# ---- block 1 ----
### src/rtl/multicycle_ctrl_fsm_pkg.sv
// Shared encodings for the multicycle RV32I control FSM: state codes,
// RV32I major opcodes, datapath mux-select codes and the control bundle.
package multicycle_ctrl_fsm_pkg;

  // FSM state encodings (all 16 codes of the 4-bit register are used)
  localparam logic [3:0] S_FETCH     = 4'd0;
  localparam logic [3:0] S_DECODE    = 4'd1;
  localparam logic [3:0] S_MEM_ADDR  = 4'd2;
  localparam logic [3:0] S_MEM_READ  = 4'd3;
  localparam logic [3:0] S_MEM_WRITE = 4'd4;
  localparam logic [3:0] S_MEM_WB    = 4'd5;
  localparam logic [3:0] S_EXEC_R    = 4'd6;
  localparam logic [3:0] S_EXEC_I    = 4'd7;
  localparam logic [3:0] S_LUI       = 4'd8;
  localparam logic [3:0] S_AUIPC     = 4'd9;
  localparam logic [3:0] S_ALU_WB    = 4'd10;
  localparam logic [3:0] S_BRANCH    = 4'd11;
  localparam logic [3:0] S_JAL       = 4'd12;
  localparam logic [3:0] S_JALR_ADDR = 4'd13;
  localparam logic [3:0] S_JALR_PC   = 4'd14;
  localparam logic [3:0] S_FAULT     = 4'd15;

  // RV32I major opcodes (IR[6:0])
  localparam logic [6:0] OP_LOAD   = 7'b0000011;
  localparam logic [6:0] OP_STORE  = 7'b0100011;
  localparam logic [6:0] OP_R      = 7'b0110011;
  localparam logic [6:0] OP_I_ALU  = 7'b0010011;
  localparam logic [6:0] OP_BRANCH = 7'b1100011;
  localparam logic [6:0] OP_JAL    = 7'b1101111;
  localparam logic [6:0] OP_JALR   = 7'b1100111;
  localparam logic [6:0] OP_LUI    = 7'b0110111;
  localparam logic [6:0] OP_AUIPC  = 7'b0010111;

  // ALU operand A select
  localparam logic [1:0] SRCA_PC    = 2'b00;
  localparam logic [1:0] SRCA_OLDPC = 2'b01;
  localparam logic [1:0] SRCA_RS1   = 2'b10;
  localparam logic [1:0] SRCA_ZERO  = 2'b11;

  // ALU operand B select
  localparam logic [1:0] SRCB_RS2  = 2'b00;
  localparam logic [1:0] SRCB_IMM  = 2'b01;
  localparam logic [1:0] SRCB_FOUR = 2'b10;

  // Result bus select
  localparam logic [1:0] RES_ALUOUT    = 2'b00;
  localparam logic [1:0] RES_DATA      = 2'b01;
  localparam logic [1:0] RES_ALURESULT = 2'b10;

  // ALU operation class handed to the ALU decoder
  localparam logic [1:0] ALUOP_ADD   = 2'b00;
  localparam logic [1:0] ALUOP_SUB   = 2'b01;
  localparam logic [1:0] ALUOP_FUNCT = 2'b10;

  // Every control output of the FSM, grouped so one default clears them all
  typedef struct packed {
    logic       mem_req;
    logic       pc_write;
    logic       adr_src;
    logic       mem_write;
    logic       ir_write;
    logic       reg_write;
    logic [1:0] result_src;
    logic [1:0] alu_src_a;
    logic [1:0] alu_src_b;
    logic [1:0] alu_op;
    logic       instr_done;
    logic       fault;
  } ctrl_t;

  // States that wait on the memory handshake and are guarded by the timeout
  function automatic logic is_mem_wait(input logic [3:0] s);
    return (s == S_FETCH) || (s == S_MEM_READ) || (s == S_MEM_WRITE);
  endfunction

endpackage

### src/rtl/multicycle_ctrl_fsm_branch_cond_unit.sv
// Branch condition evaluation: maps funct3 and the rs1-rs2 ALU flags to a
// taken decision, and flags the two funct3 codes RV32I leaves unassigned.
module branch_cond_unit (
  input  logic [2:0] funct3,
  input  logic       zero,
  input  logic       lt,
  input  logic       ltu,
  output logic       taken,
  output logic       illegal
);

  // Decode funct3 into the taken decision for BEQ/BNE/BLT/BGE/BLTU/BGEU
  always_comb begin
    // NOTE: every output gets a default before the case so no latch is inferred.
    taken   = 1'b0;
    illegal = 1'b0;
    case (funct3)
      3'b000:  taken = zero;
      3'b001:  taken = ~zero;
      3'b100:  taken = lt;
      3'b101:  taken = ~lt;
      3'b110:  taken = ltu;
      3'b111:  taken = ~ltu;
      default: illegal = 1'b1;
    endcase
  end

endmodule

### src/rtl/multicycle_ctrl_fsm.sv
// Multicycle RV32I control FSM driving a shared-memory datapath
// (PC/OldPC/IR/ALUOut/Data). Memory accesses use a mem_ready handshake with a
// timeout into a sticky FAULT state; instr_done pulses as each instruction retires.
module multicycle_ctrl_fsm
  import multicycle_ctrl_fsm_pkg::*;
#(
  parameter int MEM_TIMEOUT  = 15,
  parameter int TO_W         = 4,
  parameter int ILLEGAL_TRAP = 1
) (
  input  logic       clk,
  input  logic       rst,
  input  logic [6:0] opcode,
  input  logic [2:0] funct3,
  input  logic [6:0] funct7,
  input  logic       zero,
  input  logic       lt,
  input  logic       ltu,
  input  logic       mem_ready,
  output logic       mem_req,
  output logic       PCWrite,
  output logic       AdrSrc,
  output logic       MemWrite,
  output logic       IRWrite,
  output logic       RegWrite,
  output logic [1:0] ResultSrc,
  output logic [1:0] ALUSrcA,
  output logic [1:0] ALUSrcB,
  output logic [1:0] alu_op,
  output logic       instr_done,
  output logic       fault
);

  logic [3:0]      state;
  logic [3:0]      next_state;
  logic [TO_W-1:0] to_cnt;
  logic            br_taken;
  logic            br_illegal;
  logic            timeout_hit;
  ctrl_t           ctrl;

  // funct7 is decoded by the downstream ALU decoder, not by this FSM
  logic unused_funct7;
  assign unused_funct7 = ^funct7;

  branch_cond_unit u_branch_cond (
    .funct3  (funct3),
    .zero    (zero),
    .lt      (lt),
    .ltu     (ltu),
    .taken   (br_taken),
    .illegal (br_illegal)
  );

  // Last permitted waiting cycle expired without mem_ready; a late ready still wins
  assign timeout_hit = is_mem_wait(state) && !mem_ready
                       && (to_cnt == TO_W'(MEM_TIMEOUT - 1));

  // Next-state selection; a timeout overrides the normal flow
  always_comb begin
    next_state = state;
    case (state)
      S_FETCH:     if (mem_ready) next_state = S_DECODE;
      S_DECODE: begin
        case (opcode)
          OP_LOAD, OP_STORE: next_state = S_MEM_ADDR;
          OP_R:              next_state = S_EXEC_R;
          OP_I_ALU:          next_state = S_EXEC_I;
          OP_BRANCH:         next_state = S_BRANCH;
          OP_JAL:            next_state = S_JAL;
          OP_JALR:           next_state = S_JALR_ADDR;
          OP_LUI:            next_state = S_LUI;
          OP_AUIPC:          next_state = S_AUIPC;
          default:           next_state = (ILLEGAL_TRAP != 0) ? S_FAULT : S_FETCH;
        endcase
      end
      S_MEM_ADDR:  next_state = (opcode == OP_STORE) ? S_MEM_WRITE : S_MEM_READ;
      S_MEM_READ:  if (mem_ready) next_state = S_MEM_WB;
      S_MEM_WRITE: if (mem_ready) next_state = S_FETCH;
      S_MEM_WB:    next_state = S_FETCH;
      S_EXEC_R,
      S_EXEC_I,
      S_LUI,
      S_AUIPC:     next_state = S_ALU_WB;
      S_ALU_WB:    next_state = S_FETCH;
      S_BRANCH:    next_state = ((ILLEGAL_TRAP != 0) && br_illegal) ? S_FAULT : S_FETCH;
      S_JAL:       next_state = S_ALU_WB;
      S_JALR_ADDR: next_state = S_JALR_PC;
      S_JALR_PC:   next_state = S_ALU_WB;
      S_FAULT:     next_state = S_FAULT;
      default:     next_state = S_FAULT;
    endcase
    if (timeout_hit) next_state = S_FAULT;
  end

  // State register; rst returns to FETCH at once
  always_ff @(posedge clk or posedge rst) begin
    // NOTE: sequential state uses non-blocking assignments so every flop samples pre-edge values.
    if (rst) state <= S_FETCH;
    else     state <= next_state;
  end

  // Timeout counter: counts stalled cycles in a wait state, zero everywhere else,
  // so it is already clear on entry to FETCH/MEM_READ/MEM_WRITE
  always_ff @(posedge clk or posedge rst) begin
    if (rst)                                          to_cnt <= '0;
    else if (is_mem_wait(state) && next_state == state) to_cnt <= to_cnt + TO_W'(1);
    else                                              to_cnt <= '0;
  end

  // Control decode: Moore per state, with PCWrite/IRWrite/instr_done qualified
  // where the handshake or branch outcome decides; everything drops during rst
  always_comb begin
    ctrl = '0;
    if (!rst) begin
      case (state)
        S_FETCH: begin
          ctrl.mem_req    = 1'b1;
          ctrl.adr_src    = 1'b0;
          ctrl.alu_src_a  = SRCA_PC;
          ctrl.alu_src_b  = SRCB_FOUR;
          ctrl.alu_op     = ALUOP_ADD;
          ctrl.result_src = RES_ALURESULT;
          ctrl.ir_write   = mem_ready;
          ctrl.pc_write   = mem_ready;
        end
        S_DECODE: begin
          ctrl.alu_src_a = SRCA_OLDPC;
          ctrl.alu_src_b = SRCB_IMM;
          ctrl.alu_op    = ALUOP_ADD;
        end
        S_MEM_ADDR, S_JALR_ADDR: begin
          ctrl.alu_src_a = SRCA_RS1;
          ctrl.alu_src_b = SRCB_IMM;
          ctrl.alu_op    = ALUOP_ADD;
        end
        S_MEM_READ: begin
          ctrl.mem_req    = 1'b1;
          ctrl.adr_src    = 1'b1;
          ctrl.result_src = RES_ALUOUT;
        end
        S_MEM_WRITE: begin
          ctrl.mem_req    = 1'b1;
          ctrl.adr_src    = 1'b1;
          ctrl.result_src = RES_ALUOUT;
          ctrl.mem_write  = 1'b1;
          ctrl.instr_done = mem_ready;
        end
        S_MEM_WB: begin
          ctrl.result_src = RES_DATA;
          ctrl.reg_write  = 1'b1;
          ctrl.instr_done = 1'b1;
        end
        S_EXEC_R: begin
          ctrl.alu_src_a = SRCA_RS1;
          ctrl.alu_src_b = SRCB_RS2;
          ctrl.alu_op    = ALUOP_FUNCT;
        end
        S_EXEC_I: begin
          ctrl.alu_src_a = SRCA_RS1;
          ctrl.alu_src_b = SRCB_IMM;
          ctrl.alu_op    = ALUOP_FUNCT;
        end
        S_LUI: begin
          ctrl.alu_src_a = SRCA_ZERO;
          ctrl.alu_src_b = SRCB_IMM;
          ctrl.alu_op    = ALUOP_ADD;
        end
        S_AUIPC: begin
          ctrl.alu_src_a = SRCA_OLDPC;
          ctrl.alu_src_b = SRCB_IMM;
          ctrl.alu_op    = ALUOP_ADD;
        end
        S_ALU_WB: begin
          ctrl.result_src = RES_ALUOUT;
          ctrl.reg_write  = 1'b1;
          ctrl.instr_done = 1'b1;
        end
        S_BRANCH: begin
          ctrl.alu_src_a  = SRCA_RS1;
          ctrl.alu_src_b  = SRCB_RS2;
          ctrl.alu_op     = ALUOP_SUB;
          ctrl.result_src = RES_ALUOUT;
          ctrl.pc_write   = br_taken;
          // An illegal branch that traps does not retire
          ctrl.instr_done = !((ILLEGAL_TRAP != 0) && br_illegal);
        end
        S_JAL, S_JALR_PC: begin
          ctrl.alu_src_a  = SRCA_OLDPC;
          ctrl.alu_src_b  = SRCB_FOUR;
          ctrl.alu_op     = ALUOP_ADD;
          ctrl.result_src = RES_ALUOUT;
          ctrl.pc_write   = 1'b1;
        end
        S_FAULT:  ctrl.fault = 1'b1;
        default:  ctrl.fault = 1'b1;
      endcase
    end
  end

  assign mem_req    = ctrl.mem_req;
  assign PCWrite    = ctrl.pc_write;
  assign AdrSrc     = ctrl.adr_src;
  assign MemWrite   = ctrl.mem_write;
  assign IRWrite    = ctrl.ir_write;
  assign RegWrite   = ctrl.reg_write;
  assign ResultSrc  = ctrl.result_src;
  assign ALUSrcA    = ctrl.alu_src_a;
  assign ALUSrcB    = ctrl.alu_src_b;
  assign alu_op     = ctrl.alu_op;
  assign instr_done = ctrl.instr_done;
  assign fault      = ctrl.fault;

endmodule

### config.mk
export PLATFORM = sky130hd
export DESIGN_NAME = multicycle_ctrl_fsm
export DESIGN_NICKNAME = d
export VERILOG_FILES = /design/src/rtl/multicycle_ctrl_fsm_pkg.sv /design/src/rtl/multicycle_ctrl_fsm_branch_cond_unit.sv /design/src/rtl/multicycle_ctrl_fsm.sv
export SDC_FILE = /design/constraint.sdc
export NUM_CORES = 1
export LEC_CHECK = 0
export ABC_CLOCK_PERIOD_IN_PS = 4000
export CORE_MARGIN = 5
export CORE_UTILIZATION = 30
export DETAILED_ROUTE_END_ITERATION = 8
export PLACE_DENSITY = 0.64
export SETUP_SLACK_MARGIN = 0.3
export SLEW_MARGIN = 15
export SYNTH_ARGS = -nofsm -noshare
export SYNTH_HDL_FRONTEND = slang
export SYNTH_SLANG_ARGS = --single-unit
### constraint.sdc
create_clock -name clk -period 4 [get_ports clk]
set_input_delay 0.8 -clock clk [delete_from_list [all_inputs] [get_ports clk]]
set_output_delay 0.8 -clock clk [all_outputs]
set_load 0.03 [all_outputs]
# ---- block 2 ----
### src/rtl/upb_sched_pkg.sv
// Shared types for the packet round-robin scheduler: FSM state encoding and
// the rotating-priority pick used by the arbiter.
package upb_sched_pkg;

    localparam int max_ports = 8;

    typedef enum logic {
        IDLE,
        XFER
    } state_t;

    typedef struct packed {
        logic       valid;
        logic [2:0] idx;
    } rr_pick_t;

    // First set bit of cand, scanning ptr, ptr+1, ... and wrapping at num_ports.
    function automatic rr_pick_t rr_pick(input logic [max_ports-1:0] cand,
                                         input logic [2:0]           ptr,
                                         input int                   num_ports);
        rr_pick_t r;
        int       j;
        r = '0;
        for (int i = 0; i < max_ports; i++) begin
            j = int'(ptr) + i;
            if (j >= num_ports) j -= num_ports;
            if (i < num_ports && !r.valid && cand[3'(j)]) begin
                r.valid = 1'b1;
                r.idx   = 3'(j);
            end
        end
        return r;
    endfunction

endpackage

### src/rtl/packet_rr_scheduler_if.sv
// Ingress FIFO read ports plus the shared egress FIFO write port.
// master = scheduler side, slave = FIFO/environment side.
interface packet_rr_scheduler_if #(
    parameter int num_ports      = 4,
    parameter int data_width     = 256,
    parameter int metadata_width = 32,
    parameter int src_width      = $clog2(num_ports)
) ();
    logic [num_ports*data_width-1:0]     in_data;
    logic [num_ports*metadata_width-1:0] in_metadata;
    logic [num_ports-1:0]                in_last;
    logic [num_ports-1:0]                in_empty;
    logic [num_ports-1:0]                in_rd;

    logic [data_width-1:0]               out_data;
    logic [metadata_width-1:0]           out_metadata;
    logic [src_width-1:0]                out_src;
    logic                                out_last;
    logic                                out_wr;
    logic                                out_almost_full;

    modport master (
        input  in_data, in_metadata, in_last, in_empty, out_almost_full,
        output in_rd, out_data, out_metadata, out_src, out_last, out_wr
    );

    modport slave (
        output in_data, in_metadata, in_last, in_empty, out_almost_full,
        input  in_rd, out_data, out_metadata, out_src, out_last, out_wr
    );
endinterface

### src/rtl/rr_arbiter.sv
// Combinational round-robin arbiter: rotating priority starting at ptr,
// wrapping at num_ports.
module rr_arbiter
    import upb_sched_pkg::*;
#(
    parameter int num_ports = 4,
    parameter int src_width = $clog2(num_ports)
) (
    input  logic [num_ports-1:0] cand,
    input  logic [src_width-1:0] ptr,
    output logic                 valid,
    output logic [src_width-1:0] idx
);
    rr_pick_t pick;

    always_comb begin
        pick  = rr_pick(max_ports'(cand), 3'(ptr), num_ports);
        valid = pick.valid;
        idx   = src_width'(pick.idx);
    end
endmodule

### src/rtl/packet_rr_scheduler.sv
// Packet-atomic round-robin scheduler: pops whole packets from one ingress
// FIFO at a time and forwards them through a single output register stage.
module packet_rr_scheduler
    import upb_sched_pkg::*;
#(
    parameter int num_ports      = 4,
    parameter int data_width     = 256,
    parameter int metadata_width = 32,
    parameter int src_width      = $clog2(num_ports)
) (
    input  logic                  clk,
    input  logic                  reset,
    packet_rr_scheduler_if.master bus,
    input  logic [num_ports-1:0]  port_enable,
    output logic [31:0]           pkt_count
);
    state_t                state_q, state_d;
    logic [src_width-1:0]  grant_q, grant_d;
    logic [src_width-1:0]  rr_ptr_q, rr_ptr_d;
    logic [src_width-1:0]  sel;
    logic                  pop;
    logic [num_ports-1:0]  cand;
    logic                  pick_valid;
    logic [src_width-1:0]  pick_idx;

    assign cand = ~bus.in_empty & port_enable;

    rr_arbiter #(.num_ports(num_ports), .src_width(src_width)) u_arb (
        .cand  (cand),
        .ptr   (rr_ptr_q),
        .valid (pick_valid),
        .idx   (pick_idx)
    );

    function automatic logic [src_width-1:0] wrap_inc(input logic [src_width-1:0] p);
        return (int'(p) == num_ports - 1) ? '0 : p + 1'b1;
    endfunction

    // NOTE: in_rd is combinational, so reset must gate it here; the state
    // register alone would only take effect one cycle later.
    always_comb begin
        state_d  = state_q;
        grant_d  = grant_q;
        rr_ptr_d = rr_ptr_q;
        sel      = grant_q;
        pop      = 1'b0;
        if (!reset && !bus.out_almost_full) begin
            case (state_q)
                IDLE: begin
                    if (pick_valid) begin
                        sel     = pick_idx;
                        pop     = 1'b1;
                        grant_d = pick_idx;
                        if (bus.in_last[pick_idx]) rr_ptr_d = wrap_inc(pick_idx);
                        else                       state_d  = XFER;
                    end
                end
                XFER: begin
                    // Granted port keeps the bus until its last beat, enabled or not.
                    if (!bus.in_empty[grant_q]) begin
                        pop = 1'b1;
                        if (bus.in_last[grant_q]) begin
                            state_d  = IDLE;
                            rr_ptr_d = wrap_inc(grant_q);
                        end
                    end
                end
                default: state_d = IDLE;
            endcase
        end
    end

    always_comb begin
        bus.in_rd = '0;
        if (pop) bus.in_rd[sel] = 1'b1;
    end

    always_ff @(posedge clk) begin
        if (reset) begin
            state_q  <= IDLE;
            grant_q  <= '0;
            rr_ptr_q <= '0;
        end else begin
            state_q  <= state_d;
            grant_q  <= grant_d;
            rr_ptr_q <= rr_ptr_d;
        end
    end

    // NOTE: the wide data/metadata registers are reset too so the egress bus
    // reads as all-zero after reset rather than stale contents.
    always_ff @(posedge clk) begin
        if (reset) begin
            bus.out_wr       <= 1'b0;
            bus.out_last     <= 1'b0;
            bus.out_data     <= '0;
            bus.out_metadata <= '0;
            bus.out_src      <= '0;
            pkt_count        <= '0;
        end else begin
            bus.out_wr <= pop;
            if (pop) begin
                bus.out_data     <= bus.in_data[int'(sel)*data_width +: data_width];
                bus.out_metadata <= bus.in_metadata[int'(sel)*metadata_width +: metadata_width];
                bus.out_last     <= bus.in_last[sel];
                bus.out_src      <= sel;
            end
            if (bus.out_wr && bus.out_last) pkt_count <= pkt_count + 32'd1;
        end
    end
endmodule

### src/flat_wrapper.sv
// flat-port wrapper written by rule: the top's interface ports become plain ports
module packet_rr_scheduler_flat import upb_sched_pkg::*;
#(
    parameter int num_ports      = 4,
    parameter int data_width     = 256,
    parameter int metadata_width = 32,
    parameter int src_width      = $clog2(num_ports)
)
  (clk, reset, port_enable, pkt_count, bus_in_data, bus_in_metadata, bus_in_last, bus_in_empty, bus_out_almost_full, bus_in_rd, bus_out_data, bus_out_metadata, bus_out_src, bus_out_last, bus_out_wr);
  packet_rr_scheduler_if #(.num_ports(num_ports), .data_width(data_width), .metadata_width(metadata_width), .src_width(src_width)) bus_i ();
  input  logic clk;
  input  logic reset;
  input  logic [num_ports-1:0] port_enable;
  output logic [31:0] pkt_count;
  input wire logic [$bits(bus_i.in_data)-1:0] bus_in_data;
  input wire logic [$bits(bus_i.in_metadata)-1:0] bus_in_metadata;
  input wire logic [$bits(bus_i.in_last)-1:0] bus_in_last;
  input wire logic [$bits(bus_i.in_empty)-1:0] bus_in_empty;
  input wire logic [$bits(bus_i.out_almost_full)-1:0] bus_out_almost_full;
  output wire logic [$bits(bus_i.in_rd)-1:0] bus_in_rd;
  output wire logic [$bits(bus_i.out_data)-1:0] bus_out_data;
  output wire logic [$bits(bus_i.out_metadata)-1:0] bus_out_metadata;
  output wire logic [$bits(bus_i.out_src)-1:0] bus_out_src;
  output wire logic [$bits(bus_i.out_last)-1:0] bus_out_last;
  output wire logic [$bits(bus_i.out_wr)-1:0] bus_out_wr;
  assign bus_i.in_data = bus_in_data;
  assign bus_i.in_metadata = bus_in_metadata;
  assign bus_i.in_last = bus_in_last;
  assign bus_i.in_empty = bus_in_empty;
  assign bus_i.out_almost_full = bus_out_almost_full;
  assign bus_in_rd = bus_i.in_rd;
  assign bus_out_data = bus_i.out_data;
  assign bus_out_metadata = bus_i.out_metadata;
  assign bus_out_src = bus_i.out_src;
  assign bus_out_last = bus_i.out_last;
  assign bus_out_wr = bus_i.out_wr;
  packet_rr_scheduler #(.num_ports(num_ports), .data_width(data_width), .metadata_width(metadata_width), .src_width(src_width)) u_core (.clk(clk), .reset(reset), .bus(bus_i), .port_enable(port_enable), .pkt_count(pkt_count));
endmodule
### config.mk
export PLATFORM = sky130hd
export DESIGN_NAME = packet_rr_scheduler_flat
export DESIGN_NICKNAME = d
export VERILOG_FILES = /design/src/rtl/upb_sched_pkg.sv /design/src/rtl/packet_rr_scheduler_if.sv /design/src/rtl/rr_arbiter.sv /design/src/rtl/packet_rr_scheduler.sv /design/src/flat_wrapper.sv
export SDC_FILE = /design/constraint.sdc
export NUM_CORES = 1
export LEC_CHECK = 0
export CAP_MARGIN = 20
export CORE_AREA = 4 4 573 575
export CTS_BUF_LIST = sky130_fd_sc_hd__clkbuf_2
export DETAILED_ROUTE_END_ITERATION = 10
export DIE_AREA = 0 0 577 579
export SYNTH_ARGS = -nofsm -noshare
export SYNTH_HDL_FRONTEND = slang
export SYNTH_SLANG_ARGS = --single-unit
### constraint.sdc
create_clock -name clk -period 5.6 [get_ports clk]
set_clock_uncertainty 0.1 [all_clocks]
set_input_delay 1.12 -clock clk [delete_from_list [all_inputs] [get_ports clk]]
set_output_delay 1.12 -clock clk [all_outputs]
set_load 0.01 [all_outputs]
# ---- block 3 ----
## config.mk

```make
export PLATFORM = sky130hd
export DESIGN_NAME = awg_cmd_decoder_flat
export DESIGN_NICKNAME = d
export VERILOG_FILES = /design/src/rtl/awg_cmd_decoder_if.sv /design/src/rtl/awg_cmd_decoder.sv /design/src/flat_wrapper.sv
export SDC_FILE = /design/constraint.sdc
export NUM_CORES = 1
export LEC_CHECK = 0
export CAP_MARGIN = 10
export CORE_ASPECT_RATIO = 1.4
export CORE_UTILIZATION = 45
export DETAILED_ROUTE_END_ITERATION = 16
export PLACE_DENSITY = 0.68
export SYNTH_ARGS = -nofsm -noshare
export SYNTH_HDL_FRONTEND = slang
export SYNTH_SLANG_ARGS = --single-unit
```

## constraint.sdc

```tcl
create_clock -name clk -period 6.42 [get_ports clk]
set_input_delay 1.926 -clock clk [delete_from_list [all_inputs] [get_ports clk]]
set_output_delay 1.926 -clock clk [all_outputs]
set_load 0.02 [all_outputs]
```

## src/rtl/awg_cmd_decoder_if.sv

```systemverilog
// rtl/awg_cmd_decoder_if.sv - received-byte stream (and optional response channel, AWG_CMD_ACK_EN) into the decoder
interface awg_cmd_decoder_if;
  logic [7:0] uart_data;
  logic       data_valid;
`ifdef AWG_CMD_ACK_EN
  logic [7:0] ack_data;
  logic       ack_valid;
  logic       ack_ready;

  modport master (output uart_data, data_valid, ack_ready, input ack_data, ack_valid);
  modport slave  (input uart_data, data_valid, ack_ready, output ack_data, ack_valid);
`else
  modport master (output uart_data, data_valid);
  modport slave  (input uart_data, data_valid);
`endif
endinterface

```

## src/rtl/awg_cmd_decoder.sv

```systemverilog
// rtl/awg_cmd_decoder.sv - frames UART bytes into checksummed AWG register writes
// Optional ACK/NAK response channel enabled by macro AWG_CMD_ACK_EN.
module awg_cmd_decoder #(
  parameter int          TIMEOUT_CYCLES = 100000,
  parameter logic [1:0]  DEF_WAVE       = 2'd0,
  parameter logic [15:0] DEF_FREQ       = 16'd1000,
  parameter logic [9:0]  DEF_AMP        = 10'd512,
  parameter logic [9:0]  DEF_OFFS       = 10'd512
) (
  input  logic               clk,
  input  logic               rst_n,
  awg_cmd_decoder_if.slave   bus,
  output logic [1:0]         waveform_type,
  output logic [15:0]        frequency,
  output logic [9:0]         amplitude,
  output logic [9:0]         dc_offset,
  output logic               cfg_update,
  output logic               err_checksum,
  output logic               err_cmd,
  output logic               err_timeout
);

  localparam int CW = $clog2(TIMEOUT_CYCLES + 1);
  localparam logic [CW-1:0] CNT_MAX = CW'(TIMEOUT_CYCLES - 1);
  localparam logic [7:0] SYNC = 8'hA5;
  localparam logic [7:0] ACK  = 8'h06;
  localparam logic [7:0] NAK  = 8'h15;

  typedef enum logic [2:0] {IDLE, GOT_SYNC, GOT_CMD, GOT_DH, GOT_DL} state_t;

  state_t         state, state_n;
  logic [CW-1:0]  cnt, cnt_n;
  logic [7:0]     cmd_q, dh_q, dl_q, cmd_n, dh_n, dl_n;
  logic [1:0]     wave_n;
  logic [15:0]    freq_n;
  logic [9:0]     amp_n, offs_n;
  logic           upd_n, ecs_n, ecmd_n, eto_n;
  logic           resp_set;
  logic [7:0]     resp_code;
  logic [15:0]    data_w;
  logic [9:0]     data_sat;

  assign data_w   = {dh_q, dl_q};
  assign data_sat = (|data_w[15:10]) ? 10'h3FF : data_w[9:0];

  always_ff @(posedge clk or negedge rst_n) begin
    if (!rst_n) begin
      state         <= IDLE;
      cnt           <= '0;
      cmd_q         <= '0;
      dh_q          <= '0;
      dl_q          <= '0;
      waveform_type <= DEF_WAVE;
      frequency     <= DEF_FREQ;
      amplitude     <= DEF_AMP;
      dc_offset     <= DEF_OFFS;
      cfg_update    <= 1'b0;
      err_checksum  <= 1'b0;
      err_cmd       <= 1'b0;
      err_timeout   <= 1'b0;
    end else begin
      state         <= state_n;
      cnt           <= cnt_n;
      cmd_q         <= cmd_n;
      dh_q          <= dh_n;
      dl_q          <= dl_n;
      waveform_type <= wave_n;
      frequency     <= freq_n;
      amplitude     <= amp_n;
      dc_offset     <= offs_n;
      cfg_update    <= upd_n;
      err_checksum  <= ecs_n;
      err_cmd       <= ecmd_n;
      err_timeout   <= eto_n;
    end
  end

  always_comb begin
    state_n   = state;
    cnt_n     = cnt;
    cmd_n     = cmd_q;
    dh_n      = dh_q;
    dl_n      = dl_q;
    wave_n    = waveform_type;
    freq_n    = frequency;
    amp_n     = amplitude;
    offs_n    = dc_offset;
    upd_n     = 1'b0;
    ecs_n     = 1'b0;
    ecmd_n    = 1'b0;
    eto_n     = 1'b0;
    resp_set  = 1'b0;
    resp_code = ACK;

    if (state == IDLE) begin
      cnt_n = '0;
      if (bus.data_valid && bus.uart_data == SYNC)
        state_n = GOT_SYNC;
    end else if (bus.data_valid) begin
      // An arriving byte always beats a coincident timeout expiry.
      cnt_n = '0;
      case (state)
        GOT_SYNC: begin cmd_n = bus.uart_data; state_n = GOT_CMD; end
        GOT_CMD:  begin dh_n  = bus.uart_data; state_n = GOT_DH;  end
        GOT_DH:   begin dl_n  = bus.uart_data; state_n = GOT_DL;  end
        default: begin
          state_n  = IDLE;
          resp_set = 1'b1;
          if (bus.uart_data != (cmd_q ^ dh_q ^ dl_q)) begin
            ecs_n     = 1'b1;
            resp_code = NAK;
          end else begin
            case (cmd_q)
              8'h00: begin
                wave_n = DEF_WAVE;
                freq_n = DEF_FREQ;
                amp_n  = DEF_AMP;
                offs_n = DEF_OFFS;
                upd_n  = 1'b1;
              end
              8'h01: begin wave_n = dl_q[1:0]; upd_n = 1'b1; end
              8'h02: begin freq_n = data_w;    upd_n = 1'b1; end
              8'h03: begin amp_n  = data_sat;  upd_n = 1'b1; end
              8'h04: begin offs_n = data_sat;  upd_n = 1'b1; end
              default: begin ecmd_n = 1'b1; resp_code = NAK; end
            endcase
          end
        end
      endcase
    end else if (cnt == CNT_MAX) begin
      state_n   = IDLE;
      cnt_n     = '0;
      eto_n     = 1'b1;
      resp_set  = 1'b1;
      resp_code = NAK;
    end else begin
      cnt_n = cnt + CW'(1);
    end
  end

`ifdef AWG_CMD_ACK_EN
  logic [7:0] ack_data_q;
  logic       ack_valid_q;

  // Single-entry response buffer; a newer response replaces a pending one.
  always_ff @(posedge clk or negedge rst_n) begin
    if (!rst_n) begin
      ack_data_q  <= 8'h00;
      ack_valid_q <= 1'b0;
    end else if (resp_set) begin
      ack_data_q  <= resp_code;
      ack_valid_q <= 1'b1;
    end else if (ack_valid_q && bus.ack_ready) begin
      ack_valid_q <= 1'b0;
    end
  end

  assign bus.ack_data  = ack_data_q;
  assign bus.ack_valid = ack_valid_q;
`else
  logic unused_resp;
  assign unused_resp = resp_set ^ (^resp_code);
`endif

endmodule

```

## src/flat_wrapper.sv

```systemverilog
// flat-port wrapper written by rule: the top's interface ports become plain ports
module awg_cmd_decoder_flat 
#(
  parameter int          TIMEOUT_CYCLES = 100000,
  parameter logic [1:0]  DEF_WAVE       = 2'd0,
  parameter logic [15:0] DEF_FREQ       = 16'd1000,
  parameter logic [9:0]  DEF_AMP        = 10'd512,
  parameter logic [9:0]  DEF_OFFS       = 10'd512
)
  (clk, rst_n, waveform_type, frequency, amplitude, dc_offset, cfg_update, err_checksum, err_cmd, err_timeout, bus_uart_data, bus_data_valid);
  awg_cmd_decoder_if bus_i ();
  input  logic clk;
  input  logic rst_n;
  output logic [1:0] waveform_type;
  output logic [15:0] frequency;
  output logic [9:0] amplitude;
  output logic [9:0] dc_offset;
  output logic cfg_update;
  output logic err_checksum;
  output logic err_cmd;
  output logic err_timeout;
  input wire logic [$bits(bus_i.uart_data)-1:0] bus_uart_data;
  input wire logic [$bits(bus_i.data_valid)-1:0] bus_data_valid;
  assign bus_i.uart_data = bus_uart_data;
  assign bus_i.data_valid = bus_data_valid;
  awg_cmd_decoder #(.TIMEOUT_CYCLES(TIMEOUT_CYCLES), .DEF_WAVE(DEF_WAVE), .DEF_FREQ(DEF_FREQ), .DEF_AMP(DEF_AMP), .DEF_OFFS(DEF_OFFS)) u_core (.clk(clk), .rst_n(rst_n), .bus(bus_i), .waveform_type(waveform_type), .frequency(frequency), .amplitude(amplitude), .dc_offset(dc_offset), .cfg_update(cfg_update), .err_checksum(err_checksum), .err_cmd(err_cmd), .err_timeout(err_timeout));
endmodule
```

### Pin placement, block 3

Pins as bars across the die edge, other pins in gray.
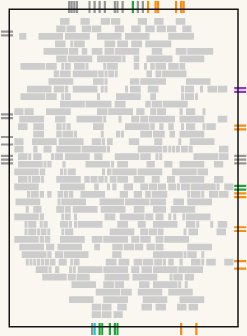
Key: green = `bus_uart_data` [pins 8, direction input, edge 5 bottom, 2 right, 1 top]; orange = `frequency` [pins 16, direction output, edge 8 right, 6 top, 2 bottom]; purple = `waveform_type` [pins 2, direction output, edge right]; cyan = `err_timeout` [pins 1, direction output, edge bottom]
All pins by edge: 20 top, 15 right, 9 left, 9 bottom.

==> Changelog: implementation, block 3 <==
### Metrics

- Fraction of area in multi-input gates: 0.362
- Maximum Capacitance Violations: 0
- First-pass DRT Iterations: 4
- Worst flop-to-flop path endpoint: u_core.frequency[5]
- Clk cell area share: 0.0608
- Global-route congestion overflow total: 0
- Number of standard cells reported by yosys: 354
- Accumulated negative setup slack: 0 ns
- Nets in the synthesized netlist: 366
- Number of tap cells inserted: 105
- TritonCTS clock tree: yes
- Detailed router's first-iteration violation count: 136
- Min-Delay Path Class: reg -> reg
- Met1 demand-to-capacity share in global routing: 0.249
- Switching fraction of total power: 0.321
- Adder share: 0.00309
- Cell area after technology mapping: just over 4000 um^2
- Routing layer with the top usage in global route: met2
- Footprint of the multi-input gates: 1800 um^2
- WL/cell: 15.9 um
- Signal buf overhead: 0.104
- Reg2Reg Launch Point: u_core.cmd_q[1]
- Time the final worst path needs with I/O delays and setup: 4.10 ns
- Worst hold-check slack: 0.491 ns
- CTS max path bufs: 2
- Number of flip-flops under the largest register name: 17
- Power Internal: 1160 uW
- Placement Cell Area: 4660 um^2
- Layout cells sized above 1: 0.201
- Number of logic inverters in the finished layout: 13
- Final net count: 420
- Crit path capture type: flip-flop
- Sort of element at the start of the critical path: primary input
- H-tree level count: 3
- Synthesis-to-finish area growth: 22.4%
- Hold buffer count at cts: 0
- Global-route usage over all layers: 0.204
- Power share of the sequential group: 0.451
- Count of clock buffers in the final design: 12
- Pre-placement core utilization: 0.468
- Buffers inserted during post-CTS setup optimization: 0
- Result of the run: finished clean
- Max-slew headroom at the worst pin: 0.286
- Commonest cells after routing, fill and taps aside: dfrtp_1 (78), clkdlybuf4s50_1 (51), mux2_2 (50), nor2_1 (45), nand2_1 (29)
- Post-layout total power: ~1700 uW
- Registers with the most flip-flops: u_core.cnt x17, u_core.frequency x16
- Clock Skews: 0.00638 ns
- Leading cell types by count after synthesis: dfrtp_1 (78), mux2_2 (50), nor2_1 (45)
- Die ar.: 9390 um^2
- Required time at the worst-slack endpoint: 6.68 ns
- Worst Hold Depth: 1
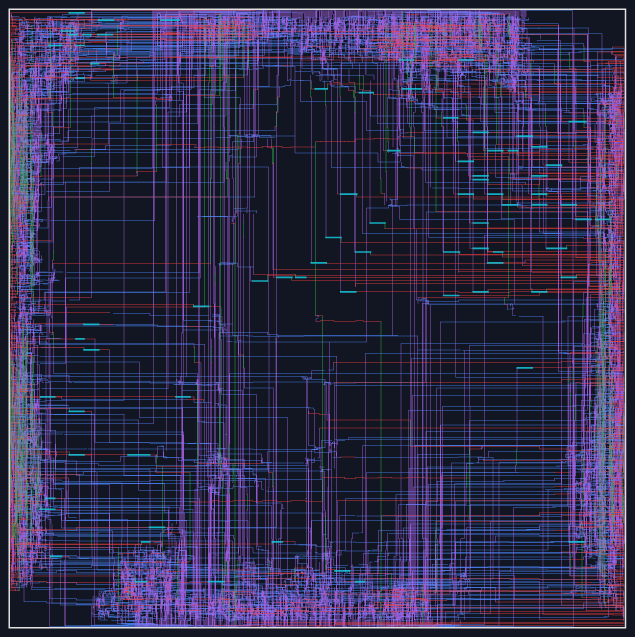
*Metal layers overlaid, block 2*
Key: red = M3 [wire length 32.9 mm]; blue = M1 [wire length 97.1 mm]; cyan = M5 [wire length 988 um]; green = M4 [wire length 13,400 um]; purple = M2 [wire length 121 mm]

==> Changelog: implementation, block 2 <==
### Metrics

- Buffers inserted during post-CTS setup optimization: 1
- Reported combinational group power: 3440 uW
- Multiplexer share: 0.00740
- Share of cell area taken by flip-flops and latches: 0.137
- Met2 Usage GRT: 0.248
- Switching fraction of total power: 0.387
- Hold Path Sink: u_core.bus.out_data[16]
- Accumulated negative setup slack: 0 ns
- Cell area after technology mapping: 18,400 um^2
- CTS max path bufs: 4
- Result of the run: finished clean
- Portion of total power attributed to the clock network: 0.279
- Launch instance of the worst min-delay path: bus_in_data[784]
- Buffers outside the clock class: 2,379
- Final net count: 6,198
### Metal layers overlaid, block 1

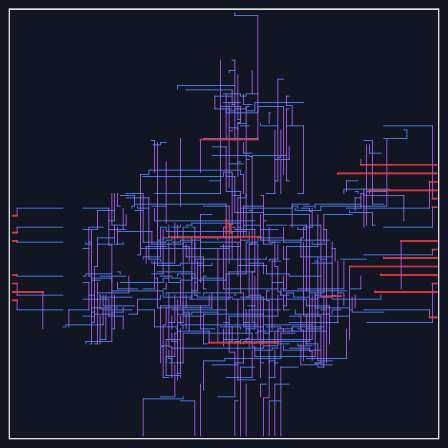
Key: blue = M1 [wire length 1,280 um]; purple = M2 [wire length 1,430 um]; red = M3 [wire length 142 um]

### Signal metal coverage by tile, block 1

14 x 14 tiles, from dark blue (low) to red (high), scaled to the fullest tile. Values are wire area over tile area, all layers added.
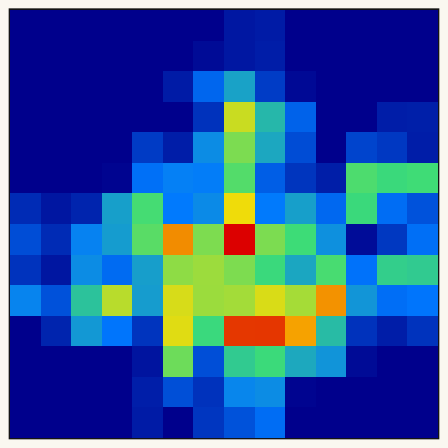
The mean over all tiles is 0.094. 15% of the tiles are over half the peak. The emptiest ninth of the die: top left. The fullest tile reaches 0.48.

==> Changelog: implementation, block 1 <==
### Metrics

- Met1 demand-to-capacity share in global routing: 0.167
- Flip-flop cell with the highest count after synthesis: dfrtp_1
- Biggest area consumer among cell classes: multi-input combinational cells
- Global-route usage over all layers: 0.125
- Pwr/cell area: between 500 and 600 nW/um^2
- Filler cell count in the final layout: 347
- Total sequential power: 201 uW
- FF-to-FF setup slack: ~1.8 ns
- And-or/or-and share of the synthesized area: 0.272
- Post-synth EDFFs: 0
- Yosys top cell by instances: nor2_1
- Buffers outside the clock class: 33
- Number of cells traversed by the worst register-to-register path: 5
- Commonest cells after routing, fill and taps aside: clkdlybuf4s50_1 (30), nor2_1 (10), nand2_1 (8), dfrtp_1 (8)
- Met2 Usage GRT: 0.204
- Clock network latency to the later pin of the worst-skew pair: between 0.2 and 0.3 ns
- Combinational cell fraction of total power: 0.683
- Result of the run: finished clean
- Portion of total power attributed to the clock network: 0.073
- Number of flip-flops and latches: 8
- H-tree level count: 1
- Commonest Layout Cell: clkdlybuf4s50_1
- Cell repeated most along the worst path: clkdlybuf4s50_1
- Unrepaired setup endpoints after global routing: false
- Layout cells sized above 1: 0.0968
- Signal buf overhead: 0.234
- Final net count: between 150 and 200
- Registers with the most flip-flops: state x4, to_cnt x4
- Highest metal layer with signal wires: met3
- Clock Skews: 0.000637 ns
- Fraction of registers with async set/reset: 1.00
- Proportion of netlist area held by the largest area contributor: 0.193
- Inserted Clock Buffers: 3
- Power share of the sequential group: 0.245
- Buffers inserted during post-CTS setup optimization: 0
- Met2 routed wirelength: 1430 um
- Post-route DRC: 0
- Wire length on met1: 1280 um
- Placement Cell Area: 1370 um^2
- Switching Power: between 400 and 500 uW
- Cell family with most CP delay: buffers and inverters
- Worst Path Arrival: approximately 2.8 ns
- Number of clock sinks: 8
- Die y size: 68.7 um
- Sum of routed wire length over all layers: about 2800 um
- Clock-pin slew of the registers on the worst-case setup and hold paths: approximately 0.05 ns
- Post-synth top area cell: dfrtp_1
- Seq/Total Area, Yosys: 0.193
- Floorplan core area: approximately 3300 um^2
- Worst hold-check slack: 0.513 ns
- Fin worst setup slack: 0.424 ns
- Post-route antenna net violation count: 0
- Maximum fanout count along the critical path: 10
- Ports placed on the boundary: 39
- Fraction of area in multi-input gates: 0.548
- Multiplexer share: 0.0290
- Number of endpoints failing setup at the final stage: 0
- Cell area after technology mapping: 1030 um^2
- Post-layout total power: roughly 800 uW
- Maximum cell stage delay along the critical path: 0.69 ns
- Accumulated negative setup slack: 0 ns
- Worst flop-to-flop path endpoint: to_cnt[0]
- Post-place setup slack: about 0.24 ns
- Number of standard cells reported by yosys: 129
- Routing layer with the top usage in global route: met2
- Switching fraction of total power: 0.545
- Sequence of cells on the critical path: clkdlybuf4s50_1 > inv_1 > nand2_1 > nor2_1 > a221o_1 > clkdlybuf4s50_1
- Startpoint of the most critical setup path: rst
- Maximum ir drop on the vdd rail: 0.000149 V

# ---- block 4 ----
$ cat src/rtl/mm_sched.sv
// mm_sched: sequencer for an N x N signed matrix multiply on LANES parallel MAC
// lanes that share one B operand. Issues A/B reads, drives MAC enables,
// captures each pass's lane results and serialises them into the C RAM.
module mm_sched #(
  parameter int unsigned N     = 8,
  parameter int unsigned LANES = 4,
  parameter int unsigned AW    = 6,
  parameter int unsigned DW    = 19,
  parameter int unsigned CW    = 11
) (
  input  logic                  clk,
  input  logic                  reset,
  input  logic                  start,
  input  logic [LANES*DW-1:0]   mac_out,
  output logic                  rd_en,
  output logic [AW-1:0]         a_addr,
  output logic [AW-1:0]         b_addr,
  output logic                  mac_en,
  output logic                  mac_first,
  output logic                  c_wr,
  output logic [AW-1:0]         c_addr,
  output logic [DW-1:0]         c_data,
  output logic                  busy,
  output logic                  done,
  output logic [CW-1:0]         clk_count
);

  localparam int unsigned GROUPS = N / LANES;
  localparam int unsigned PASSES = N * N / LANES;
  localparam int unsigned KW     = (N > 1) ? $clog2(N) : 1;
  localparam int unsigned PW     = (PASSES > 1) ? $clog2(PASSES) : 1;
  localparam int unsigned LW     = (LANES > 1) ? $clog2(LANES) : 1;

  if (LANES > N || (N % LANES) != 0) begin : g_cfg_check
    $error("mm_sched: LANES must divide N and must not exceed N");
  end

  typedef enum logic [1:0] {IDLE, RUN, DRAIN, DONE} state_t;

  state_t            state, state_nx;
  logic [KW-1:0]     beat;
  logic [PW-1:0]     pass;
  logic              beat_last, pass_last;
  int unsigned       col, grp;
  logic [AW-1:0]     a_calc, b_calc, wb_calc;
  logic              last_d1, last_d2, fin_d1, fin_d2;
  logic [AW-1:0]     base_d1, base_d2;
  logic [AW-1:0]     wr_base;
  logic              wr_active, wr_final, wr_end;
  logic [LW-1:0]     wr_lane;
  logic [DW-1:0]     cap_buf [LANES];

  // Decode pass into column/row group and form the issue and write-base addresses.
  always_comb begin
    col       = 32'(pass) / GROUPS;
    grp       = 32'(pass) % GROUPS;
    a_calc    = AW'(32'(beat) * N + LANES * grp);
    b_calc    = AW'(col * N + 32'(beat));
    wb_calc   = AW'(col * N + LANES * grp);
    beat_last = (32'(beat) == N - 1);
    pass_last = (32'(pass) == PASSES - 1);
    wr_end    = wr_active && wr_final && (32'(wr_lane) == LANES - 1);
  end

  // State register.
  always_ff @(posedge clk or negedge reset) begin
    if (!reset) state <= IDLE;
    else        state <= state_nx;
  end

  // Next-state logic.
  always_comb begin
    state_nx = state;
    unique case (state)
      IDLE:  if (start)                  state_nx = RUN;
      RUN:   if (beat_last && pass_last) state_nx = DRAIN;
      DRAIN: if (wr_end)                 state_nx = DONE;
      DONE:  if (!start)                 state_nx = IDLE;
      default:                           state_nx = IDLE;
    endcase
  end

  // Issue-side and status outputs decoded from state.
  always_comb begin
    rd_en  = (state == RUN);
    a_addr = '0;
    b_addr = '0;
    if (state == RUN) begin
      a_addr = a_calc;
      b_addr = b_calc;
    end
    busy = (state == RUN) || (state == DRAIN);
    done = (state == DONE);
  end

  // Beat and pass counters; passes run back-to-back while in RUN.
  always_ff @(posedge clk or negedge reset) begin
    if (!reset) begin
      beat <= '0;
      pass <= '0;
    end else if (state == RUN) begin
      if (beat_last) begin
        beat <= '0;
        pass <= pass_last ? '0 : pass + PW'(1);
      end else begin
        beat <= beat + KW'(1);
      end
    end else begin
      beat <= '0;
      pass <= '0;
    end
  end

  // MAC control and pass-end markers follow the RAM read latency; the write
  // base address travels with the marker so it is valid at capture time.
  always_ff @(posedge clk or negedge reset) begin
    if (!reset) begin
      mac_en    <= 1'b0;
      mac_first <= 1'b0;
      last_d1   <= 1'b0;
      last_d2   <= 1'b0;
      fin_d1    <= 1'b0;
      fin_d2    <= 1'b0;
      base_d1   <= '0;
      base_d2   <= '0;
    end else begin
      mac_en    <= rd_en;
      mac_first <= rd_en && (beat == '0);
      last_d1   <= rd_en && beat_last;
      fin_d1    <= rd_en && beat_last && pass_last;
      base_d1   <= wb_calc;
      last_d2   <= last_d1;
      fin_d2    <= fin_d1;
      base_d2   <= base_d1;
    end
  end

  // Capture all lane results at pass end, then step through them one per cycle.
  always_ff @(posedge clk or negedge reset) begin
    if (!reset) begin
      for (int unsigned i = 0; i < LANES; i++) cap_buf[i] <= '0;
      wr_base   <= '0;
      wr_active <= 1'b0;
      wr_final  <= 1'b0;
      wr_lane   <= '0;
    end else if (last_d2) begin
      for (int unsigned i = 0; i < LANES; i++) cap_buf[i] <= mac_out[i*DW +: DW];
      wr_base   <= base_d2;
      wr_final  <= fin_d2;
      wr_active <= 1'b1;
      wr_lane   <= '0;
    end else if (wr_active) begin
      if (32'(wr_lane) == LANES - 1) begin
        wr_active <= 1'b0;
        wr_final  <= 1'b0;
        wr_lane   <= '0;
      end else begin
        wr_lane <= wr_lane + LW'(1);
      end
    end
  end

  // Output RAM write port, zero when not writing.
  always_comb begin
    c_wr   = wr_active;
    c_addr = '0;
    c_data = '0;
    if (wr_active) begin
      c_addr = wr_base + AW'(wr_lane);
      c_data = cap_buf[wr_lane];
    end
  end

  // Run-length counter: cleared on start, saturating count of busy cycles.
  always_ff @(posedge clk or negedge reset) begin
    if (!reset)                            clk_count <= '0;
    else if (state == IDLE && start)       clk_count <= '0;
    else if (busy && (clk_count != '1))    clk_count <= clk_count + CW'(1);
  end

endmodule

$ cat config.mk
export PLATFORM = sky130hd
export DESIGN_NAME = mm_sched
export DESIGN_NICKNAME = d
export VERILOG_FILES = /design/src/rtl/mm_sched.sv
export SDC_FILE = /design/constraint.sdc
export NUM_CORES = 1
export LEC_CHECK = 0
export CAP_MARGIN = 20
export CORE_UTILIZATION = 49
export CTS_CLUSTER_SIZE = 30
export DETAILED_ROUTE_END_ITERATION = 16
export MAX_ROUTING_LAYER = met4
export PLACE_DENSITY = 0.9
export SKIP_LAST_GASP = 1
export SYNTH_ARGS = -nofsm -noshare
export SYNTH_HDL_FRONTEND = slang
export SYNTH_SLANG_ARGS = --single-unit
$ cat constraint.sdc
create_clock -name clk -period 2.3 [get_ports clk]
set_clock_uncertainty 0.2 [all_clocks]
set_input_delay 0.23 -clock clk [delete_from_list [all_inputs] [get_ports clk]]
set_output_delay 0.23 -clock clk [all_outputs]
set_load 0.01 [all_outputs]
# ---- block 5 ----
### src/rtl/mips_mul_div_unit.sv
// Iterative MIPS multiply/divide unit with architectural HI/LO registers and a BUSY/DONE handshake.
// Optional build macro MDU_EARLY_TERM_EN: multiplies leave CALC once the remaining multiplier is zero.
module mips_mul_div_unit #(
  parameter int DATA_WIDTH = 32
) (
  input  logic                  CLK,
  input  logic                  RST,
  input  logic                  START,
  input  logic [1:0]            OP,
  input  logic [DATA_WIDTH-1:0] SRC_A,
  input  logic [DATA_WIDTH-1:0] SRC_B,
  input  logic                  HI_WE,
  input  logic                  LO_WE,
  input  logic [DATA_WIDTH-1:0] WR_DATA,
  output logic                  BUSY,
  output logic                  DONE,
  output logic                  DIV_BY_ZERO,
  output logic [DATA_WIDTH-1:0] HI_OUT,
  output logic [DATA_WIDTH-1:0] LO_OUT
);

  localparam int W  = DATA_WIDTH;
  localparam int CW = $clog2(W) + 1;

  typedef enum logic [1:0] {
    S_IDLE = 2'd0,
    S_CALC = 2'd1,
    S_FIX  = 2'd2,
    S_DONE = 2'd3
  } state_t;

  state_t          state_r, state_s;
  logic            is_div_r, sign_r, rem_neg_r, dbz_r;
  logic [2*W-1:0]  acc_r, mcand_r;
  logic [W-1:0]    mplier_r;
  logic [CW-1:0]   cnt_r;
  logic [W-1:0]    hi_r, lo_r;
  logic            busy_r, done_r, dbz_out_r;

  logic            signed_op_s, a_neg_s, b_neg_s, b_zero_s, last_s, cnt_last_s;
  logic [W-1:0]    a_mag_s, b_mag_s;
  logic [2*W-1:0]  mul_acc_s, prod_s;
  logic [W:0]      rem_shift_s, diff_s;
  logic [W-1:0]    div_hi_s, div_lo_s, quo_s, rem_s, res_hi_s, res_lo_s;

  // Launch-time operand conditioning: magnitudes and sign flags.
  always_comb begin
    signed_op_s = ~OP[0];
    a_neg_s     = signed_op_s & SRC_A[W-1];
    b_neg_s     = signed_op_s & SRC_B[W-1];
    b_zero_s    = (SRC_B == {W{1'b0}});
    if (a_neg_s) a_mag_s = -SRC_A; else a_mag_s = SRC_A;
    if (b_neg_s) b_mag_s = -SRC_B; else b_mag_s = SRC_B;
  end

  // End-of-CALC detection; the early-exit build also watches the remaining multiplier.
  always_comb begin
    cnt_last_s = (cnt_r == CW'(W - 1));
`ifdef MDU_EARLY_TERM_EN
    if (is_div_r) last_s = cnt_last_s;
    else          last_s = cnt_last_s || (mplier_r[W-1:1] == {(W-1){1'b0}});
`else
    last_s = cnt_last_s;
`endif
  end

  // Next-state logic.
  always_comb begin
    state_s = state_r;
    case (state_r)
      S_IDLE: begin
        if (START) begin
          if (OP[1] && b_zero_s) state_s = S_FIX;
          else                   state_s = S_CALC;
        end else begin
          state_s = S_IDLE;
        end
      end
      S_CALC: begin
        if (last_s) state_s = S_FIX;
        else        state_s = S_CALC;
      end
      S_FIX:   state_s = S_DONE;
      S_DONE:  state_s = S_IDLE;
      default: state_s = S_IDLE;
    endcase
  end

  // One iteration step: the multiplicand is shifted left so partial products stay aligned.
  always_comb begin
    if (mplier_r[0]) mul_acc_s = acc_r + mcand_r;
    else             mul_acc_s = acc_r;
    rem_shift_s = {acc_r[2*W-1:W], acc_r[W-1]};
    diff_s      = rem_shift_s - {1'b0, mcand_r[W-1:0]};
    if (!diff_s[W]) begin
      div_hi_s = diff_s[W-1:0];
      div_lo_s = {acc_r[W-2:0], 1'b1};
    end else begin
      div_hi_s = rem_shift_s[W-1:0];
      div_lo_s = {acc_r[W-2:0], 1'b0};
    end
  end

  // Sign fix-up and result selection for the FIX->DONE load.
  always_comb begin
    if (sign_r) prod_s = -acc_r;            else prod_s = acc_r;
    if (sign_r) quo_s  = -acc_r[W-1:0];     else quo_s  = acc_r[W-1:0];
    if (rem_neg_r) rem_s = -acc_r[2*W-1:W]; else rem_s  = acc_r[2*W-1:W];
    if (dbz_r) begin
      res_hi_s = acc_r[W-1:0];
      res_lo_s = {W{1'b1}};
    end else if (is_div_r) begin
      res_hi_s = rem_s;
      res_lo_s = quo_s;
    end else begin
      res_hi_s = prod_s[2*W-1:W];
      res_lo_s = prod_s[W-1:0];
    end
  end

  // State register.
  always_ff @(posedge CLK or negedge RST) begin
    if (!RST) state_r <= S_IDLE;
    else      state_r <= state_s;
  end

  // Operand capture and iteration datapath; a zero divisor keeps the raw dividend for HI.
  always_ff @(posedge CLK or negedge RST) begin
    if (!RST) begin
      is_div_r  <= 1'b0;
      sign_r    <= 1'b0;
      rem_neg_r <= 1'b0;
      dbz_r     <= 1'b0;
      acc_r     <= {(2*W){1'b0}};
      mcand_r   <= {(2*W){1'b0}};
      mplier_r  <= {W{1'b0}};
      cnt_r     <= {CW{1'b0}};
    end else begin
      case (state_r)
        S_IDLE: begin
          if (START) begin
            is_div_r  <= OP[1];
            sign_r    <= a_neg_s ^ b_neg_s;
            rem_neg_r <= a_neg_s;
            dbz_r     <= OP[1] & b_zero_s;
            cnt_r     <= {CW{1'b0}};
            if (OP[1]) begin
              acc_r    <= {{W{1'b0}}, (b_zero_s ? SRC_A : a_mag_s)};
              mcand_r  <= {{W{1'b0}}, b_mag_s};
              mplier_r <= {W{1'b0}};
            end else begin
              acc_r    <= {(2*W){1'b0}};
              mcand_r  <= {{W{1'b0}}, a_mag_s};
              mplier_r <= b_mag_s;
            end
          end
        end
        S_CALC: begin
          cnt_r <= cnt_r + CW'(1);
          if (is_div_r) begin
            acc_r <= {div_hi_s, div_lo_s};
          end else begin
            acc_r    <= mul_acc_s;
            mcand_r  <= mcand_r << 1;
            mplier_r <= mplier_r >> 1;
          end
        end
        default: begin
          cnt_r <= cnt_r;
        end
      endcase
    end
  end

  // HI/LO: result load on FIX->DONE, MTHI/MTLO only in an idle cycle with no launch.
  always_ff @(posedge CLK or negedge RST) begin
    if (!RST) begin
      hi_r <= {W{1'b0}};
      lo_r <= {W{1'b0}};
    end else if (state_r == S_FIX) begin
      hi_r <= res_hi_s;
      lo_r <= res_lo_s;
    end else if ((state_r == S_IDLE) && !START) begin
      if (HI_WE) hi_r <= WR_DATA;
      if (LO_WE) lo_r <= WR_DATA;
    end
  end

  // Handshake outputs registered from the next state.
  always_ff @(posedge CLK or negedge RST) begin
    if (!RST) begin
      busy_r    <= 1'b0;
      done_r    <= 1'b0;
      dbz_out_r <= 1'b0;
    end else begin
      busy_r    <= (state_s == S_CALC) || (state_s == S_FIX);
      done_r    <= (state_s == S_DONE);
      dbz_out_r <= (state_s == S_DONE) && dbz_r;
    end
  end

  assign BUSY        = busy_r;
  assign DONE        = done_r;
  assign DIV_BY_ZERO = dbz_out_r;
  assign HI_OUT      = hi_r;
  assign LO_OUT      = lo_r;

endmodule

### config.mk
export PLATFORM = sky130hd
export DESIGN_NAME = mips_mul_div_unit
export DESIGN_NICKNAME = d
export VERILOG_FILES = /design/src/rtl/mips_mul_div_unit.sv
export SDC_FILE = /design/constraint.sdc
export NUM_CORES = 1
export LEC_CHECK = 0
export CAP_MARGIN = 20
export CORE_AREA = 2 2 188 190
export CTS_BUF_LIST = sky130_fd_sc_hd__clkbuf_4 sky130_fd_sc_hd__clkbuf_8
export DETAILED_ROUTE_END_ITERATION = 6
export DIE_AREA = 0 0 190 192
export DONT_BUFFER_PORTS = 1
export PLACE_DENSITY = 0.79
export SLEW_MARGIN = 20
export SYNTH_ARGS = -nofsm -noshare
export SYNTH_HDL_FRONTEND = slang
export SYNTH_SLANG_ARGS = --single-unit
### constraint.sdc
create_clock -name CLK -period 4.3 [get_ports CLK]
set_clock_uncertainty 0.15 [all_clocks]
set_input_delay 0.645 -clock CLK [delete_from_list [all_inputs] [get_ports CLK]]
set_output_delay 0.645 -clock CLK [all_outputs]
set_load 0.005 [all_outputs]
# ---- block 6 ----
==> src/rtl/inst_mem_arbiter.sv <==
// Instruction SRAM port arbiter. The boot loader owns the port while boot
// mode is active. Otherwise CPU fetch and debug share it, and debug waits
// behind fetch for at most MAX_WAIT cycles. All SRAM controls are registered.
// Read ownership is tracked across the single-cycle SRAM read latency.
module inst_mem_arbiter #(
  parameter int DATA_WIDTH = 32,
  parameter int ADDR_WIDTH = 20,
  parameter int MAX_WAIT   = 4
) (
  input  logic                  clk,
  input  logic                  rst_n,
  input  logic                  i_boot_mode,
  input  logic                  i_boot_wr_en,
  input  logic [ADDR_WIDTH-1:0] i_boot_addr,
  input  logic [DATA_WIDTH-1:0] i_boot_wr_data,
  input  logic                  i_fetch_req,
  input  logic [ADDR_WIDTH-1:0] i_fetch_addr,
  output logic                  o_fetch_gnt,
  output logic                  o_fetch_rd_valid,
  output logic [DATA_WIDTH-1:0] o_fetch_rd_data,
  input  logic                  i_dbg_req,
  input  logic                  i_dbg_we,
  input  logic [ADDR_WIDTH-1:0] i_dbg_addr,
  input  logic [DATA_WIDTH-1:0] i_dbg_wr_data,
  output logic                  o_dbg_gnt,
  output logic                  o_dbg_rd_valid,
  output logic [DATA_WIDTH-1:0] o_dbg_rd_data,
  output logic                  o_mem_en,
  output logic                  o_mem_wr_en,
  output logic [ADDR_WIDTH-1:0] o_mem_addr,
  output logic [DATA_WIDTH-1:0] o_mem_wr_data,
  input  logic [DATA_WIDTH-1:0] i_mem_rd_data,
  output logic                  o_cpu_stall
);

  localparam int WAIT_W = $clog2(MAX_WAIT + 1);
  localparam logic [WAIT_W-1:0] WAIT_MAX = WAIT_W'(MAX_WAIT);

  typedef enum logic [1:0] {
    ST_BOOT   = 2'd0,
    ST_SETTLE = 2'd1,
    ST_RUN    = 2'd2
  } state_t;

  state_t                r_state;
  state_t                w_state_nxt;
  logic                  w_fetch_gnt;
  logic                  w_dbg_gnt;
  logic                  w_cpu_stall;

  logic [WAIT_W-1:0]     r_wait_cnt;

  logic                  r_mem_en;
  logic                  r_mem_wr_en;
  logic [ADDR_WIDTH-1:0] r_mem_addr;
  logic [DATA_WIDTH-1:0] r_mem_wr_data;

  // Owner of the read currently presented to the SRAM (mem_en cycle)
  logic                  r_iss_fetch;
  logic                  r_iss_dbg;
  logic                  r_fetch_rd_valid;
  logic                  r_dbg_rd_valid;

  // State register
  always_ff @(posedge clk or negedge rst_n) begin
    if (!rst_n) begin
      r_state <= ST_BOOT;
    end else begin
      r_state <= w_state_nxt;
    end
  end

  // Next state, grants and CPU stall, all from current inputs and state
  always_comb begin
    w_state_nxt = r_state;
    w_fetch_gnt = 1'b0;
    w_dbg_gnt   = 1'b0;
    case (r_state)
      ST_BOOT: begin
        if (!i_boot_mode) w_state_nxt = ST_SETTLE;
      end
      ST_SETTLE: begin
        // The last boot write is on the SRAM port during this cycle
        w_state_nxt = i_boot_mode ? ST_BOOT : ST_RUN;
      end
      ST_RUN: begin
        // Fetch has priority until debug has waited MAX_WAIT cycles
        w_dbg_gnt   = i_dbg_req && (!i_fetch_req || (r_wait_cnt == WAIT_MAX));
        w_fetch_gnt = i_fetch_req && !w_dbg_gnt;
        if (i_boot_mode) w_state_nxt = ST_BOOT;
      end
      default: begin
        w_state_nxt = ST_BOOT;
      end
    endcase
    w_cpu_stall = (r_state != ST_RUN) || (i_fetch_req && !w_fetch_gnt);
  end

  // Debug starvation counter, live only in RUN
  always_ff @(posedge clk or negedge rst_n) begin
    if (!rst_n) begin
      r_wait_cnt <= '0;
    end else if ((r_state == ST_RUN) && i_dbg_req && !w_dbg_gnt) begin
      if (r_wait_cnt != WAIT_MAX) r_wait_cnt <= r_wait_cnt + 1'b1;
    end else begin
      r_wait_cnt <= '0;
    end
  end

  // Registered SRAM controls; address and data hold when the port is idle
  always_ff @(posedge clk or negedge rst_n) begin
    if (!rst_n) begin
      r_mem_en      <= 1'b0;
      r_mem_wr_en   <= 1'b0;
      r_mem_addr    <= '0;
      r_mem_wr_data <= '0;
    end else begin
      case (r_state)
        ST_BOOT: begin
          r_mem_en      <= i_boot_wr_en;
          r_mem_wr_en   <= i_boot_wr_en;
          r_mem_addr    <= i_boot_addr;
          r_mem_wr_data <= i_boot_wr_data;
        end
        ST_RUN: begin
          if (w_fetch_gnt) begin
            r_mem_en    <= 1'b1;
            r_mem_wr_en <= 1'b0;
            r_mem_addr  <= i_fetch_addr;
          end else if (w_dbg_gnt) begin
            r_mem_en      <= 1'b1;
            r_mem_wr_en   <= i_dbg_we;
            r_mem_addr    <= i_dbg_addr;
            r_mem_wr_data <= i_dbg_wr_data;
          end else begin
            r_mem_en    <= 1'b0;
            r_mem_wr_en <= 1'b0;
          end
        end
        default: begin
          r_mem_en    <= 1'b0;
          r_mem_wr_en <= 1'b0;
        end
      endcase
    end
  end

  // Read owner tracking: tag at accept, valid one cycle after mem_en
  always_ff @(posedge clk or negedge rst_n) begin
    if (!rst_n) begin
      r_iss_fetch      <= 1'b0;
      r_iss_dbg        <= 1'b0;
      r_fetch_rd_valid <= 1'b0;
      r_dbg_rd_valid   <= 1'b0;
    end else begin
      r_iss_fetch      <= w_fetch_gnt;
      r_iss_dbg        <= w_dbg_gnt && !i_dbg_we;
      r_fetch_rd_valid <= r_iss_fetch;
      r_dbg_rd_valid   <= r_iss_dbg;
    end
  end

  assign o_fetch_gnt      = w_fetch_gnt;
  assign o_dbg_gnt        = w_dbg_gnt;
  assign o_cpu_stall      = w_cpu_stall;
  assign o_mem_en         = r_mem_en;
  assign o_mem_wr_en      = r_mem_wr_en;
  assign o_mem_addr       = r_mem_addr;
  assign o_mem_wr_data    = r_mem_wr_data;
  assign o_fetch_rd_valid = r_fetch_rd_valid;
  assign o_dbg_rd_valid   = r_dbg_rd_valid;
  assign o_fetch_rd_data  = i_mem_rd_data;
  assign o_dbg_rd_data    = i_mem_rd_data;

endmodule

==> config.mk <==
export PLATFORM = sky130hd
export DESIGN_NAME = inst_mem_arbiter
export DESIGN_NICKNAME = d
export VERILOG_FILES = /design/src/rtl/inst_mem_arbiter.sv
export SDC_FILE = /design/constraint.sdc
export NUM_CORES = 1
export LEC_CHECK = 0
export ABC_AREA = 1
export CORE_AREA = 2 2 112 114
export DETAILED_ROUTE_END_ITERATION = 8
export DIE_AREA = 0 0 114 116
export PLACE_DENSITY = 0.86
export RECOVER_POWER = 50
export SKIP_LAST_GASP = 1
export SLEW_MARGIN = 5
export SYNTH_ARGS = -nofsm -noshare
export SYNTH_HDL_FRONTEND = slang
export SYNTH_SLANG_ARGS = --single-unit
==> constraint.sdc <==
create_clock -name clk -period 3.1 [get_ports clk]
set_clock_uncertainty 0.2 [all_clocks]
set_input_delay 0.775 -clock clk [delete_from_list [all_inputs] [get_ports clk]]
set_output_delay 0.775 -clock clk [all_outputs]
set_load 0.02 [all_outputs]
# ---- block 7 ----
<file path="src/rtl/warmboot_sequencer.sv">
// Sequences a bootloader "boot user image" request into an iCE40 warmboot.
// Order: drain SPI, detach USB, hold a stable image select, then assert BOOT.
module warmboot_sequencer #(
    parameter int QUIESCE_CYCLES = 16,
    parameter int DRAIN_TIMEOUT  = 65536,
    parameter int DETACH_CYCLES  = 480000,
    parameter int ARM_CYCLES     = 4
) (
    input  logic       clk_48mhz,
    input  logic       reset,
    input  logic       boot_req,
    input  logic [1:0] image_sel,
    input  logic       spi_busy,
    output logic       spi_hold,
    input  logic       usb_pu_en,
    output logic       usb_pu,
    output logic       wb_s1,
    output logic       wb_s0,
    output logic       wb_boot,
    output logic       busy,
    output logic       drain_timeout
);

    localparam int CNT_MAX0 = (DRAIN_TIMEOUT > DETACH_CYCLES) ? DRAIN_TIMEOUT : DETACH_CYCLES;
    localparam int CNT_MAX  = (CNT_MAX0 > ARM_CYCLES) ? CNT_MAX0 : ARM_CYCLES;
    localparam int CNT_W    = $clog2(CNT_MAX + 1);
    localparam int Q_W      = $clog2(QUIESCE_CYCLES + 1);

    localparam logic [CNT_W-1:0] DRAIN_LAST  = CNT_W'(DRAIN_TIMEOUT - 1);
    localparam logic [CNT_W-1:0] DETACH_LAST = CNT_W'(DETACH_CYCLES - 1);
    localparam logic [CNT_W-1:0] ARM_LAST    = CNT_W'(ARM_CYCLES - 1);
    localparam logic [Q_W-1:0]   QUIET_LAST  = Q_W'(QUIESCE_CYCLES - 1);

    typedef enum logic [2:0] {
        S_IDLE,
        S_DRAIN,
        S_DETACH,
        S_ARM,
        S_FIRE
    } state_t;

    state_t           r_state, w_state_next;
    logic [CNT_W-1:0] r_cnt, w_cnt_next;
    logic [Q_W-1:0]   r_quiet, w_quiet_next;
    logic [1:0]       r_img, w_img_next;
    logic             r_dto, w_dto_next;
    logic             w_quiet_done, w_drain_expired;

    always_ff @(posedge clk_48mhz or posedge reset) begin
        if (reset) begin
            r_state <= S_IDLE;
            r_cnt   <= '0;
            r_quiet <= '0;
            r_img   <= 2'b00;
            r_dto   <= 1'b0;
        end else begin
            r_state <= w_state_next;
            r_cnt   <= w_cnt_next;
            r_quiet <= w_quiet_next;
            r_img   <= w_img_next;
            r_dto   <= w_dto_next;
        end
    end

    // Quiesce is checked before the timeout so a same-cycle tie is not flagged.
    always_comb begin
        w_state_next    = r_state;
        w_cnt_next      = r_cnt + CNT_W'(1);
        w_quiet_next    = r_quiet;
        w_img_next      = r_img;
        w_dto_next      = r_dto;
        w_quiet_done    = !spi_busy && (r_quiet == QUIET_LAST);
        w_drain_expired = (r_cnt == DRAIN_LAST);
        case (r_state)
            S_IDLE: begin
                w_cnt_next   = '0;
                w_quiet_next = '0;
                if (boot_req) begin
                    w_state_next = S_DRAIN;
                    w_img_next   = image_sel;
                end
            end
            S_DRAIN: begin
                w_quiet_next = spi_busy ? '0 : r_quiet + Q_W'(1);
                if (w_quiet_done || w_drain_expired) begin
                    w_state_next = S_DETACH;
                    w_cnt_next   = '0;
                    w_quiet_next = '0;
                    if (!w_quiet_done) w_dto_next = 1'b1;
                end
            end
            S_DETACH: begin
                if (r_cnt == DETACH_LAST) begin
                    w_state_next = S_ARM;
                    w_cnt_next   = '0;
                end
            end
            S_ARM: begin
                if (r_cnt == ARM_LAST) begin
                    w_state_next = S_FIRE;
                    w_cnt_next   = '0;
                end
            end
            S_FIRE: begin
                w_cnt_next = r_cnt;
            end
            default: begin
                w_state_next = S_IDLE;
                w_cnt_next   = '0;
            end
        endcase
    end

    assign spi_hold      = (r_state != S_IDLE);
    assign busy          = (r_state != S_IDLE);
    assign usb_pu        = usb_pu_en && ((r_state == S_IDLE) || (r_state == S_DRAIN));
    assign wb_boot       = (r_state == S_FIRE);
    assign wb_s1         = r_img[1];
    assign wb_s0         = r_img[0];
    assign drain_timeout = r_dto;

endmodule

</file>
<file path="config.mk">
export PLATFORM = sky130hd
export DESIGN_NAME = warmboot_sequencer
export DESIGN_NICKNAME = d
export VERILOG_FILES = /design/src/rtl/warmboot_sequencer.sv
export SDC_FILE = /design/constraint.sdc
export NUM_CORES = 1
export LEC_CHECK = 0
export ABC_AREA = 1
export CORE_ASPECT_RATIO = 0.6
export CORE_UTILIZATION = 30
export DETAILED_ROUTE_END_ITERATION = 10
export PLACE_DENSITY_LB_ADDON = 0.1
export SLEW_MARGIN = 5
export SYNTH_ARGS = -nofsm -noshare
export SYNTH_HDL_FRONTEND = slang
export SYNTH_SLANG_ARGS = --single-unit
</file>
<file path="constraint.sdc">
create_clock -name clk_48mhz -period 2.31 [get_ports clk_48mhz]
set_input_delay 0.693 -clock clk_48mhz [delete_from_list [all_inputs] [get_ports clk_48mhz]]
set_output_delay 0.693 -clock clk_48mhz [all_outputs]
set_load 0.005 [all_outputs]
</file>
### Pin placement, block 7

Pins as bars across the die edge, other pins in gray.
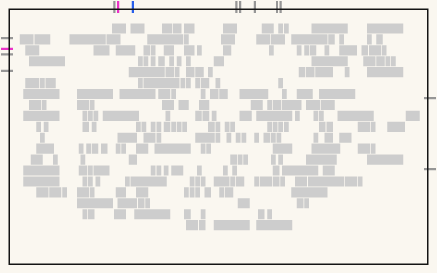
Key: magenta = `image_sel` [pins 2, direction input, edge 1 left, 1 top]; blue = `wb_s1` [pins 1, direction output, edge top]
All pins by edge: 8 top, 4 left, 2 right.

### Metal layers overlaid, block 7

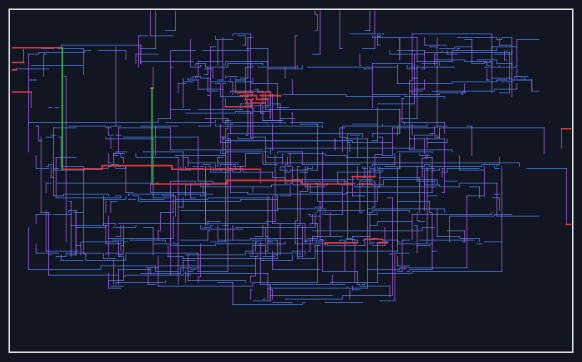
Key: green = M4 [wire length 40.1 um]; purple = M2 [wire length 1,500 um]; red = M3 [wire length 137 um]; blue = M1 [wire length 2,550 um]

==> Changelog: implementation, block 7 <==
### Metrics

- Result of the run: finished clean
- Met2 routed wirelength: 1500 um
- Fin worst setup slack: 0.126 ns
- Initial antenna violation count: 0
- Flip-flop cell with the highest count after synthesis: dfrtp_1
- Sort of element at the start of the critical path: primary input
- Maximum Capacitance Violations: 0
- Worst Path Arrival: 1.49 ns
- Post-place setup slack: -0.155 ns
- Registers with the most flip-flops: r_cnt x19, r_quiet x5, r_state x3
- Final design utilization: 0.380
- Pleak: 0.00118 uW
- Layout cells sized above 1: 0.173
- Total number of yosys warnings: 0
- Inserted Clock Buffers: 5
- Post-detailed-placement half-perimeter wirelength: 2990 um
- Gate Count Post-Synth: around 230
- Total sequential power: 525 uW
- Buffers & Inverters on Critical Path: 3
- Final Instance Count excl. Fillers: 334
- Maximum cell stage delay along the critical path: 0.45 ns
- Main area contributors after synthesis: dfrtp_1 (40%), nand2_1 (14%), nor2_1 (5.4%)
- Hold violation count in the final report: 0
- Number of cells traversed by the worst register-to-register path: 12
- First-pass DRT Iterations: 4
- Finished Cell Area: 2200 um^2
- Filler cell count in the final layout: 629
- Met2 Usage GRT: 0.182
- Footprint of the multi-input gates: 987 um^2
- Termination of the worst setup path: usb_pu
- Avg Cell Area, Syn: 8.01 um^2
- Flip-flop and latch area: 751 um^2
- Slowest cell on the critical path: clkdlybuf4s50_1
- Synthesis-to-finish area growth: 17.8%
- Multiplexer share: 0.0121
- Die y size: approximately 63 um
- Reported combinational group power: ~24 uW
- Pre-placement core utilization: 0.323
- Accumulated negative setup slack: 0 ns
- Row count: 21
- Power Internal: 776 uW
- Number of standard cells reported by yosys: 233
- Maximum ir drop on the vdd rail: 0.000191 V
- And-or/or-and share of the synthesized area: 0.0973
- Area fraction in xor and xnor cells: 0.0751
- Die ar.: between 6000 and 7000 um^2
- Number of flip-flops under the largest register name: 19
- Count of multi-input gates: 175
- Number of flip-flops and latches: 30
- CTS max path bufs: 2
- Share of cell area taken by flip-flops and latches: 0.341
- Placement Cell Area: 2080 um^2
- Nets in the synthesized netlist: 243
- Largest Register: r_cnt
- Required time at the worst-slack endpoint: 1.62 ns
- Switching Power: around 210 uW
- Clock-pin slew of the registers on the worst-case setup and hold paths: around 0.060 ns
- Commonest cells after routing, fill and taps aside: nand2_1 (68), dfrtp_1 (30), nor2_1 (26), inv_1 (16), o21ai_0 (12)
- Dominant comb cell: simple AND/OR/NAND/NOR gates
- Number of endpoints failing setup at the final stage: 0
- Final slew viol count: 0
- Floorplan core area: 5780 um^2
- Max-slew headroom at the worst pin: 0.677
- Number of different library cells in the post-synthesis netlist: 31
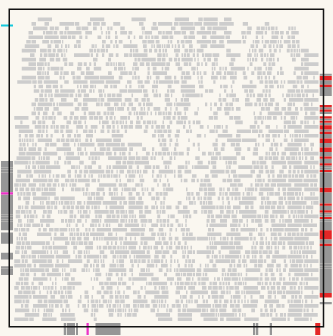
*Pin placement, block 5*
Pins as bars across the die edge, other pins in gray.
Key: red = `HI_OUT` [pins 32, direction output, edge 29 right, 3 bottom]; magenta = `OP` [pins 2, direction input, edge 1 left, 1 bottom]; cyan = `CLK` [pins 1, direction input, edge left]

### Metal layers overlaid, block 5

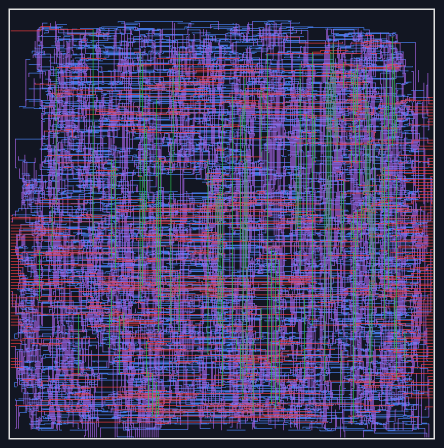
Key: purple = M2 [wire length 32.5 mm]; blue = M1 [wire length 29.8 mm]; red = M3 [wire length 9,150 um]; green = M4 [wire length 4,270 um]

==> Changelog: implementation, block 5 <==
### Metrics

- Buffers inserted during post-CTS setup optimization: 0
- Final net count: approximately 2,700
- Reg2Reg Launch Point: acc_r[31]
- Portion of total power attributed to the clock network: 0.130
- Post-route DRC: 2
- Nets in the synthesized netlist: around 2,700
- Violated checks: design-rule violations, negative hold slack
- Number of clock sinks: 239
- Pleak: between 0.009 and 0.01 uW
- X dimension of the die: 190 um
- Final Instance Count excl. Fillers: 2,993
- Worst hold-check slack: -0.441 ns
- Result of the run: finished, violations left
- Total number of yosys warnings: 0
- Power Internal: 10,300 uW
- Vias/cell: 6.89
- Main area contributors after synthesis: dfrtp_1 (29%), xnor2_1 (6.3%), ha_1 (6.1%)
- Commonest Layout Cell: nand2_1
- Number of standard cells reported by yosys: about 2,500
- Power drawn by the clock network: 2760 uW
- CTS max path bufs: 3
- First-pass GRT wire length: 114,000 um
- Global-route congestion overflow total: 0
- And-or/or-and share of the synthesized area: 0.295
- Hold violation count in the final report: 239
- Crit share post-route: 0.924
- Count of clock buffers in the final design: 63
- Proportion of netlist area held by the largest area contributor: 0.293
- Gate Count Post-Synth: 2,544
- Fraction of registers with async set/reset: 1.00
- Crit path capture type: flip-flop
- Area fraction in xor and xnor cells: 0.102
- Die ar.: 36,500 um^2
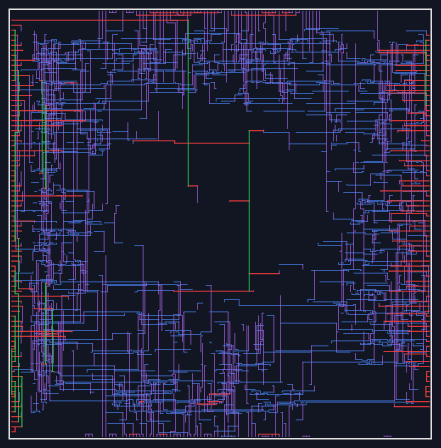
*Metal layers overlaid, block 6*
Key: purple = M2 [wire length 4,760 um]; green = M4 [wire length 355 um]; red = M3 [wire length 982 um]; blue = M1 [wire length 4,130 um]

==> Changelog: implementation, block 6 <==
### Metrics

- Result of the run: finished clean
- Number of flip-flops and latches: 63
- Pin count of the biggest net entering global routing: about 65
- Post-place setup slack: -0.173 ns
- Pre-placement core utilization: 0.323
- Area fraction in xor and xnor cells: 0.00228
- Max-slew headroom at the worst pin: 0.0113
- Required time at the worst-slack endpoint: ~2.1 ns
- Total of flip-flops plus latches after synthesis: 63
- CTS max path bufs: 2
- Finished Cell Area: 5670 um^2
- Met2 Usage GRT: 0.271
- Gate Count Post-Synth: 538
- Detailed router's first-iteration violation count: 153
- Fraction of registers with async set/reset: 1.00
- Row count: 40
- Fin worst setup slack: 0.125 ns
- Min-Delay Path Class: reg -> reg
- Post-CTS resize count: 3
- Total sequential power: 1100 uW
- Cell area after technology mapping: between 3000 and 4000 um^2
- Buffers & Inverters on Critical Path: 3
- Clock network latency to the later pin of the worst-skew pair: 0.32 ns
- WP depth: 6
- Number of tap cells inserted: 147
- Switching Power: approximately 1000 uW
- Final Instance Count excl. Fillers: a little over 800
- Vias/cell: 4.36
- Synthesis-to-finish area growth: 47.2%
- Met1 demand-to-capacity share in global routing: 0.166
- Flip-flop cell with the highest count after synthesis: dfrtp_1
- Accumulated negative setup slack: 0 ns
- Worst hold-check slack: 0.157 ns
- Number of standard cells reported by yosys: 538
- Adder share: 0.00650
- Main area contributors after synthesis: dfrtp_1 (41%), nand2_1 (17%), buf_4 (13%)
- Clock-pin slew of the registers on the worst-case setup and hold paths: 0.05 ns
- Commonest cells after routing, fill and taps aside: clkdlybuf4s50_1 (184), nand2_1 (175), inv_1 (79), dfrtp_1 (63), o21ai_0 (53)
- Dominant comb cell: buffers and inverters
- First-pass GRT wire length: 16,100 um
- Signal buf overhead: 0.348
- Highest metal layer with signal wires: met4
- Final net count: 826
- First-pass DRT Iterations: 4
- Sum of routed wire length over all layers: 10,200 um
- Length of routed met3 wiring: 981 um
### Pin placement, block 4

Pins as bars across the die edge, other pins in gray.
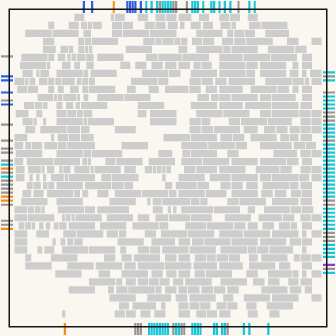
Key: purple = `reset` [pins 1, direction input, edge right]; blue = `clk_count` [pins 11, direction output, edge 7 top, 4 left]; cyan = `mac_out` [pins 76, direction input, edge 35 right, 21 bottom, 18 top, 2 left]; orange = `a_addr` [pins 6, direction output, edge 4 left, 1 bottom, 1 top]

### Register map, names as in the netlist, block 4

Other sequential cells in the stronger gray, the rest of the logic in the fainter gray.
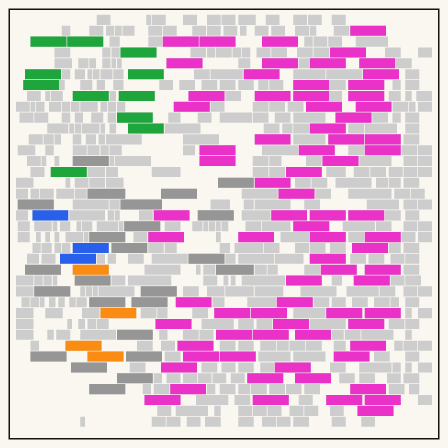
Key: orange = `base_d1` [sequential cells 4, where bottom left]; magenta = `cap_buf` [sequential cells 76]; blue = `beat` [sequential cells 3]; green = `clk_count` [sequential cells 11, where top left]
Another 24 sequential cells are not colored.

==> Changelog: implementation, block 4 <==
### Metrics

- Hold buffer count at cts: 1
- Number of tap cells inserted: 140
- Worst flop-to-flop path endpoint: state[1]
- Number of flip-flops and latches: 118
- Buffers & Inverters on Critical Path: 4
- Crit path capture type: output pin
- Required time at the worst-slack endpoint: between 1.5 and 2 ns
- Post-detailed-placement half-perimeter wirelength: between 8000 and 9000 um
- Switching Power: around 1700 uW
- Sequence of cells on the critical path: buf_12 > buf_12 > buf_4 > mux4_2 > and2_4 > buf_6
- Number of cells traversed by the worst register-to-register path: 5
- Number of vias after detailed routing: 3,726
- Fin worst setup slack: -0.138 ns
- FF-to-FF setup slack: 0.35 ns
- Floorplan core area: 10,800 um^2
- Largest Register: cap_buf
- Avg Cell Area, Syn: 13.9 um^2
- Flip-flop and latch area: 2960 um^2
- Number of endpoints failing setup at the final stage: 18
- Fraction of registers with async set/reset: 1.00
- Power Internal: 4530 uW
- Commonest cells after routing, fill and taps aside: dfrtp_1 (115), clkdlybuf4s50_1 (97), mux2_2 (81), and2_1 (25), mux4_2 (19)
- And-or/or-and share of the synthesized area: 0.0415
- Maximum Capacitance Violations: 0
- Die y size: 107 um
- Post-synth top area cell: dfrtp_1
- WL/cell: 18.1 um
- Result of the run: finished, violations left
- Time the final worst path needs with I/O delays and setup: 2.44 ns
- Sort of element at the start of the critical path: flip-flop
- Post-route antenna net violation count: 0
- Total of buffers placed on input and output ports: between 100 and 150
- Category of the critical setup timing path: reg -> out
- Total sequential power: between 2000 and 2500 uW
- Routing layer with the top usage in global route: met2
- Final design utilization: 0.711
- Dominant comb cell: multiplexers
- Multiplexer share: 0.255
- Cell area after technology mapping: 5420 um^2
- Tool warnings: 32
- Total number of yosys warnings: 0
- Cell family with most CP delay: buffers and inverters
- Via count of the first global-routing pass: about 3,900
- WP depth: 6
- Hold violation count in the final report: 0
- Switching fraction of total power: 0.267
- Inserted Clock Buffers: 17
- Termination of the worst setup path: c_data[15]
- Power share of the sequential group: 0.372
- Pwr/cell area: 806 nW/um^2
- Initial antenna violation count: 0
- Combinational cell fraction of total power: 0.201
- Met2 routed wirelength: 6530 um
- Worst slew pin tran: 0.577 ns
- Length of routed met3 wiring: 734 um
- Biggest area consumer among cell classes: sequential cells
- Synthesized-area fraction occupied by and/or/nand/nor cells: 0.0955
- Violated checks: negative setup slack
- Layout cells sized above 1: 0.358
- Area fraction in xor and xnor cells: 0.00323
- Placed insts: 644
- Count of multi-input gates: 237
- Startpoint of the most critical setup path: wr_lane[0]
- Clock-pin slew of the registers on the worst-case setup and hold paths: roughly 0.060 ns

==> notes/layouts.md <==
Pictures saved along the way, in no particular order.

Gate families picked out.
picture 1
Bar = 20 um.
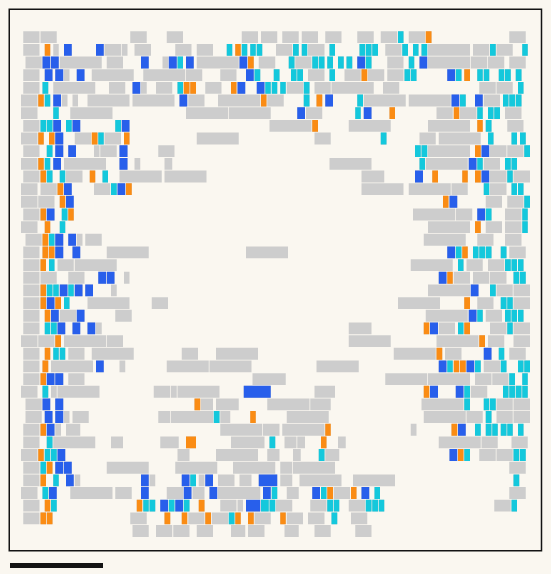
picture 2
Bar = 50 um.
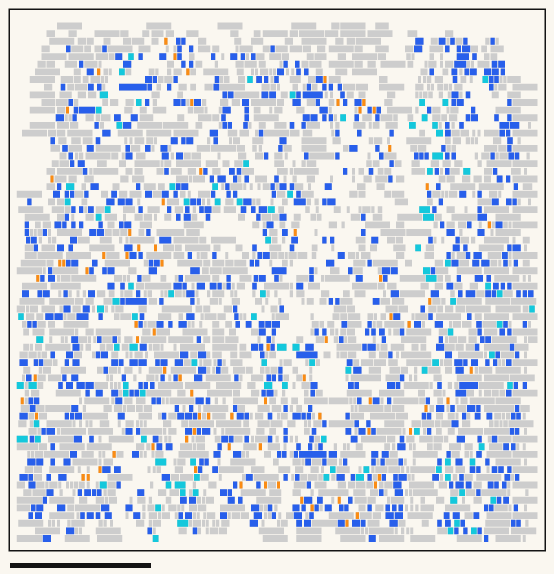
picture 3
Bar = 20 um.
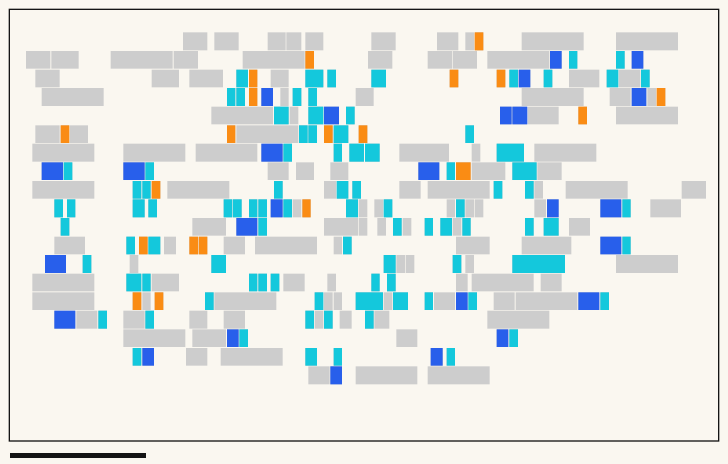
picture 4
Bar = 20 um.
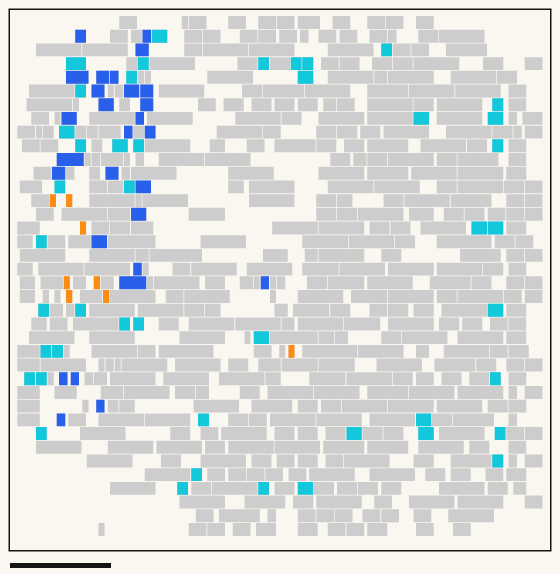
- picture 3 = block 7
- picture 4 = block 4
- picture 2 = block 5
- picture 1 = block 6
The one with the most cells is picture 2.

Key to picture 2:
Key: cyan = and/or cells [cells 104, most used or3_1, where widely spread]; blue = aoi and oai cells [cells 763, most used o21ai_0, where widely spread]; orange = inv cells [cells 75, most used inv_1, where widely spread]


# ---- block 8 ----
### Signal metal coverage by tile, block 8

9 x 9 tiles, from dark blue (low) to red (high), scaled to the fullest tile. Values are wire area over tile area, all layers added.
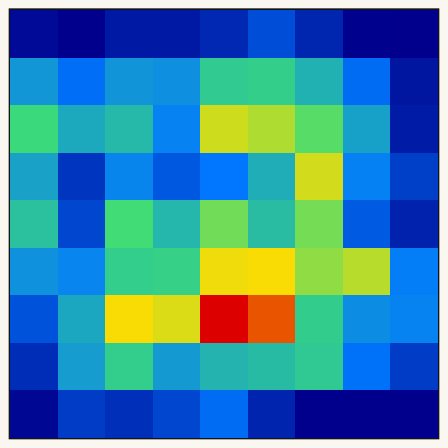

--- src/rtl/ece369_pipe_pkg.sv ---
// ----------------------------------------------------------------------------
// ece369_pipe_pkg
// Shared definitions for the six-stage MIPS pipeline (IF, ID, EX1, EX2, MEM,
// WB) hazard control logic.
//   REG_IDX_W       width of a register index
//   SAD_CYCLES_DEF  default minimum spacing between two SAD issues
//   hazard_state_e  SAD structural-hazard state (IDLE / SAD_BUSY)
//   hazard_ctrl_t   bundle of the write-enable / flush controls
//   CTRL_IDLE, CTRL_STALL, CTRL_FLUSH  the three control bundles
//   loadUseMatch()  load-use dependency test against one later stage
// ----------------------------------------------------------------------------
package ece369_pipe_pkg;

  localparam int REG_IDX_W      = 5;
  localparam int SAD_CYCLES_DEF = 4;

  typedef enum logic {
    IDLE     = 1'b0,
    SAD_BUSY = 1'b1
  } hazard_state_e;

  typedef struct packed {
    logic pcWrite;
    logic ifIdWrite;
    logic ifIdFlush;
    logic idEx1Flush;
    logic ex1Ex2Flush;
  } hazard_ctrl_t;

  // Normal flow: everything loads, nothing is squashed.
  localparam hazard_ctrl_t CTRL_IDLE  = '{pcWrite: 1'b1, ifIdWrite: 1'b1,
                                         ifIdFlush: 1'b0, idEx1Flush: 1'b0,
                                         ex1Ex2Flush: 1'b0};
  // Stall: freeze PC and IF_ID, inject a bubble into ID_EX1.
  localparam hazard_ctrl_t CTRL_STALL = '{pcWrite: 1'b0, ifIdWrite: 1'b0,
                                         ifIdFlush: 1'b0, idEx1Flush: 1'b1,
                                         ex1Ex2Flush: 1'b0};
  // Jump resolved in EX2: keep fetching the target, squash the three
  // younger wrong-path instructions.
  localparam hazard_ctrl_t CTRL_FLUSH = '{pcWrite: 1'b1, ifIdWrite: 1'b1,
                                         ifIdFlush: 1'b1, idEx1Flush: 1'b1,
                                         ex1Ex2Flush: 1'b1};

  // A load in a later stage blocks the ID instruction when it really writes
  // a register other than $0 that the ID instruction really reads.
  function automatic logic loadUseMatch(
    input logic                 memRead,
    input logic                 regWrite,
    input logic [REG_IDX_W-1:0] dst,
    input logic [REG_IDX_W-1:0] rs,
    input logic [REG_IDX_W-1:0] rt,
    input logic                 useRs,
    input logic                 useRt
  );
    return memRead && regWrite && (dst != '0) &&
           ((useRs && (rs == dst)) || (useRt && (rt == dst)));
  endfunction

endpackage

--- src/rtl/sad_busy_counter.sv ---
// ----------------------------------------------------------------------------
// sad_busy_counter
// Loadable down-counter that tracks how long the iterative SAD datapath is
// still occupied. It counts down to zero and holds there.
// Ports:
//   clk_i      pipeline clock
//   reset_ni   synchronous active-low reset
//   load_i     load load_val_i this cycle (a SAD issues)
//   load_val_i value to load
//   state_o    IDLE when the count is zero, SAD_BUSY otherwise
//   busy_o     count is nonzero
// ----------------------------------------------------------------------------
module sad_busy_counter
  import ece369_pipe_pkg::*;
#(
  parameter int CNT_W = 4
) (
  input  logic             clk_i,
  input  logic             reset_ni,
  input  logic             load_i,
  input  logic [CNT_W-1:0] load_val_i,
  output hazard_state_e    state_o,
  output logic             busy_o
);

  logic [CNT_W-1:0] cnt_q;
  logic [CNT_W-1:0] cnt_d;

  // A new issue reloads the count; otherwise it drains by one per cycle and
  // sticks at zero so it can never wrap back into a busy value.
  always_comb begin
    cnt_d = cnt_q;
    if (load_i) begin
      cnt_d = load_val_i;
    end else if (cnt_q != '0) begin
      cnt_d = cnt_q - 1'b1;
    end
  end

  // The count is the whole state; reset abandons any SAD in flight.
  always_ff @(posedge clk_i) begin
    if (!reset_ni) begin
      cnt_q <= '0;
    end else begin
      cnt_q <= cnt_d;
    end
  end

  // State and busy flag are decoded straight from the registered count.
  always_comb begin
    busy_o  = (cnt_q != '0);
    state_o = busy_o ? SAD_BUSY : IDLE;
  end

endmodule

--- src/rtl/pipeline_hazard_ctrl.sv ---
// ----------------------------------------------------------------------------
// pipeline_hazard_ctrl
// Hazard and stall/flush controller for the six-stage MIPS pipeline with the
// custom SAD instruction. Resolves load-use hazards (load in EX1 or EX2),
// the structural hazard of the iterative SAD unit and control flushes for
// jumps resolved in EX2. Priority: flush > load stall > SAD stall.
// Optional build macro: HAZARD_STATS_EN adds saturating 32-bit counters
// stall_cycles and flush_count.
// Ports:
//   Clk, Reset                  clock, synchronous active-low reset
//   rs_ID, rt_ID, use_rs_ID, use_rt_ID, sad_ID   ID-stage instruction info
//   MemRead_EX1, RegWrite_EX1, RegDst1Result_EX1 EX1-stage load info
//   MemRead_EX2, RegWrite_EX2, RegDst1Result_EX2 EX2-stage load info
//   Jump_EX2, JR_EX2            taken jump resolved in EX2
//   PCWrite, IF_ID_Write        load enables
//   IF_ID_Flush, ID_EX1_Flush, EX1_EX2_Flush     control-bit squash
//   sad_busy                    SAD unit occupied
//   stall_cycles, flush_count   statistics (HAZARD_STATS_EN only)
// ----------------------------------------------------------------------------
module pipeline_hazard_ctrl
  import ece369_pipe_pkg::*;
#(
  parameter int SAD_CYCLES = SAD_CYCLES_DEF,
  parameter int CNT_W      = 4
) (
  input  logic                 Clk,
  input  logic                 Reset,
  input  logic [REG_IDX_W-1:0] rs_ID,
  input  logic [REG_IDX_W-1:0] rt_ID,
  input  logic                 use_rs_ID,
  input  logic                 use_rt_ID,
  input  logic                 sad_ID,
  input  logic                 MemRead_EX1,
  input  logic                 RegWrite_EX1,
  input  logic [REG_IDX_W-1:0] RegDst1Result_EX1,
  input  logic                 MemRead_EX2,
  input  logic                 RegWrite_EX2,
  input  logic [REG_IDX_W-1:0] RegDst1Result_EX2,
  input  logic                 Jump_EX2,
  input  logic                 JR_EX2,
  output logic                 PCWrite,
  output logic                 IF_ID_Write,
  output logic                 IF_ID_Flush,
  output logic                 ID_EX1_Flush,
  output logic                 EX1_EX2_Flush,
  output logic                 sad_busy
`ifdef HAZARD_STATS_EN
  ,
  output logic [31:0]          stall_cycles,
  output logic [31:0]          flush_count
`endif
);

  logic          loadMatchEx1;
  logic          loadMatchEx2;
  logic          loadStall;
  logic          sadStall;
  logic          flushReq;
  logic          sadIssue;
  logic          cntBusy;
  hazard_state_e sadState;
  hazard_ctrl_t  ctrl;

  // Hazard detection. A dependent load in EX1 keeps matching after it moves
  // into EX2, so it naturally stalls two cycles without any extra state.
  always_comb begin
    loadMatchEx1 = loadUseMatch(MemRead_EX1, RegWrite_EX1, RegDst1Result_EX1,
                                rs_ID, rt_ID, use_rs_ID, use_rt_ID);
    loadMatchEx2 = loadUseMatch(MemRead_EX2, RegWrite_EX2, RegDst1Result_EX2,
                                rs_ID, rt_ID, use_rs_ID, use_rt_ID);
    loadStall    = loadMatchEx1 || loadMatchEx2;
    sadStall     = sad_ID && (sadState == SAD_BUSY);
    flushReq     = Jump_EX2 || JR_EX2;
    sadIssue     = sad_ID && !flushReq && !loadStall && !sadStall;
  end

  // The busy counter only loads on a real issue, so a SAD held back by a
  // load-use stall or squashed by a flush never reserves the unit. A flush
  // deliberately leaves an already-running count alone.
  sad_busy_counter #(
    .CNT_W (CNT_W)
  ) u_sad_busy_counter (
    .clk_i      (Clk),
    .reset_ni   (Reset),
    .load_i     (sadIssue),
    .load_val_i (CNT_W'(SAD_CYCLES - 1)),
    .state_o    (sadState),
    .busy_o     (cntBusy)
  );

  // Control selection by priority; while reset is asserted the pipeline sees
  // plain IDLE controls whatever the other inputs say.
  always_comb begin
    ctrl = CTRL_IDLE;
    if (!Reset) begin
      ctrl = CTRL_IDLE;
    end else if (flushReq) begin
      ctrl = CTRL_FLUSH;
    end else if (loadStall || sadStall) begin
      ctrl = CTRL_STALL;
    end
  end

  // Unpack the control bundle onto the individual pipeline-register enables.
  always_comb begin
    PCWrite       = ctrl.pcWrite;
    IF_ID_Write   = ctrl.ifIdWrite;
    IF_ID_Flush   = ctrl.ifIdFlush;
    ID_EX1_Flush  = ctrl.idEx1Flush;
    EX1_EX2_Flush = ctrl.ex1Ex2Flush;
    sad_busy      = Reset && cntBusy;
  end

`ifdef HAZARD_STATS_EN
  logic [31:0] stallCnt_q;
  logic [31:0] flushCnt_q;
  logic        stallEvent;
  logic        flushEvent;

  // Events are taken from the control actually presented, so a stall that
  // loses to a flush is not counted as a stall.
  always_comb begin
    stallEvent = Reset && !flushReq && (loadStall || sadStall);
    flushEvent = Reset && flushReq;
  end

  // Saturating statistics counters; they pin at all-ones instead of wrapping.
  always_ff @(posedge Clk) begin
    if (!Reset) begin
      stallCnt_q <= '0;
      flushCnt_q <= '0;
    end else begin
      if (stallEvent && (stallCnt_q != 32'hFFFF_FFFF)) begin
        stallCnt_q <= stallCnt_q + 32'd1;
      end
      if (flushEvent && (flushCnt_q != 32'hFFFF_FFFF)) begin
        flushCnt_q <= flushCnt_q + 32'd1;
      end
    end
  end

  assign stall_cycles = stallCnt_q;
  assign flush_count  = flushCnt_q;
`endif

endmodule

--- config.mk ---
export PLATFORM = sky130hd
export DESIGN_NAME = pipeline_hazard_ctrl
export DESIGN_NICKNAME = d
export VERILOG_FILES = /design/src/rtl/ece369_pipe_pkg.sv /design/src/rtl/sad_busy_counter.sv /design/src/rtl/pipeline_hazard_ctrl.sv
export SDC_FILE = /design/constraint.sdc
export NUM_CORES = 1
export LEC_CHECK = 0
export ABC_AREA = 1
export CAP_MARGIN = 15
export CORE_MARGIN = 2
export CORE_UTILIZATION = 43
export CTS_BUF_LIST = sky130_fd_sc_hd__clkbuf_16
export CTS_CLUSTER_SIZE = 30
export DETAILED_ROUTE_END_ITERATION = 12
export GPL_TIMING_DRIVEN = 1
export HOLD_SLACK_MARGIN = 0.1
export PLACE_DENSITY_LB_ADDON = 0.12
export REMOVE_ABC_BUFFERS = 1
export SYNTH_ARGS = -nofsm -noshare
export SYNTH_HDL_FRONTEND = slang
export SYNTH_HIERARCHICAL = 1
export SYNTH_SLANG_ARGS = --single-unit
export TNS_END_PERCENT = 50
--- constraint.sdc ---
create_clock -name Clk -period 2.9 [get_ports Clk]
set_input_delay 0.435 -clock Clk [delete_from_list [all_inputs] [get_ports Clk]]
set_output_delay 0.435 -clock Clk [all_outputs]
set_load 0.05 [all_outputs]
# ---- block 9 ----
### src/rtl/serial_subtractor.sv
// Bit-serial A - B, LSB first: one full-subtractor cell reused across all bit positions,
// with a registered borrow between bits and a start/busy/done handshake.
module serial_subtractor #(
  parameter int WIDTH = 8
) (
  input  logic             clk,
  input  logic             rst,
  input  logic             start,
  input  logic [WIDTH-1:0] a,
  input  logic [WIDTH-1:0] b,
  output logic             busy,
  output logic             done,
  output logic [WIDTH-1:0] diff,
  output logic             bout,
  output logic             ovf,
  output logic [1:0]       dbg_state
);

  // Handshake: start is taken only while idle (busy=0, done=0); a/b are captured on that edge.
  // done is a one-cycle pulse; diff/bout/ovf are stable from the done cycle until the next done.
  localparam int CW = (WIDTH > 2) ? $clog2(WIDTH) : 1;

  typedef enum logic [1:0] {
    S_IDLE  = 2'd0,
    S_SHIFT = 2'd1,
    S_DONE  = 2'd2
  } state_t;

  state_t           r_state;
  state_t           w_state_next;
  logic [WIDTH-1:0] r_a;
  logic [WIDTH-1:0] r_b;
  logic [WIDTH-1:0] r_res;
  logic             r_br;
  logic [CW-1:0]    r_cnt;
  logic             r_a_msb;
  logic             r_b_msb;
  logic [WIDTH-1:0] r_diff;
  logic             r_bout;
  logic             r_ovf;

  logic             w_ai;
  logic             w_bi;
  logic             w_d;
  logic             w_br_next;
  logic             w_last;
  logic [WIDTH-1:0] w_res_next;

  assign w_ai       = r_a[0];
  assign w_bi       = r_b[0];
  assign w_d        = w_ai ^ w_bi ^ r_br;
  assign w_br_next  = (~w_ai & w_bi) | (~(w_ai ^ w_bi) & r_br);
  assign w_last     = (r_cnt == CW'(WIDTH - 1));
  assign w_res_next = {w_d, r_res[WIDTH-1:1]};

  always_ff @(posedge clk) begin
    if (rst) r_state <= S_IDLE;
    else     r_state <= w_state_next;
  end

  always_comb begin
    w_state_next = r_state;
    busy         = 1'b0;
    done         = 1'b0;
    case (r_state)
      S_IDLE:  if (start) w_state_next = S_SHIFT;
      S_SHIFT: begin
        busy = 1'b1;
        if (w_last) w_state_next = S_DONE;
      end
      S_DONE:  begin
        done         = 1'b1;
        w_state_next = S_IDLE;
      end
      default: w_state_next = S_IDLE;
    endcase
  end

  always_ff @(posedge clk) begin
    if (rst) begin
      r_a     <= '0;
      r_b     <= '0;
      r_res   <= '0;
      r_br    <= 1'b0;
      r_cnt   <= '0;
      r_a_msb <= 1'b0;
      r_b_msb <= 1'b0;
      r_diff  <= '0;
      r_bout  <= 1'b0;
      r_ovf   <= 1'b0;
    end else begin
      case (r_state)
        S_IDLE: begin
          if (start) begin
            r_a     <= a;
            r_b     <= b;
            r_br    <= 1'b0;
            r_cnt   <= '0;
            r_a_msb <= a[WIDTH-1];
            r_b_msb <= b[WIDTH-1];
          end
        end
        S_SHIFT: begin
          r_a   <= r_a >> 1;
          r_b   <= r_b >> 1;
          r_res <= w_res_next;
          r_br  <= w_br_next;
          // Hold the counter on the last bit so it never wraps.
          if (!w_last) r_cnt <= r_cnt + CW'(1);
          if (w_last) begin
            r_diff <= w_res_next;
            r_bout <= w_br_next;
            r_ovf  <= (r_a_msb ^ r_b_msb) & (w_d ^ r_a_msb);
          end
        end
        default: ;
      endcase
    end
  end

  assign diff      = r_diff;
  assign bout      = r_bout;
  assign ovf       = r_ovf;
  assign dbg_state = r_state;

endmodule

### config.mk
export PLATFORM = sky130hd
export DESIGN_NAME = serial_subtractor
export DESIGN_NICKNAME = d
export VERILOG_FILES = /design/src/rtl/serial_subtractor.sv
export SDC_FILE = /design/constraint.sdc
export NUM_CORES = 1
export LEC_CHECK = 0
export CORE_MARGIN = 3
export CORE_UTILIZATION = 49
export CTS_CLUSTER_DIAMETER = 120
export DETAILED_ROUTE_END_ITERATION = 6
export PLACE_DENSITY = 0.76
export SYNTH_ARGS = -nofsm -noshare
export SYNTH_HDL_FRONTEND = slang
export SYNTH_SLANG_ARGS = --single-unit
### constraint.sdc
create_clock -name clk -period 2.6 [get_ports clk]
set_input_delay 0.26 -clock clk [delete_from_list [all_inputs] [get_ports clk]]
set_output_delay 0.26 -clock clk [all_outputs]
set_load 0.01 [all_outputs]
# ---- block 10 ----
===== config.mk =====
export PLATFORM = sky130hd
export DESIGN_NAME = sequential_fixed_multiplier_flat
export DESIGN_NICKNAME = d
export VERILOG_FILES = /design/src/rtl/divider_pkg.sv /design/src/rtl/sequential_fixed_multiplier_if.sv /design/src/rtl/sequential_fixed_multiplier.sv /design/src/flat_wrapper.sv
export SDC_FILE = /design/constraint.sdc
export NUM_CORES = 1
export LEC_CHECK = 0
export CAP_MARGIN = 20
export CORE_MARGIN = 5
export CORE_UTILIZATION = 30
export CTS_CLUSTER_SIZE = 25
export DETAILED_ROUTE_END_ITERATION = 7
export GPL_TIMING_DRIVEN = 0
export PLACE_DENSITY = 0.49
export SYNTH_ARGS = -nofsm -noshare
export SYNTH_HDL_FRONTEND = slang
export SYNTH_SLANG_ARGS = --single-unit

===== constraint.sdc =====
create_clock -name clk -period 4.4 [get_ports clk]
set_clock_uncertainty 0.1 [all_clocks]
set_input_delay 0.88 -clock clk [delete_from_list [all_inputs] [get_ports clk]]
set_output_delay 0.88 -clock clk [all_outputs]
set_load 0.05 [all_outputs]

===== src/rtl/divider_pkg.sv =====
// Widths and FSM states shared by the divider, reciprocal and multiplier.
package divider_pkg;
  localparam int ARG_BIT_WIDTH = 32;
  localparam int PRECISION     = 64;
  localparam int QW            = ARG_BIT_WIDTH + PRECISION;
  localparam int PW            = 2 * ARG_BIT_WIDTH + PRECISION;
  localparam int STEP_W        = $clog2(ARG_BIT_WIDTH);

  typedef enum logic [1:0] {
    IDLE,
    RUN,
    DONE
  } state_t;
endpackage


===== src/rtl/sequential_fixed_multiplier_if.sv =====
// Request/result bundle of the fixed-point shift-add multiplier.
interface sequential_fixed_multiplier_if;
  import divider_pkg::*;

  logic                     start;
  logic [QW-1:0]            Q;
  logic [ARG_BIT_WIDTH-1:0] B;
  logic                     busy;
  logic                     done;
  logic [PW-1:0]            P;
  logic [ARG_BIT_WIDTH-1:0] A_rec;
  logic                     OVF;

  modport master (
    output start, Q, B,
    input  busy, done, P, A_rec, OVF
  );

  modport slave (
    input  start, Q, B,
    output busy, done, P, A_rec, OVF
  );
endinterface


===== src/rtl/sequential_fixed_multiplier.sv =====
// Multi-cycle shift-add multiplier: Q(fixed point) * B(integer) -> exact product
// plus a rounded, saturated integer reconstruction of the dividend.
module sequential_fixed_multiplier
  import divider_pkg::*;
(
  input  logic                         clk,
  input  logic                         rst_n,
  sequential_fixed_multiplier_if.slave bus
);

  localparam int W = ARG_BIT_WIDTH;
  localparam logic [STEP_W-1:0] LAST_STEP = STEP_W'(W - 1);

  state_t            state_q, state_d;
  logic [STEP_W-1:0] step_q, step_d;
  logic [W-1:0]      b_q, b_d;
  logic [PW-1:0]     mcand_q, mcand_d;
  logic [PW-1:0]     acc_q, acc_d;
  logic [PW-1:0]     p_q, p_d;
  logic [W-1:0]      a_rec_q, a_rec_d;
  logic              ovf_q, ovf_d;
  logic              done_q, done_d;
  logic              busy;

  logic [W:0]        rnd_sum;
  logic              rnd_ovf;
  logic [W-1:0]      rnd_val;

  always_ff @(posedge clk or negedge rst_n) begin
    if (!rst_n) begin
      state_q <= IDLE;
    end else begin
      state_q <= state_d;
    end
  end

  always_comb begin
    state_d = state_q;
    case (state_q)
      IDLE:    if (bus.start) state_d = RUN;
      RUN:     if (step_q == LAST_STEP) state_d = DONE;
      DONE:    state_d = IDLE;
      default: state_d = IDLE;
    endcase
  end

  // busy covers the result-registering cycle too, so it spans the whole latency.
  always_comb begin
    busy = (state_q != IDLE);
  end

  // Half-up rounding on the first fraction bit; any set bit above the integer
  // width, or a carry out of the rounding add, saturates the result.
  always_comb begin
    rnd_sum = {1'b0, acc_q[PRECISION+W-1:PRECISION]} + {{W{1'b0}}, acc_q[PRECISION-1]};
    rnd_ovf = (|acc_q[PW-1:PRECISION+W]) | rnd_sum[W];
    rnd_val = rnd_ovf ? {W{1'b1}} : rnd_sum[W-1:0];
  end

  always_comb begin
    step_d  = step_q;
    b_d     = b_q;
    mcand_d = mcand_q;
    acc_d   = acc_q;
    p_d     = p_q;
    a_rec_d = a_rec_q;
    ovf_d   = ovf_q;
    done_d  = 1'b0;
    case (state_q)
      IDLE: begin
        if (bus.start) begin
          mcand_d = PW'(bus.Q);
          b_d     = bus.B;
          acc_d   = '0;
          step_d  = '0;
        end
      end
      RUN: begin
        // The multiplicand register shifts left in step with B, so it always
        // holds Q << step without a barrel shifter.
        if (b_q[0]) acc_d = acc_q + mcand_q;
        mcand_d = mcand_q << 1;
        b_d     = b_q >> 1;
        step_d  = step_q + 1'b1;
      end
      DONE: begin
        p_d     = acc_q;
        a_rec_d = rnd_val;
        ovf_d   = rnd_ovf;
        done_d  = 1'b1;
      end
      default: ;
    endcase
  end

  always_ff @(posedge clk or negedge rst_n) begin
    if (!rst_n) begin
      step_q  <= '0;
      b_q     <= '0;
      mcand_q <= '0;
      acc_q   <= '0;
      p_q     <= '0;
      a_rec_q <= '0;
      ovf_q   <= 1'b0;
      done_q  <= 1'b0;
    end else begin
      step_q  <= step_d;
      b_q     <= b_d;
      mcand_q <= mcand_d;
      acc_q   <= acc_d;
      p_q     <= p_d;
      a_rec_q <= a_rec_d;
      ovf_q   <= ovf_d;
      done_q  <= done_d;
    end
  end

  assign bus.busy  = busy;
  assign bus.done  = done_q;
  assign bus.P     = p_q;
  assign bus.A_rec = a_rec_q;
  assign bus.OVF   = ovf_q;

endmodule


===== src/flat_wrapper.sv =====
// flat-port wrapper written by rule: the top's interface ports become plain ports
module sequential_fixed_multiplier_flat import divider_pkg::*;
  (clk, rst_n, bus_start, bus_Q, bus_B, bus_busy, bus_done, bus_P, bus_A_rec, bus_OVF);
  sequential_fixed_multiplier_if bus_i ();
  input  logic clk;
  input  logic rst_n;
  input wire logic [$bits(bus_i.start)-1:0] bus_start;
  input wire logic [$bits(bus_i.Q)-1:0] bus_Q;
  input wire logic [$bits(bus_i.B)-1:0] bus_B;
  output wire logic [$bits(bus_i.busy)-1:0] bus_busy;
  output wire logic [$bits(bus_i.done)-1:0] bus_done;
  output wire logic [$bits(bus_i.P)-1:0] bus_P;
  output wire logic [$bits(bus_i.A_rec)-1:0] bus_A_rec;
  output wire logic [$bits(bus_i.OVF)-1:0] bus_OVF;
  assign bus_i.start = bus_start;
  assign bus_i.Q = bus_Q;
  assign bus_i.B = bus_B;
  assign bus_busy = bus_i.busy;
  assign bus_done = bus_i.done;
  assign bus_P = bus_i.P;
  assign bus_A_rec = bus_i.A_rec;
  assign bus_OVF = bus_i.OVF;
  sequential_fixed_multiplier u_core (.clk(clk), .rst_n(rst_n), .bus(bus_i));
endmodule

### Metal layers overlaid, block 9

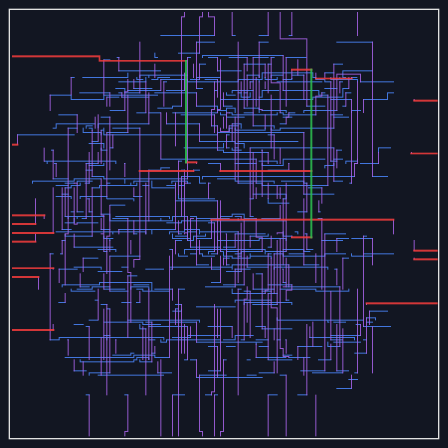
Key: green = M4 [wire length 41.5 um]; purple = M2 [wire length 1,520 um]; blue = M1 [wire length 1,470 um]; red = M3 [wire length 151 um]

==> Changelog: implementation, block 9 <==
### Metrics

- Number of cells traversed by the worst register-to-register path: 5
- Total of buffers placed on input and output ports: 32
- Number of logic inverters in the finished layout: 4
- Maximum fanout count along the critical path: 13
- Die y size: 66.0 um
- Post-synth EDFFs: 0
- Number of different library cells in the post-synthesis netlist: 31
- Worst hold-check slack: 0.464 ns
- Footprint of the multi-input gates: a little over 800 um^2
- Accumulated negative setup slack: 0 ns
- Gate Count Post-Synth: 193
- Ports placed on the boundary: 33
- Number of flip-flops and latches: between 40 and 50
- Max-slew headroom at the worst pin: 0.695
- Post-CTS resize count: 0
- Via count of the first global-routing pass: 1,288
- Sort of element at the start of the critical path: flip-flop
- Commonest cells after routing, fill and taps aside: dfxtp_1 (41), nand2_1 (35), clkdlybuf4s50_1 (32), a21oi_1 (21), nor2_1 (20)
- Post-detailed-placement half-perimeter wirelength: 2270 um
- CTS root buf: clkbuf_4
- Combinational cell fraction of total power: 0.112
- Slowest cell on the critical path: dfxtp_1
- Global-route congestion overflow total: 0
- Final slew viol count: 0
- Pre-placement core utilization: 0.520
- Final net count: 243
- Unrepaired setup endpoints after global routing: false
- Hold violation count in the final report: 0
- Total sequential power: between 600 and 700 uW
- Fin worst setup slack: around 0.3 ns
- Biggest area consumer among cell classes: sequential cells
- Buffers & Inverters on Critical Path: 2
- Launch instance of the worst min-delay path: diff[0]
- Flip-flop and latch area: 821 um^2
- Cell area after technology mapping: 1760 um^2
- Final design utilization: 0.638
- Placer Congestion: 0.809
- Clk cell area share: 0.0474
- FF-to-FF setup slack: 0.85 ns
- Leading cell types by count after synthesis: dfxtp_1 (41), nand2_1 (35), a21oi_1 (21)
- Post-route antenna net violation count: 0
- Termination of the worst setup path: busy
- Proportion of netlist area held by the largest area contributor: 0.466
- Crit share post-route: 0.887
- Power Internal: approximately 1000 uW
- Initial antenna violation count: 0
- Crit path capture type: output pin
- CTS max path bufs: 2
- Clock network latency to the later pin of the worst-skew pair: between 0.3 and 0.4 ns
- Fraction of registers with async set/reset: 0
- And-or/or-and share of the synthesized area: 0.179
- Met2 routed wirelength: 1520 um
- Multiplexer share: 0.0852
- Fraction of area in multi-input gates: 0.378
- Wire length on met1: ~1500 um
- Result of the run: finished clean
- Power drawn by the clock network: 502 uW
- Startpoint of the most critical setup path: dbg_state[1]
- Buffers outside the clock class: 36
- WP depth: 3
- Final Instance Count excl. Fillers: around 270
- Hold buffer count at cts: 0
- Main area contributors after synthesis: dfxtp_1 (47%), mux2i_1 (8.5%), nand2_1 (7.5%)
- Commonest Layout Cell: dfxtp_1
- Yosys top cell by instances: dfxtp_1
- Time the final worst path needs with I/O delays and setup: 2.31 ns
- Category of the critical setup timing path: reg -> out
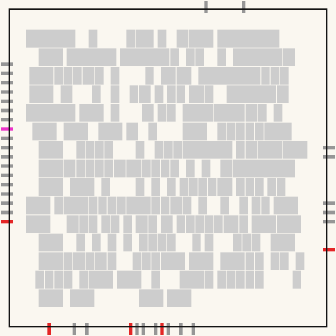
*Pin placement, block 8*
Pins as bars across the die edge, other pins in gray.
Key: magenta = `sad_ID` [pins 1, direction input, edge left]; red = `rt_ID` [pins 5, direction input, edge 3 bottom, 1 left, 1 right]
All pins by edge: 18 left, 11 bottom, 6 right, 2 top.

About 'Signal metal coverage by tile' of block 8:
19% of the tiles are over half the peak. The fullest tile reaches 0.51. 8.6% of the tiles are nearly empty. The mean over all tiles is 0.16.

==> Changelog: implementation, block 8 <==
### Metrics

- Accumulated negative setup slack: 0 ns
- Avg Cell Area, Syn: between 4 and 5 um^2
- Number of endpoints failing setup at the final stage: 0
- Total sequential power: 108 uW
- Number of vias after detailed routing: roughly 1,000
- FF-to-FF setup slack: around 1.0 ns
- Global-route usage over all layers: 0.221
- Registers with the most flip-flops: u_sad_busy_counter/cnt_q x4
- Final slew viol count: 0
- Number of logic inverters in the finished layout: 31
- Cell area after technology mapping: 772 um^2
- Number of tap cells inserted: 25
- H-tree level count: 1
- Number of different library cells in the post-synthesis netlist: 19
- Layout cells sized above 1: 0.0891
- GRT met3 Usage: 0.00392
- WP depth: 4
- Placed insts: 224
- Finished Cell Area: 1250 um^2
- Number of flip-flops and latches: 4
- Final net count: 237
- Signal buf overhead: 0.311
- Power Internal: 442 uW
- Length of routed met3 wiring: approximately 170 um
- Floorplan core area: approximately 1700 um^2
- Dominant comb cell: simple AND/OR/NAND/NOR gates
- Startpoint of the most critical setup path: Reset
- X dimension of the die: around 46 um
- Post-synth top area cell: nand2_1
- Reg2Reg Launch Point: u_sad_busy_counter/cnt_q[0]
- Crit share post-route: 0.873
- Hold violation count in the final report: 0
- Inserted Clock Buffers: 3
- Power drawn by the clock network: 213 uW
- Slowest cell on the critical path: clkdlybuf4s50_1
- Portion of total power attributed to the clock network: 0.279
- Met1 demand-to-capacity share in global routing: 0.309
- First-pass GRT wire length: around 3600 um
- Post-CTS resize count: 0
- Required time at the worst-slack endpoint: about 2.5 ns
- Sum of routed wire length over all layers: 2170 um
- Post-route DRC: 0
- Result of the run: finished clean
- Final Instance Count excl. Fillers: 227
- Min-Delay Path Class: reg -> reg
- Achievable clock frequency: 395 MHz
- Power share of the sequential group: 0.141
- Worst Path Arrival: around 2.1 ns
- Clock-pin slew of the registers on the worst-case setup and hold paths: 0.03 ns
- Met2 Usage GRT: 0.383
- Total of flip-flops plus latches after synthesis: 4
### Register map, names as in the netlist, block 10

Other sequential cells in the stronger gray, the rest of the logic in the fainter gray.
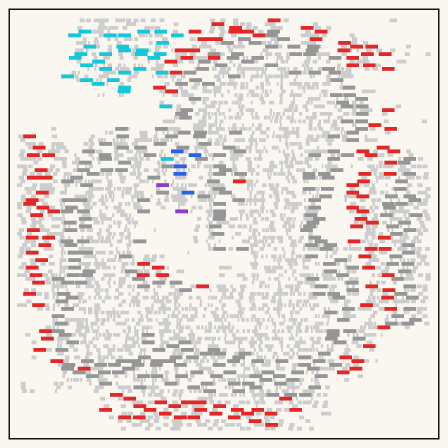
Key: red = `u_core.bus.P` [sequential cells 128, where widely spread]; cyan = `u_core.b_q` [sequential cells 32, where top left]; purple = `u_core.state_q` [sequential cells 2]; blue = `u_core.step_q` [sequential cells 5]
Another 290 sequential cells are not colored.

==> Changelog: implementation, block 10 <==
### Metrics

- Crit share post-route: 0.988
- Maximum Capacitance Violations: 0
- Row count: 110
- Switching fraction of total power: 0.462
- Unrepaired setup endpoints after global routing: false
- Pin count of the biggest net entering global routing: 113
- Finished Cell Area: about 34,000 um^2
- Synthesis-to-finish area growth: 23.8%
- Fraction of area in multi-input gates: 0.441
- Required time at the worst-slack endpoint: about 4.8 ns
- Worst slew pin tran: 1.11 ns
- Number of vias after detailed routing: 23,600
- Min-Delay Path Class: in -> async
- Fraction of registers with async set/reset: 1.00
- Number of endpoints failing setup at the final stage: 0
- H-tree level count: 2
- WP depth: 13
- Length of routed met3 wiring: 5050 um
- Global-route congestion overflow total: 0
- Reported combinational group power: 11,300 uW
- Cell family with most CP delay: AND-OR/OR-AND gates
- Pleak: 0.0148 uW
- TritonCTS clock tree: yes
- Yosys synthesis chip area: 27,100 um^2
- Power Internal: 12,200 uW
- Placement Cell Area: 31,700 um^2
- Reg2Reg Launch Point: u_core.acc_q[4]
- Vias/cell: 5.14
- Result of the run: finished clean
- Avg Cell Area, Syn: ~9.0 um^2
- Ports placed on the boundary: 294
- Hold buffer count at cts: 0

# ---- block 11 ----
### Clock nets, block 11

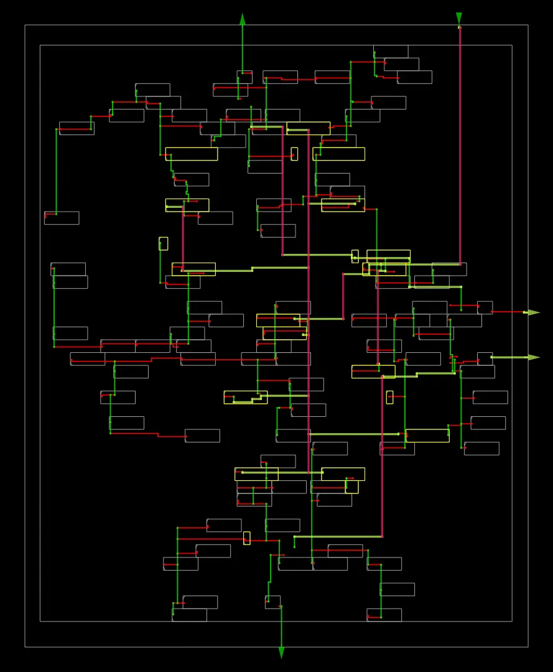
### Gate families picked out, block 11

Bar = 20 um.
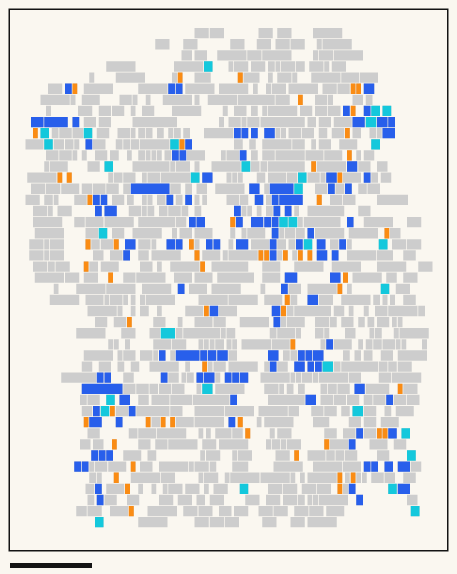
### Pin placement, block 11

Pins as bars across the die edge, other pins in gray.
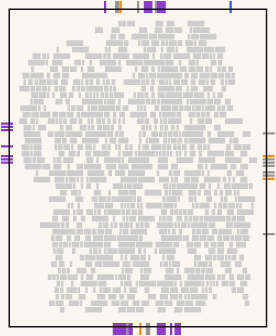
==> src/rtl/clk_div_mc.sv <==
// rtl/clk_div_mc.sv - multi-channel integer clock divider with graceful stop, tick strobe and phase align
module clk_div_mc #(
    parameter int NUM_CH = 4,
    parameter int WIDTH  = 8
) (
    input  logic                      i_clk_ref,
    input  logic                      i_rst,
    input  logic [NUM_CH-1:0]         i_clk_en,
    input  logic [NUM_CH*WIDTH-1:0]   i_div_ratio,
    input  logic                      i_sync,
    output logic [NUM_CH-1:0]         o_div_clk,
    output logic [NUM_CH-1:0]         o_tick,
    output logic [NUM_CH-1:0]         o_active
);

    localparam logic [1:0] ST_IDLE   = 2'd0;
    localparam logic [1:0] ST_HIGH   = 2'd1;
    localparam logic [1:0] ST_LOW    = 2'd2;
    localparam logic [1:0] ST_BYPASS = 2'd3;

    genvar c;
    generate
        for (c = 0; c < NUM_CH; c++) begin : g_ch
            logic [1:0]       state_q, state_d;
            logic [WIDTH-1:0] cnt_q, cnt_d;
            logic [WIDTH-1:0] shadow_q, shadow_d;
            logic             div_clk_q, div_clk_d;
            logic             tick_q, tick_d;
            logic             active_q, active_d;

            logic [WIDTH-1:0] ratio;
            logic [WIDTH-1:0] high_len;
            logic [WIDTH-1:0] low_len;
            logic             en;
            logic             ratio_ok;
            logic             running;
            logic             do_start;
            logic             do_stop;
            logic             do_bypass;

            assign ratio    = i_div_ratio[c*WIDTH +: WIDTH];
            assign en       = i_clk_en[c];
            assign ratio_ok = (ratio >= WIDTH'(2));
            assign running  = (state_q == ST_HIGH) || (state_q == ST_LOW);
            // High phase is the floor half; an odd ratio lengthens the low phase.
            assign high_len = shadow_q >> 1;
            assign low_len  = shadow_q - high_len;

            // Next-state decode: sync restart outranks normal phase stepping.
            always_comb begin
                state_d   = state_q;
                cnt_d     = cnt_q;
                shadow_d  = shadow_q;
                div_clk_d = div_clk_q;
                tick_d    = 1'b0;
                active_d  = active_q;
                do_start  = 1'b0;
                do_stop   = 1'b0;
                do_bypass = 1'b0;

                if (i_sync && running) begin
                    if (en && ratio_ok) begin
                        do_start = 1'b1;
                    end else begin
                        do_stop = 1'b1;
                    end
                end else begin
                    case (state_q)
                        ST_IDLE: begin
                            if (en) begin
                                if (ratio_ok) begin
                                    do_start = 1'b1;
                                end else begin
                                    do_bypass = 1'b1;
                                end
                            end
                        end
                        ST_HIGH: begin
                            if (cnt_q == high_len) begin
                                state_d   = ST_LOW;
                                div_clk_d = 1'b0;
                                cnt_d     = WIDTH'(1);
                            end else begin
                                cnt_d = cnt_q + WIDTH'(1);
                            end
                        end
                        ST_LOW: begin
                            // Period boundary: only here are enable and ratio re-sampled.
                            if (cnt_q == low_len) begin
                                if (!en) begin
                                    do_stop = 1'b1;
                                end else if (ratio_ok) begin
                                    do_start = 1'b1;
                                end else begin
                                    do_bypass = 1'b1;
                                end
                            end else begin
                                cnt_d = cnt_q + WIDTH'(1);
                            end
                        end
                        ST_BYPASS: begin
                            if (!en) begin
                                do_stop = 1'b1;
                            end else if (ratio_ok) begin
                                do_start = 1'b1;
                            end
                        end
                        default: begin
                            do_stop = 1'b1;
                        end
                    endcase
                end

                if (do_start) begin
                    state_d   = ST_HIGH;
                    shadow_d  = ratio;
                    cnt_d     = WIDTH'(1);
                    div_clk_d = 1'b1;
                    tick_d    = 1'b1;
                    active_d  = 1'b1;
                end
                if (do_stop) begin
                    state_d   = ST_IDLE;
                    cnt_d     = '0;
                    div_clk_d = 1'b0;
                    active_d  = 1'b0;
                end
                if (do_bypass) begin
                    state_d   = ST_BYPASS;
                    cnt_d     = '0;
                    div_clk_d = 1'b0;
                    active_d  = 1'b0;
                end
            end

            // Channel state registers with synchronous reset.
            always_ff @(posedge i_clk_ref) begin
                if (i_rst) begin
                    state_q   <= ST_IDLE;
                    cnt_q     <= '0;
                    shadow_q  <= '0;
                    div_clk_q <= 1'b0;
                    tick_q    <= 1'b0;
                    active_q  <= 1'b0;
                end else begin
                    state_q   <= state_d;
                    cnt_q     <= cnt_d;
                    shadow_q  <= shadow_d;
                    div_clk_q <= div_clk_d;
                    tick_q    <= tick_d;
                    active_q  <= active_d;
                end
            end

            // Bypass is the only combinational clock path; all other modes use registers.
            assign o_div_clk[c] = (state_q == ST_BYPASS) ? i_clk_ref : div_clk_q;
            assign o_tick[c]    = (state_q == ST_BYPASS) ? 1'b1 : tick_q;
            assign o_active[c]  = active_q;
        end
    endgenerate

endmodule

==> config.mk <==
export PLATFORM = sky130hd
export DESIGN_NAME = clk_div_mc
export DESIGN_NICKNAME = d
export VERILOG_FILES = /design/src/rtl/clk_div_mc.sv
export SDC_FILE = /design/constraint.sdc
export NUM_CORES = 1
export LEC_CHECK = 0
export CAP_MARGIN = 5
export CORE_ASPECT_RATIO = 1.25
export CORE_MARGIN = 3
export CORE_UTILIZATION = 50
export CTS_BUF_LIST = sky130_fd_sc_hd__clkbuf_16
export DETAILED_ROUTE_END_ITERATION = 7
export GPL_TIMING_DRIVEN = 0
export PLACE_DENSITY = 0.74
export SYNTH_ARGS = -nofsm -noshare
export SYNTH_HDL_FRONTEND = slang
export SYNTH_SLANG_ARGS = --single-unit
==> constraint.sdc <==
create_clock -name i_clk_ref -period 3.3 [get_ports i_clk_ref]
set_input_delay 0.825 -clock i_clk_ref [delete_from_list [all_inputs] [get_ports i_clk_ref]]
set_output_delay 0.825 -clock i_clk_ref [all_outputs]
set_load 0.01 [all_outputs]
==> Changelog: implementation <==
### Metrics

- WL/cell: 15.3 um
- Maximum cell stage delay along the critical path: 0.28 ns
- And-or/or-and share of the synthesized area: 0.170
- Yosys synthesis chip area: 6360 um^2
- Ports placed on the boundary: 51
- Wire length on met1: 6490 um
- Slowest cell on the critical path: dlygate4sd2_1
- Result of the run: finished clean
- Row count: 45
- Sort of element at the start of the critical path: clock port
- Worst flop-to-flop path endpoint: g_ch[2].cnt_q[1]
- Power drawn by the clock network: 1360 uW
- Commonest cells after routing, fill and taps aside: dfxtp_1 (84), nor2_1 (75), inv_1 (61), nand2_1 (53)
- Total number of yosys warnings: 0
- Buffers outside the clock class: about 83
- Met2 routed wirelength: 8030 um
- Global-route usage over all layers: 0.225
- FF-to-FF setup slack: 0.15 ns
- Post-route antenna net violation count: 0
- Max-slew headroom at the worst pin: 0.539
- Number of tap cells inserted: 164
- Maximum fanout count along the critical path: 2
- Detailed router's first-iteration violation count: 269
- Final net count: roughly 940
- Category of the critical setup timing path: clk -> out
- Total sequential power: 1190 uW
- Fraction of area in multi-input gates: 0.572
- Synthesized-area fraction occupied by and/or/nand/nor cells: 0.211
- Met1 demand-to-capacity share in global routing: 0.260
- WP depth: 4
- Leading cell types by count after synthesis: dfxtp_1 (84), nor2_1 (75), inv_1 (58)
- Clock-pin slew of the registers on the worst-case setup and hold paths: 0.06 ns
- Signal buf overhead: 0.0891
- Multiplexer share: 0.0588
- Combinational cell fraction of total power: 0.348
- Number of different library cells in the post-synthesis netlist: slightly above 70
- Number of cells traversed by the worst register-to-register path: 12
- Reg2Reg Launch Point: g_ch[2].shadow_q[0]
- Cell area after technology mapping: 6360 um^2
- Hold buffer count at cts: 0
About 'Clock nets' of block 11:
count of clock buffers in the final design: 17
clock network latency to the later pin of the worst-skew pair: 0.45 ns

About 'Gate families picked out' of block 11:
Key: blue = aoi and oai cells [cells 124, most used a21oi_1]; orange = inv cells [cells 59, most used inv_1, where widely spread]; cyan = and/or cells [cells 32, most used and3_1, where widely spread]

About 'Pin placement' of block 11:
Key: orange = `o_div_clk` [pins 4, direction output, edge 2 right, 1 top, 1 bottom]; purple = `i_div_ratio` [pins 32, direction input, edge 16 bottom, 9 top, 7 left]; blue = `i_clk_ref` [pins 1, direction input, edge top]



## Gallery

Metal layers overlaid.
Plate I
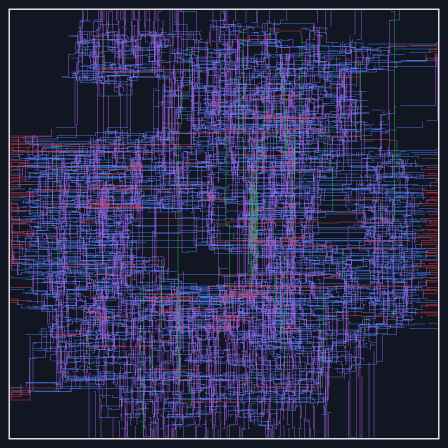
Plate II
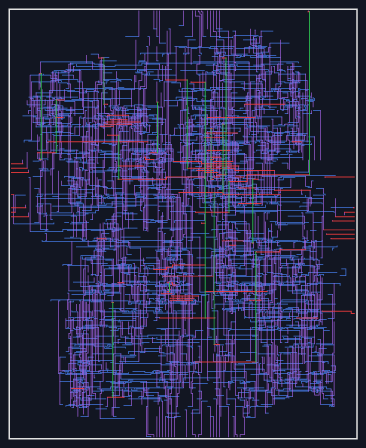
Plate III
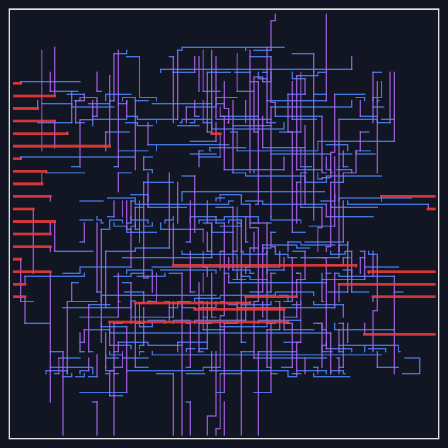
Plate IV
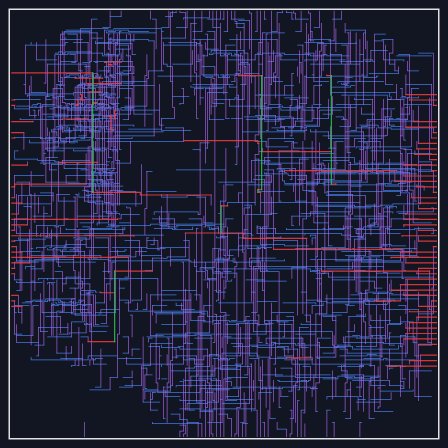
Plate V
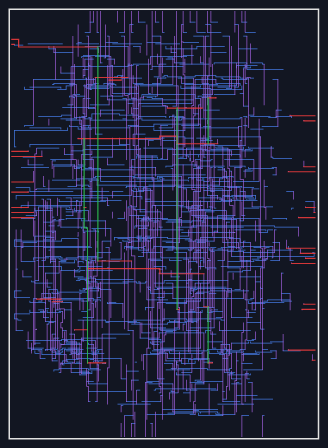
block 10: Plate I
block 3: Plate V
block 11: Plate II
block 4: Plate IV
block 8: Plate III
Of these, least wire: Plate III
Of these, most wire: Plate I


==> notes/layouts.md <==
Pictures saved along the way, in no particular order.

Clock nets.
panel A
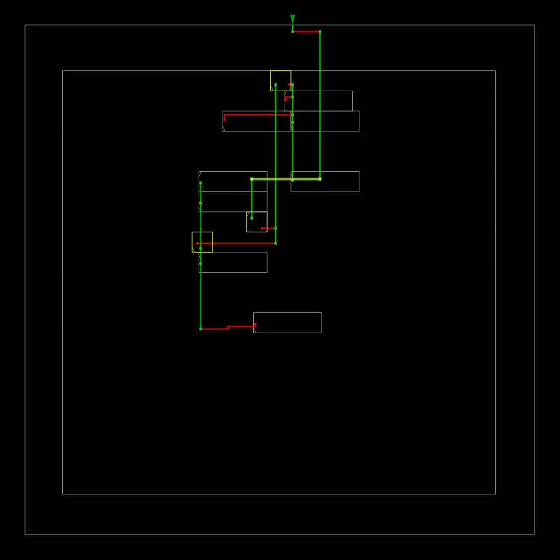
panel B
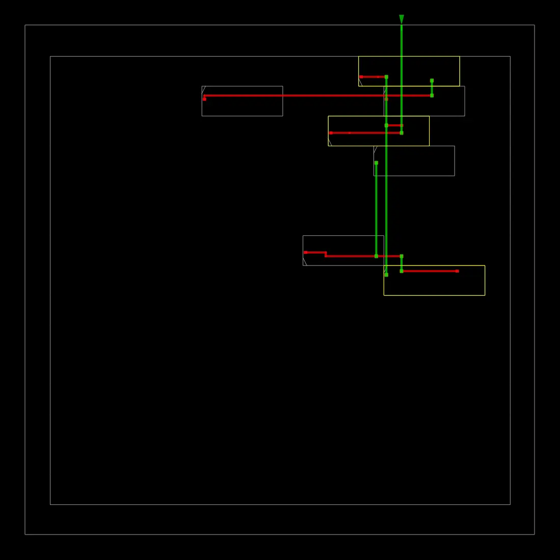
panel C
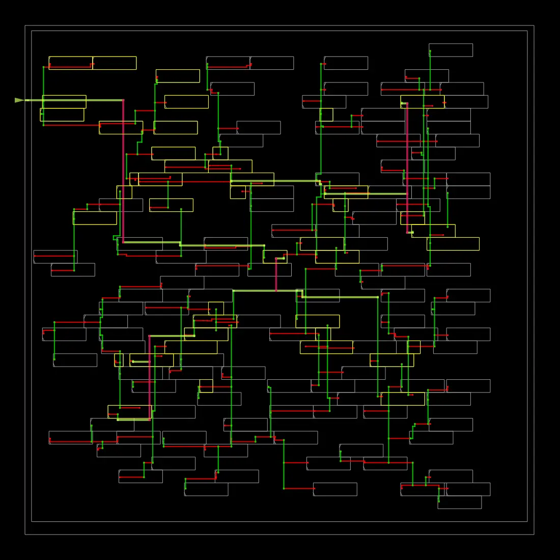
panel D
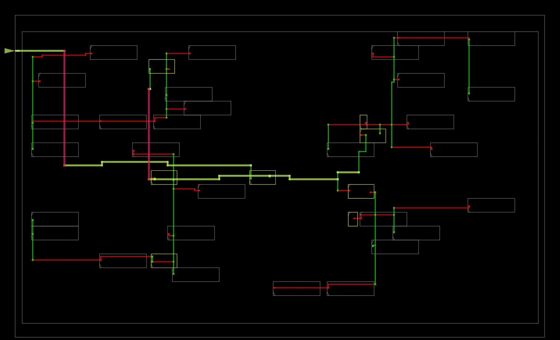
panel E
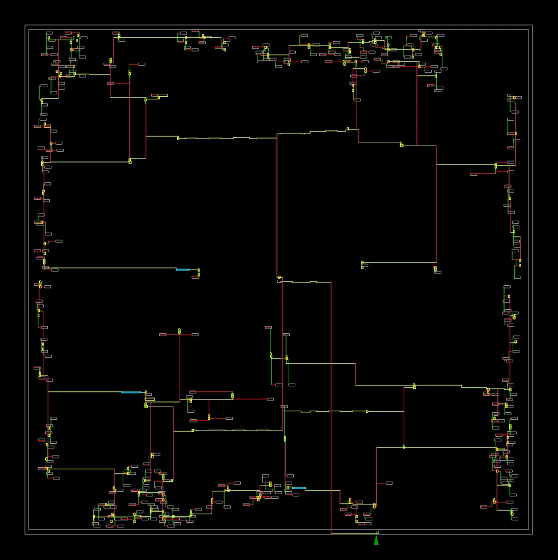
panel F
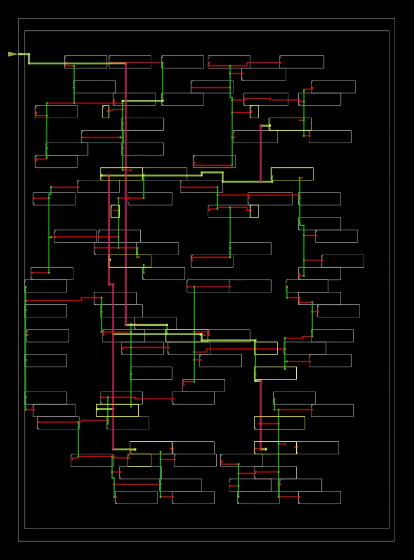
| picture | from |
|---|---|
| panel D | block 7 |
| panel C | block 4 |
| panel A | block 1 |
| panel E | block 2 |
| panel B | block 8 |
| panel F | block 3 |

No activity file was given, so power comes from the tool's default toggle rates.
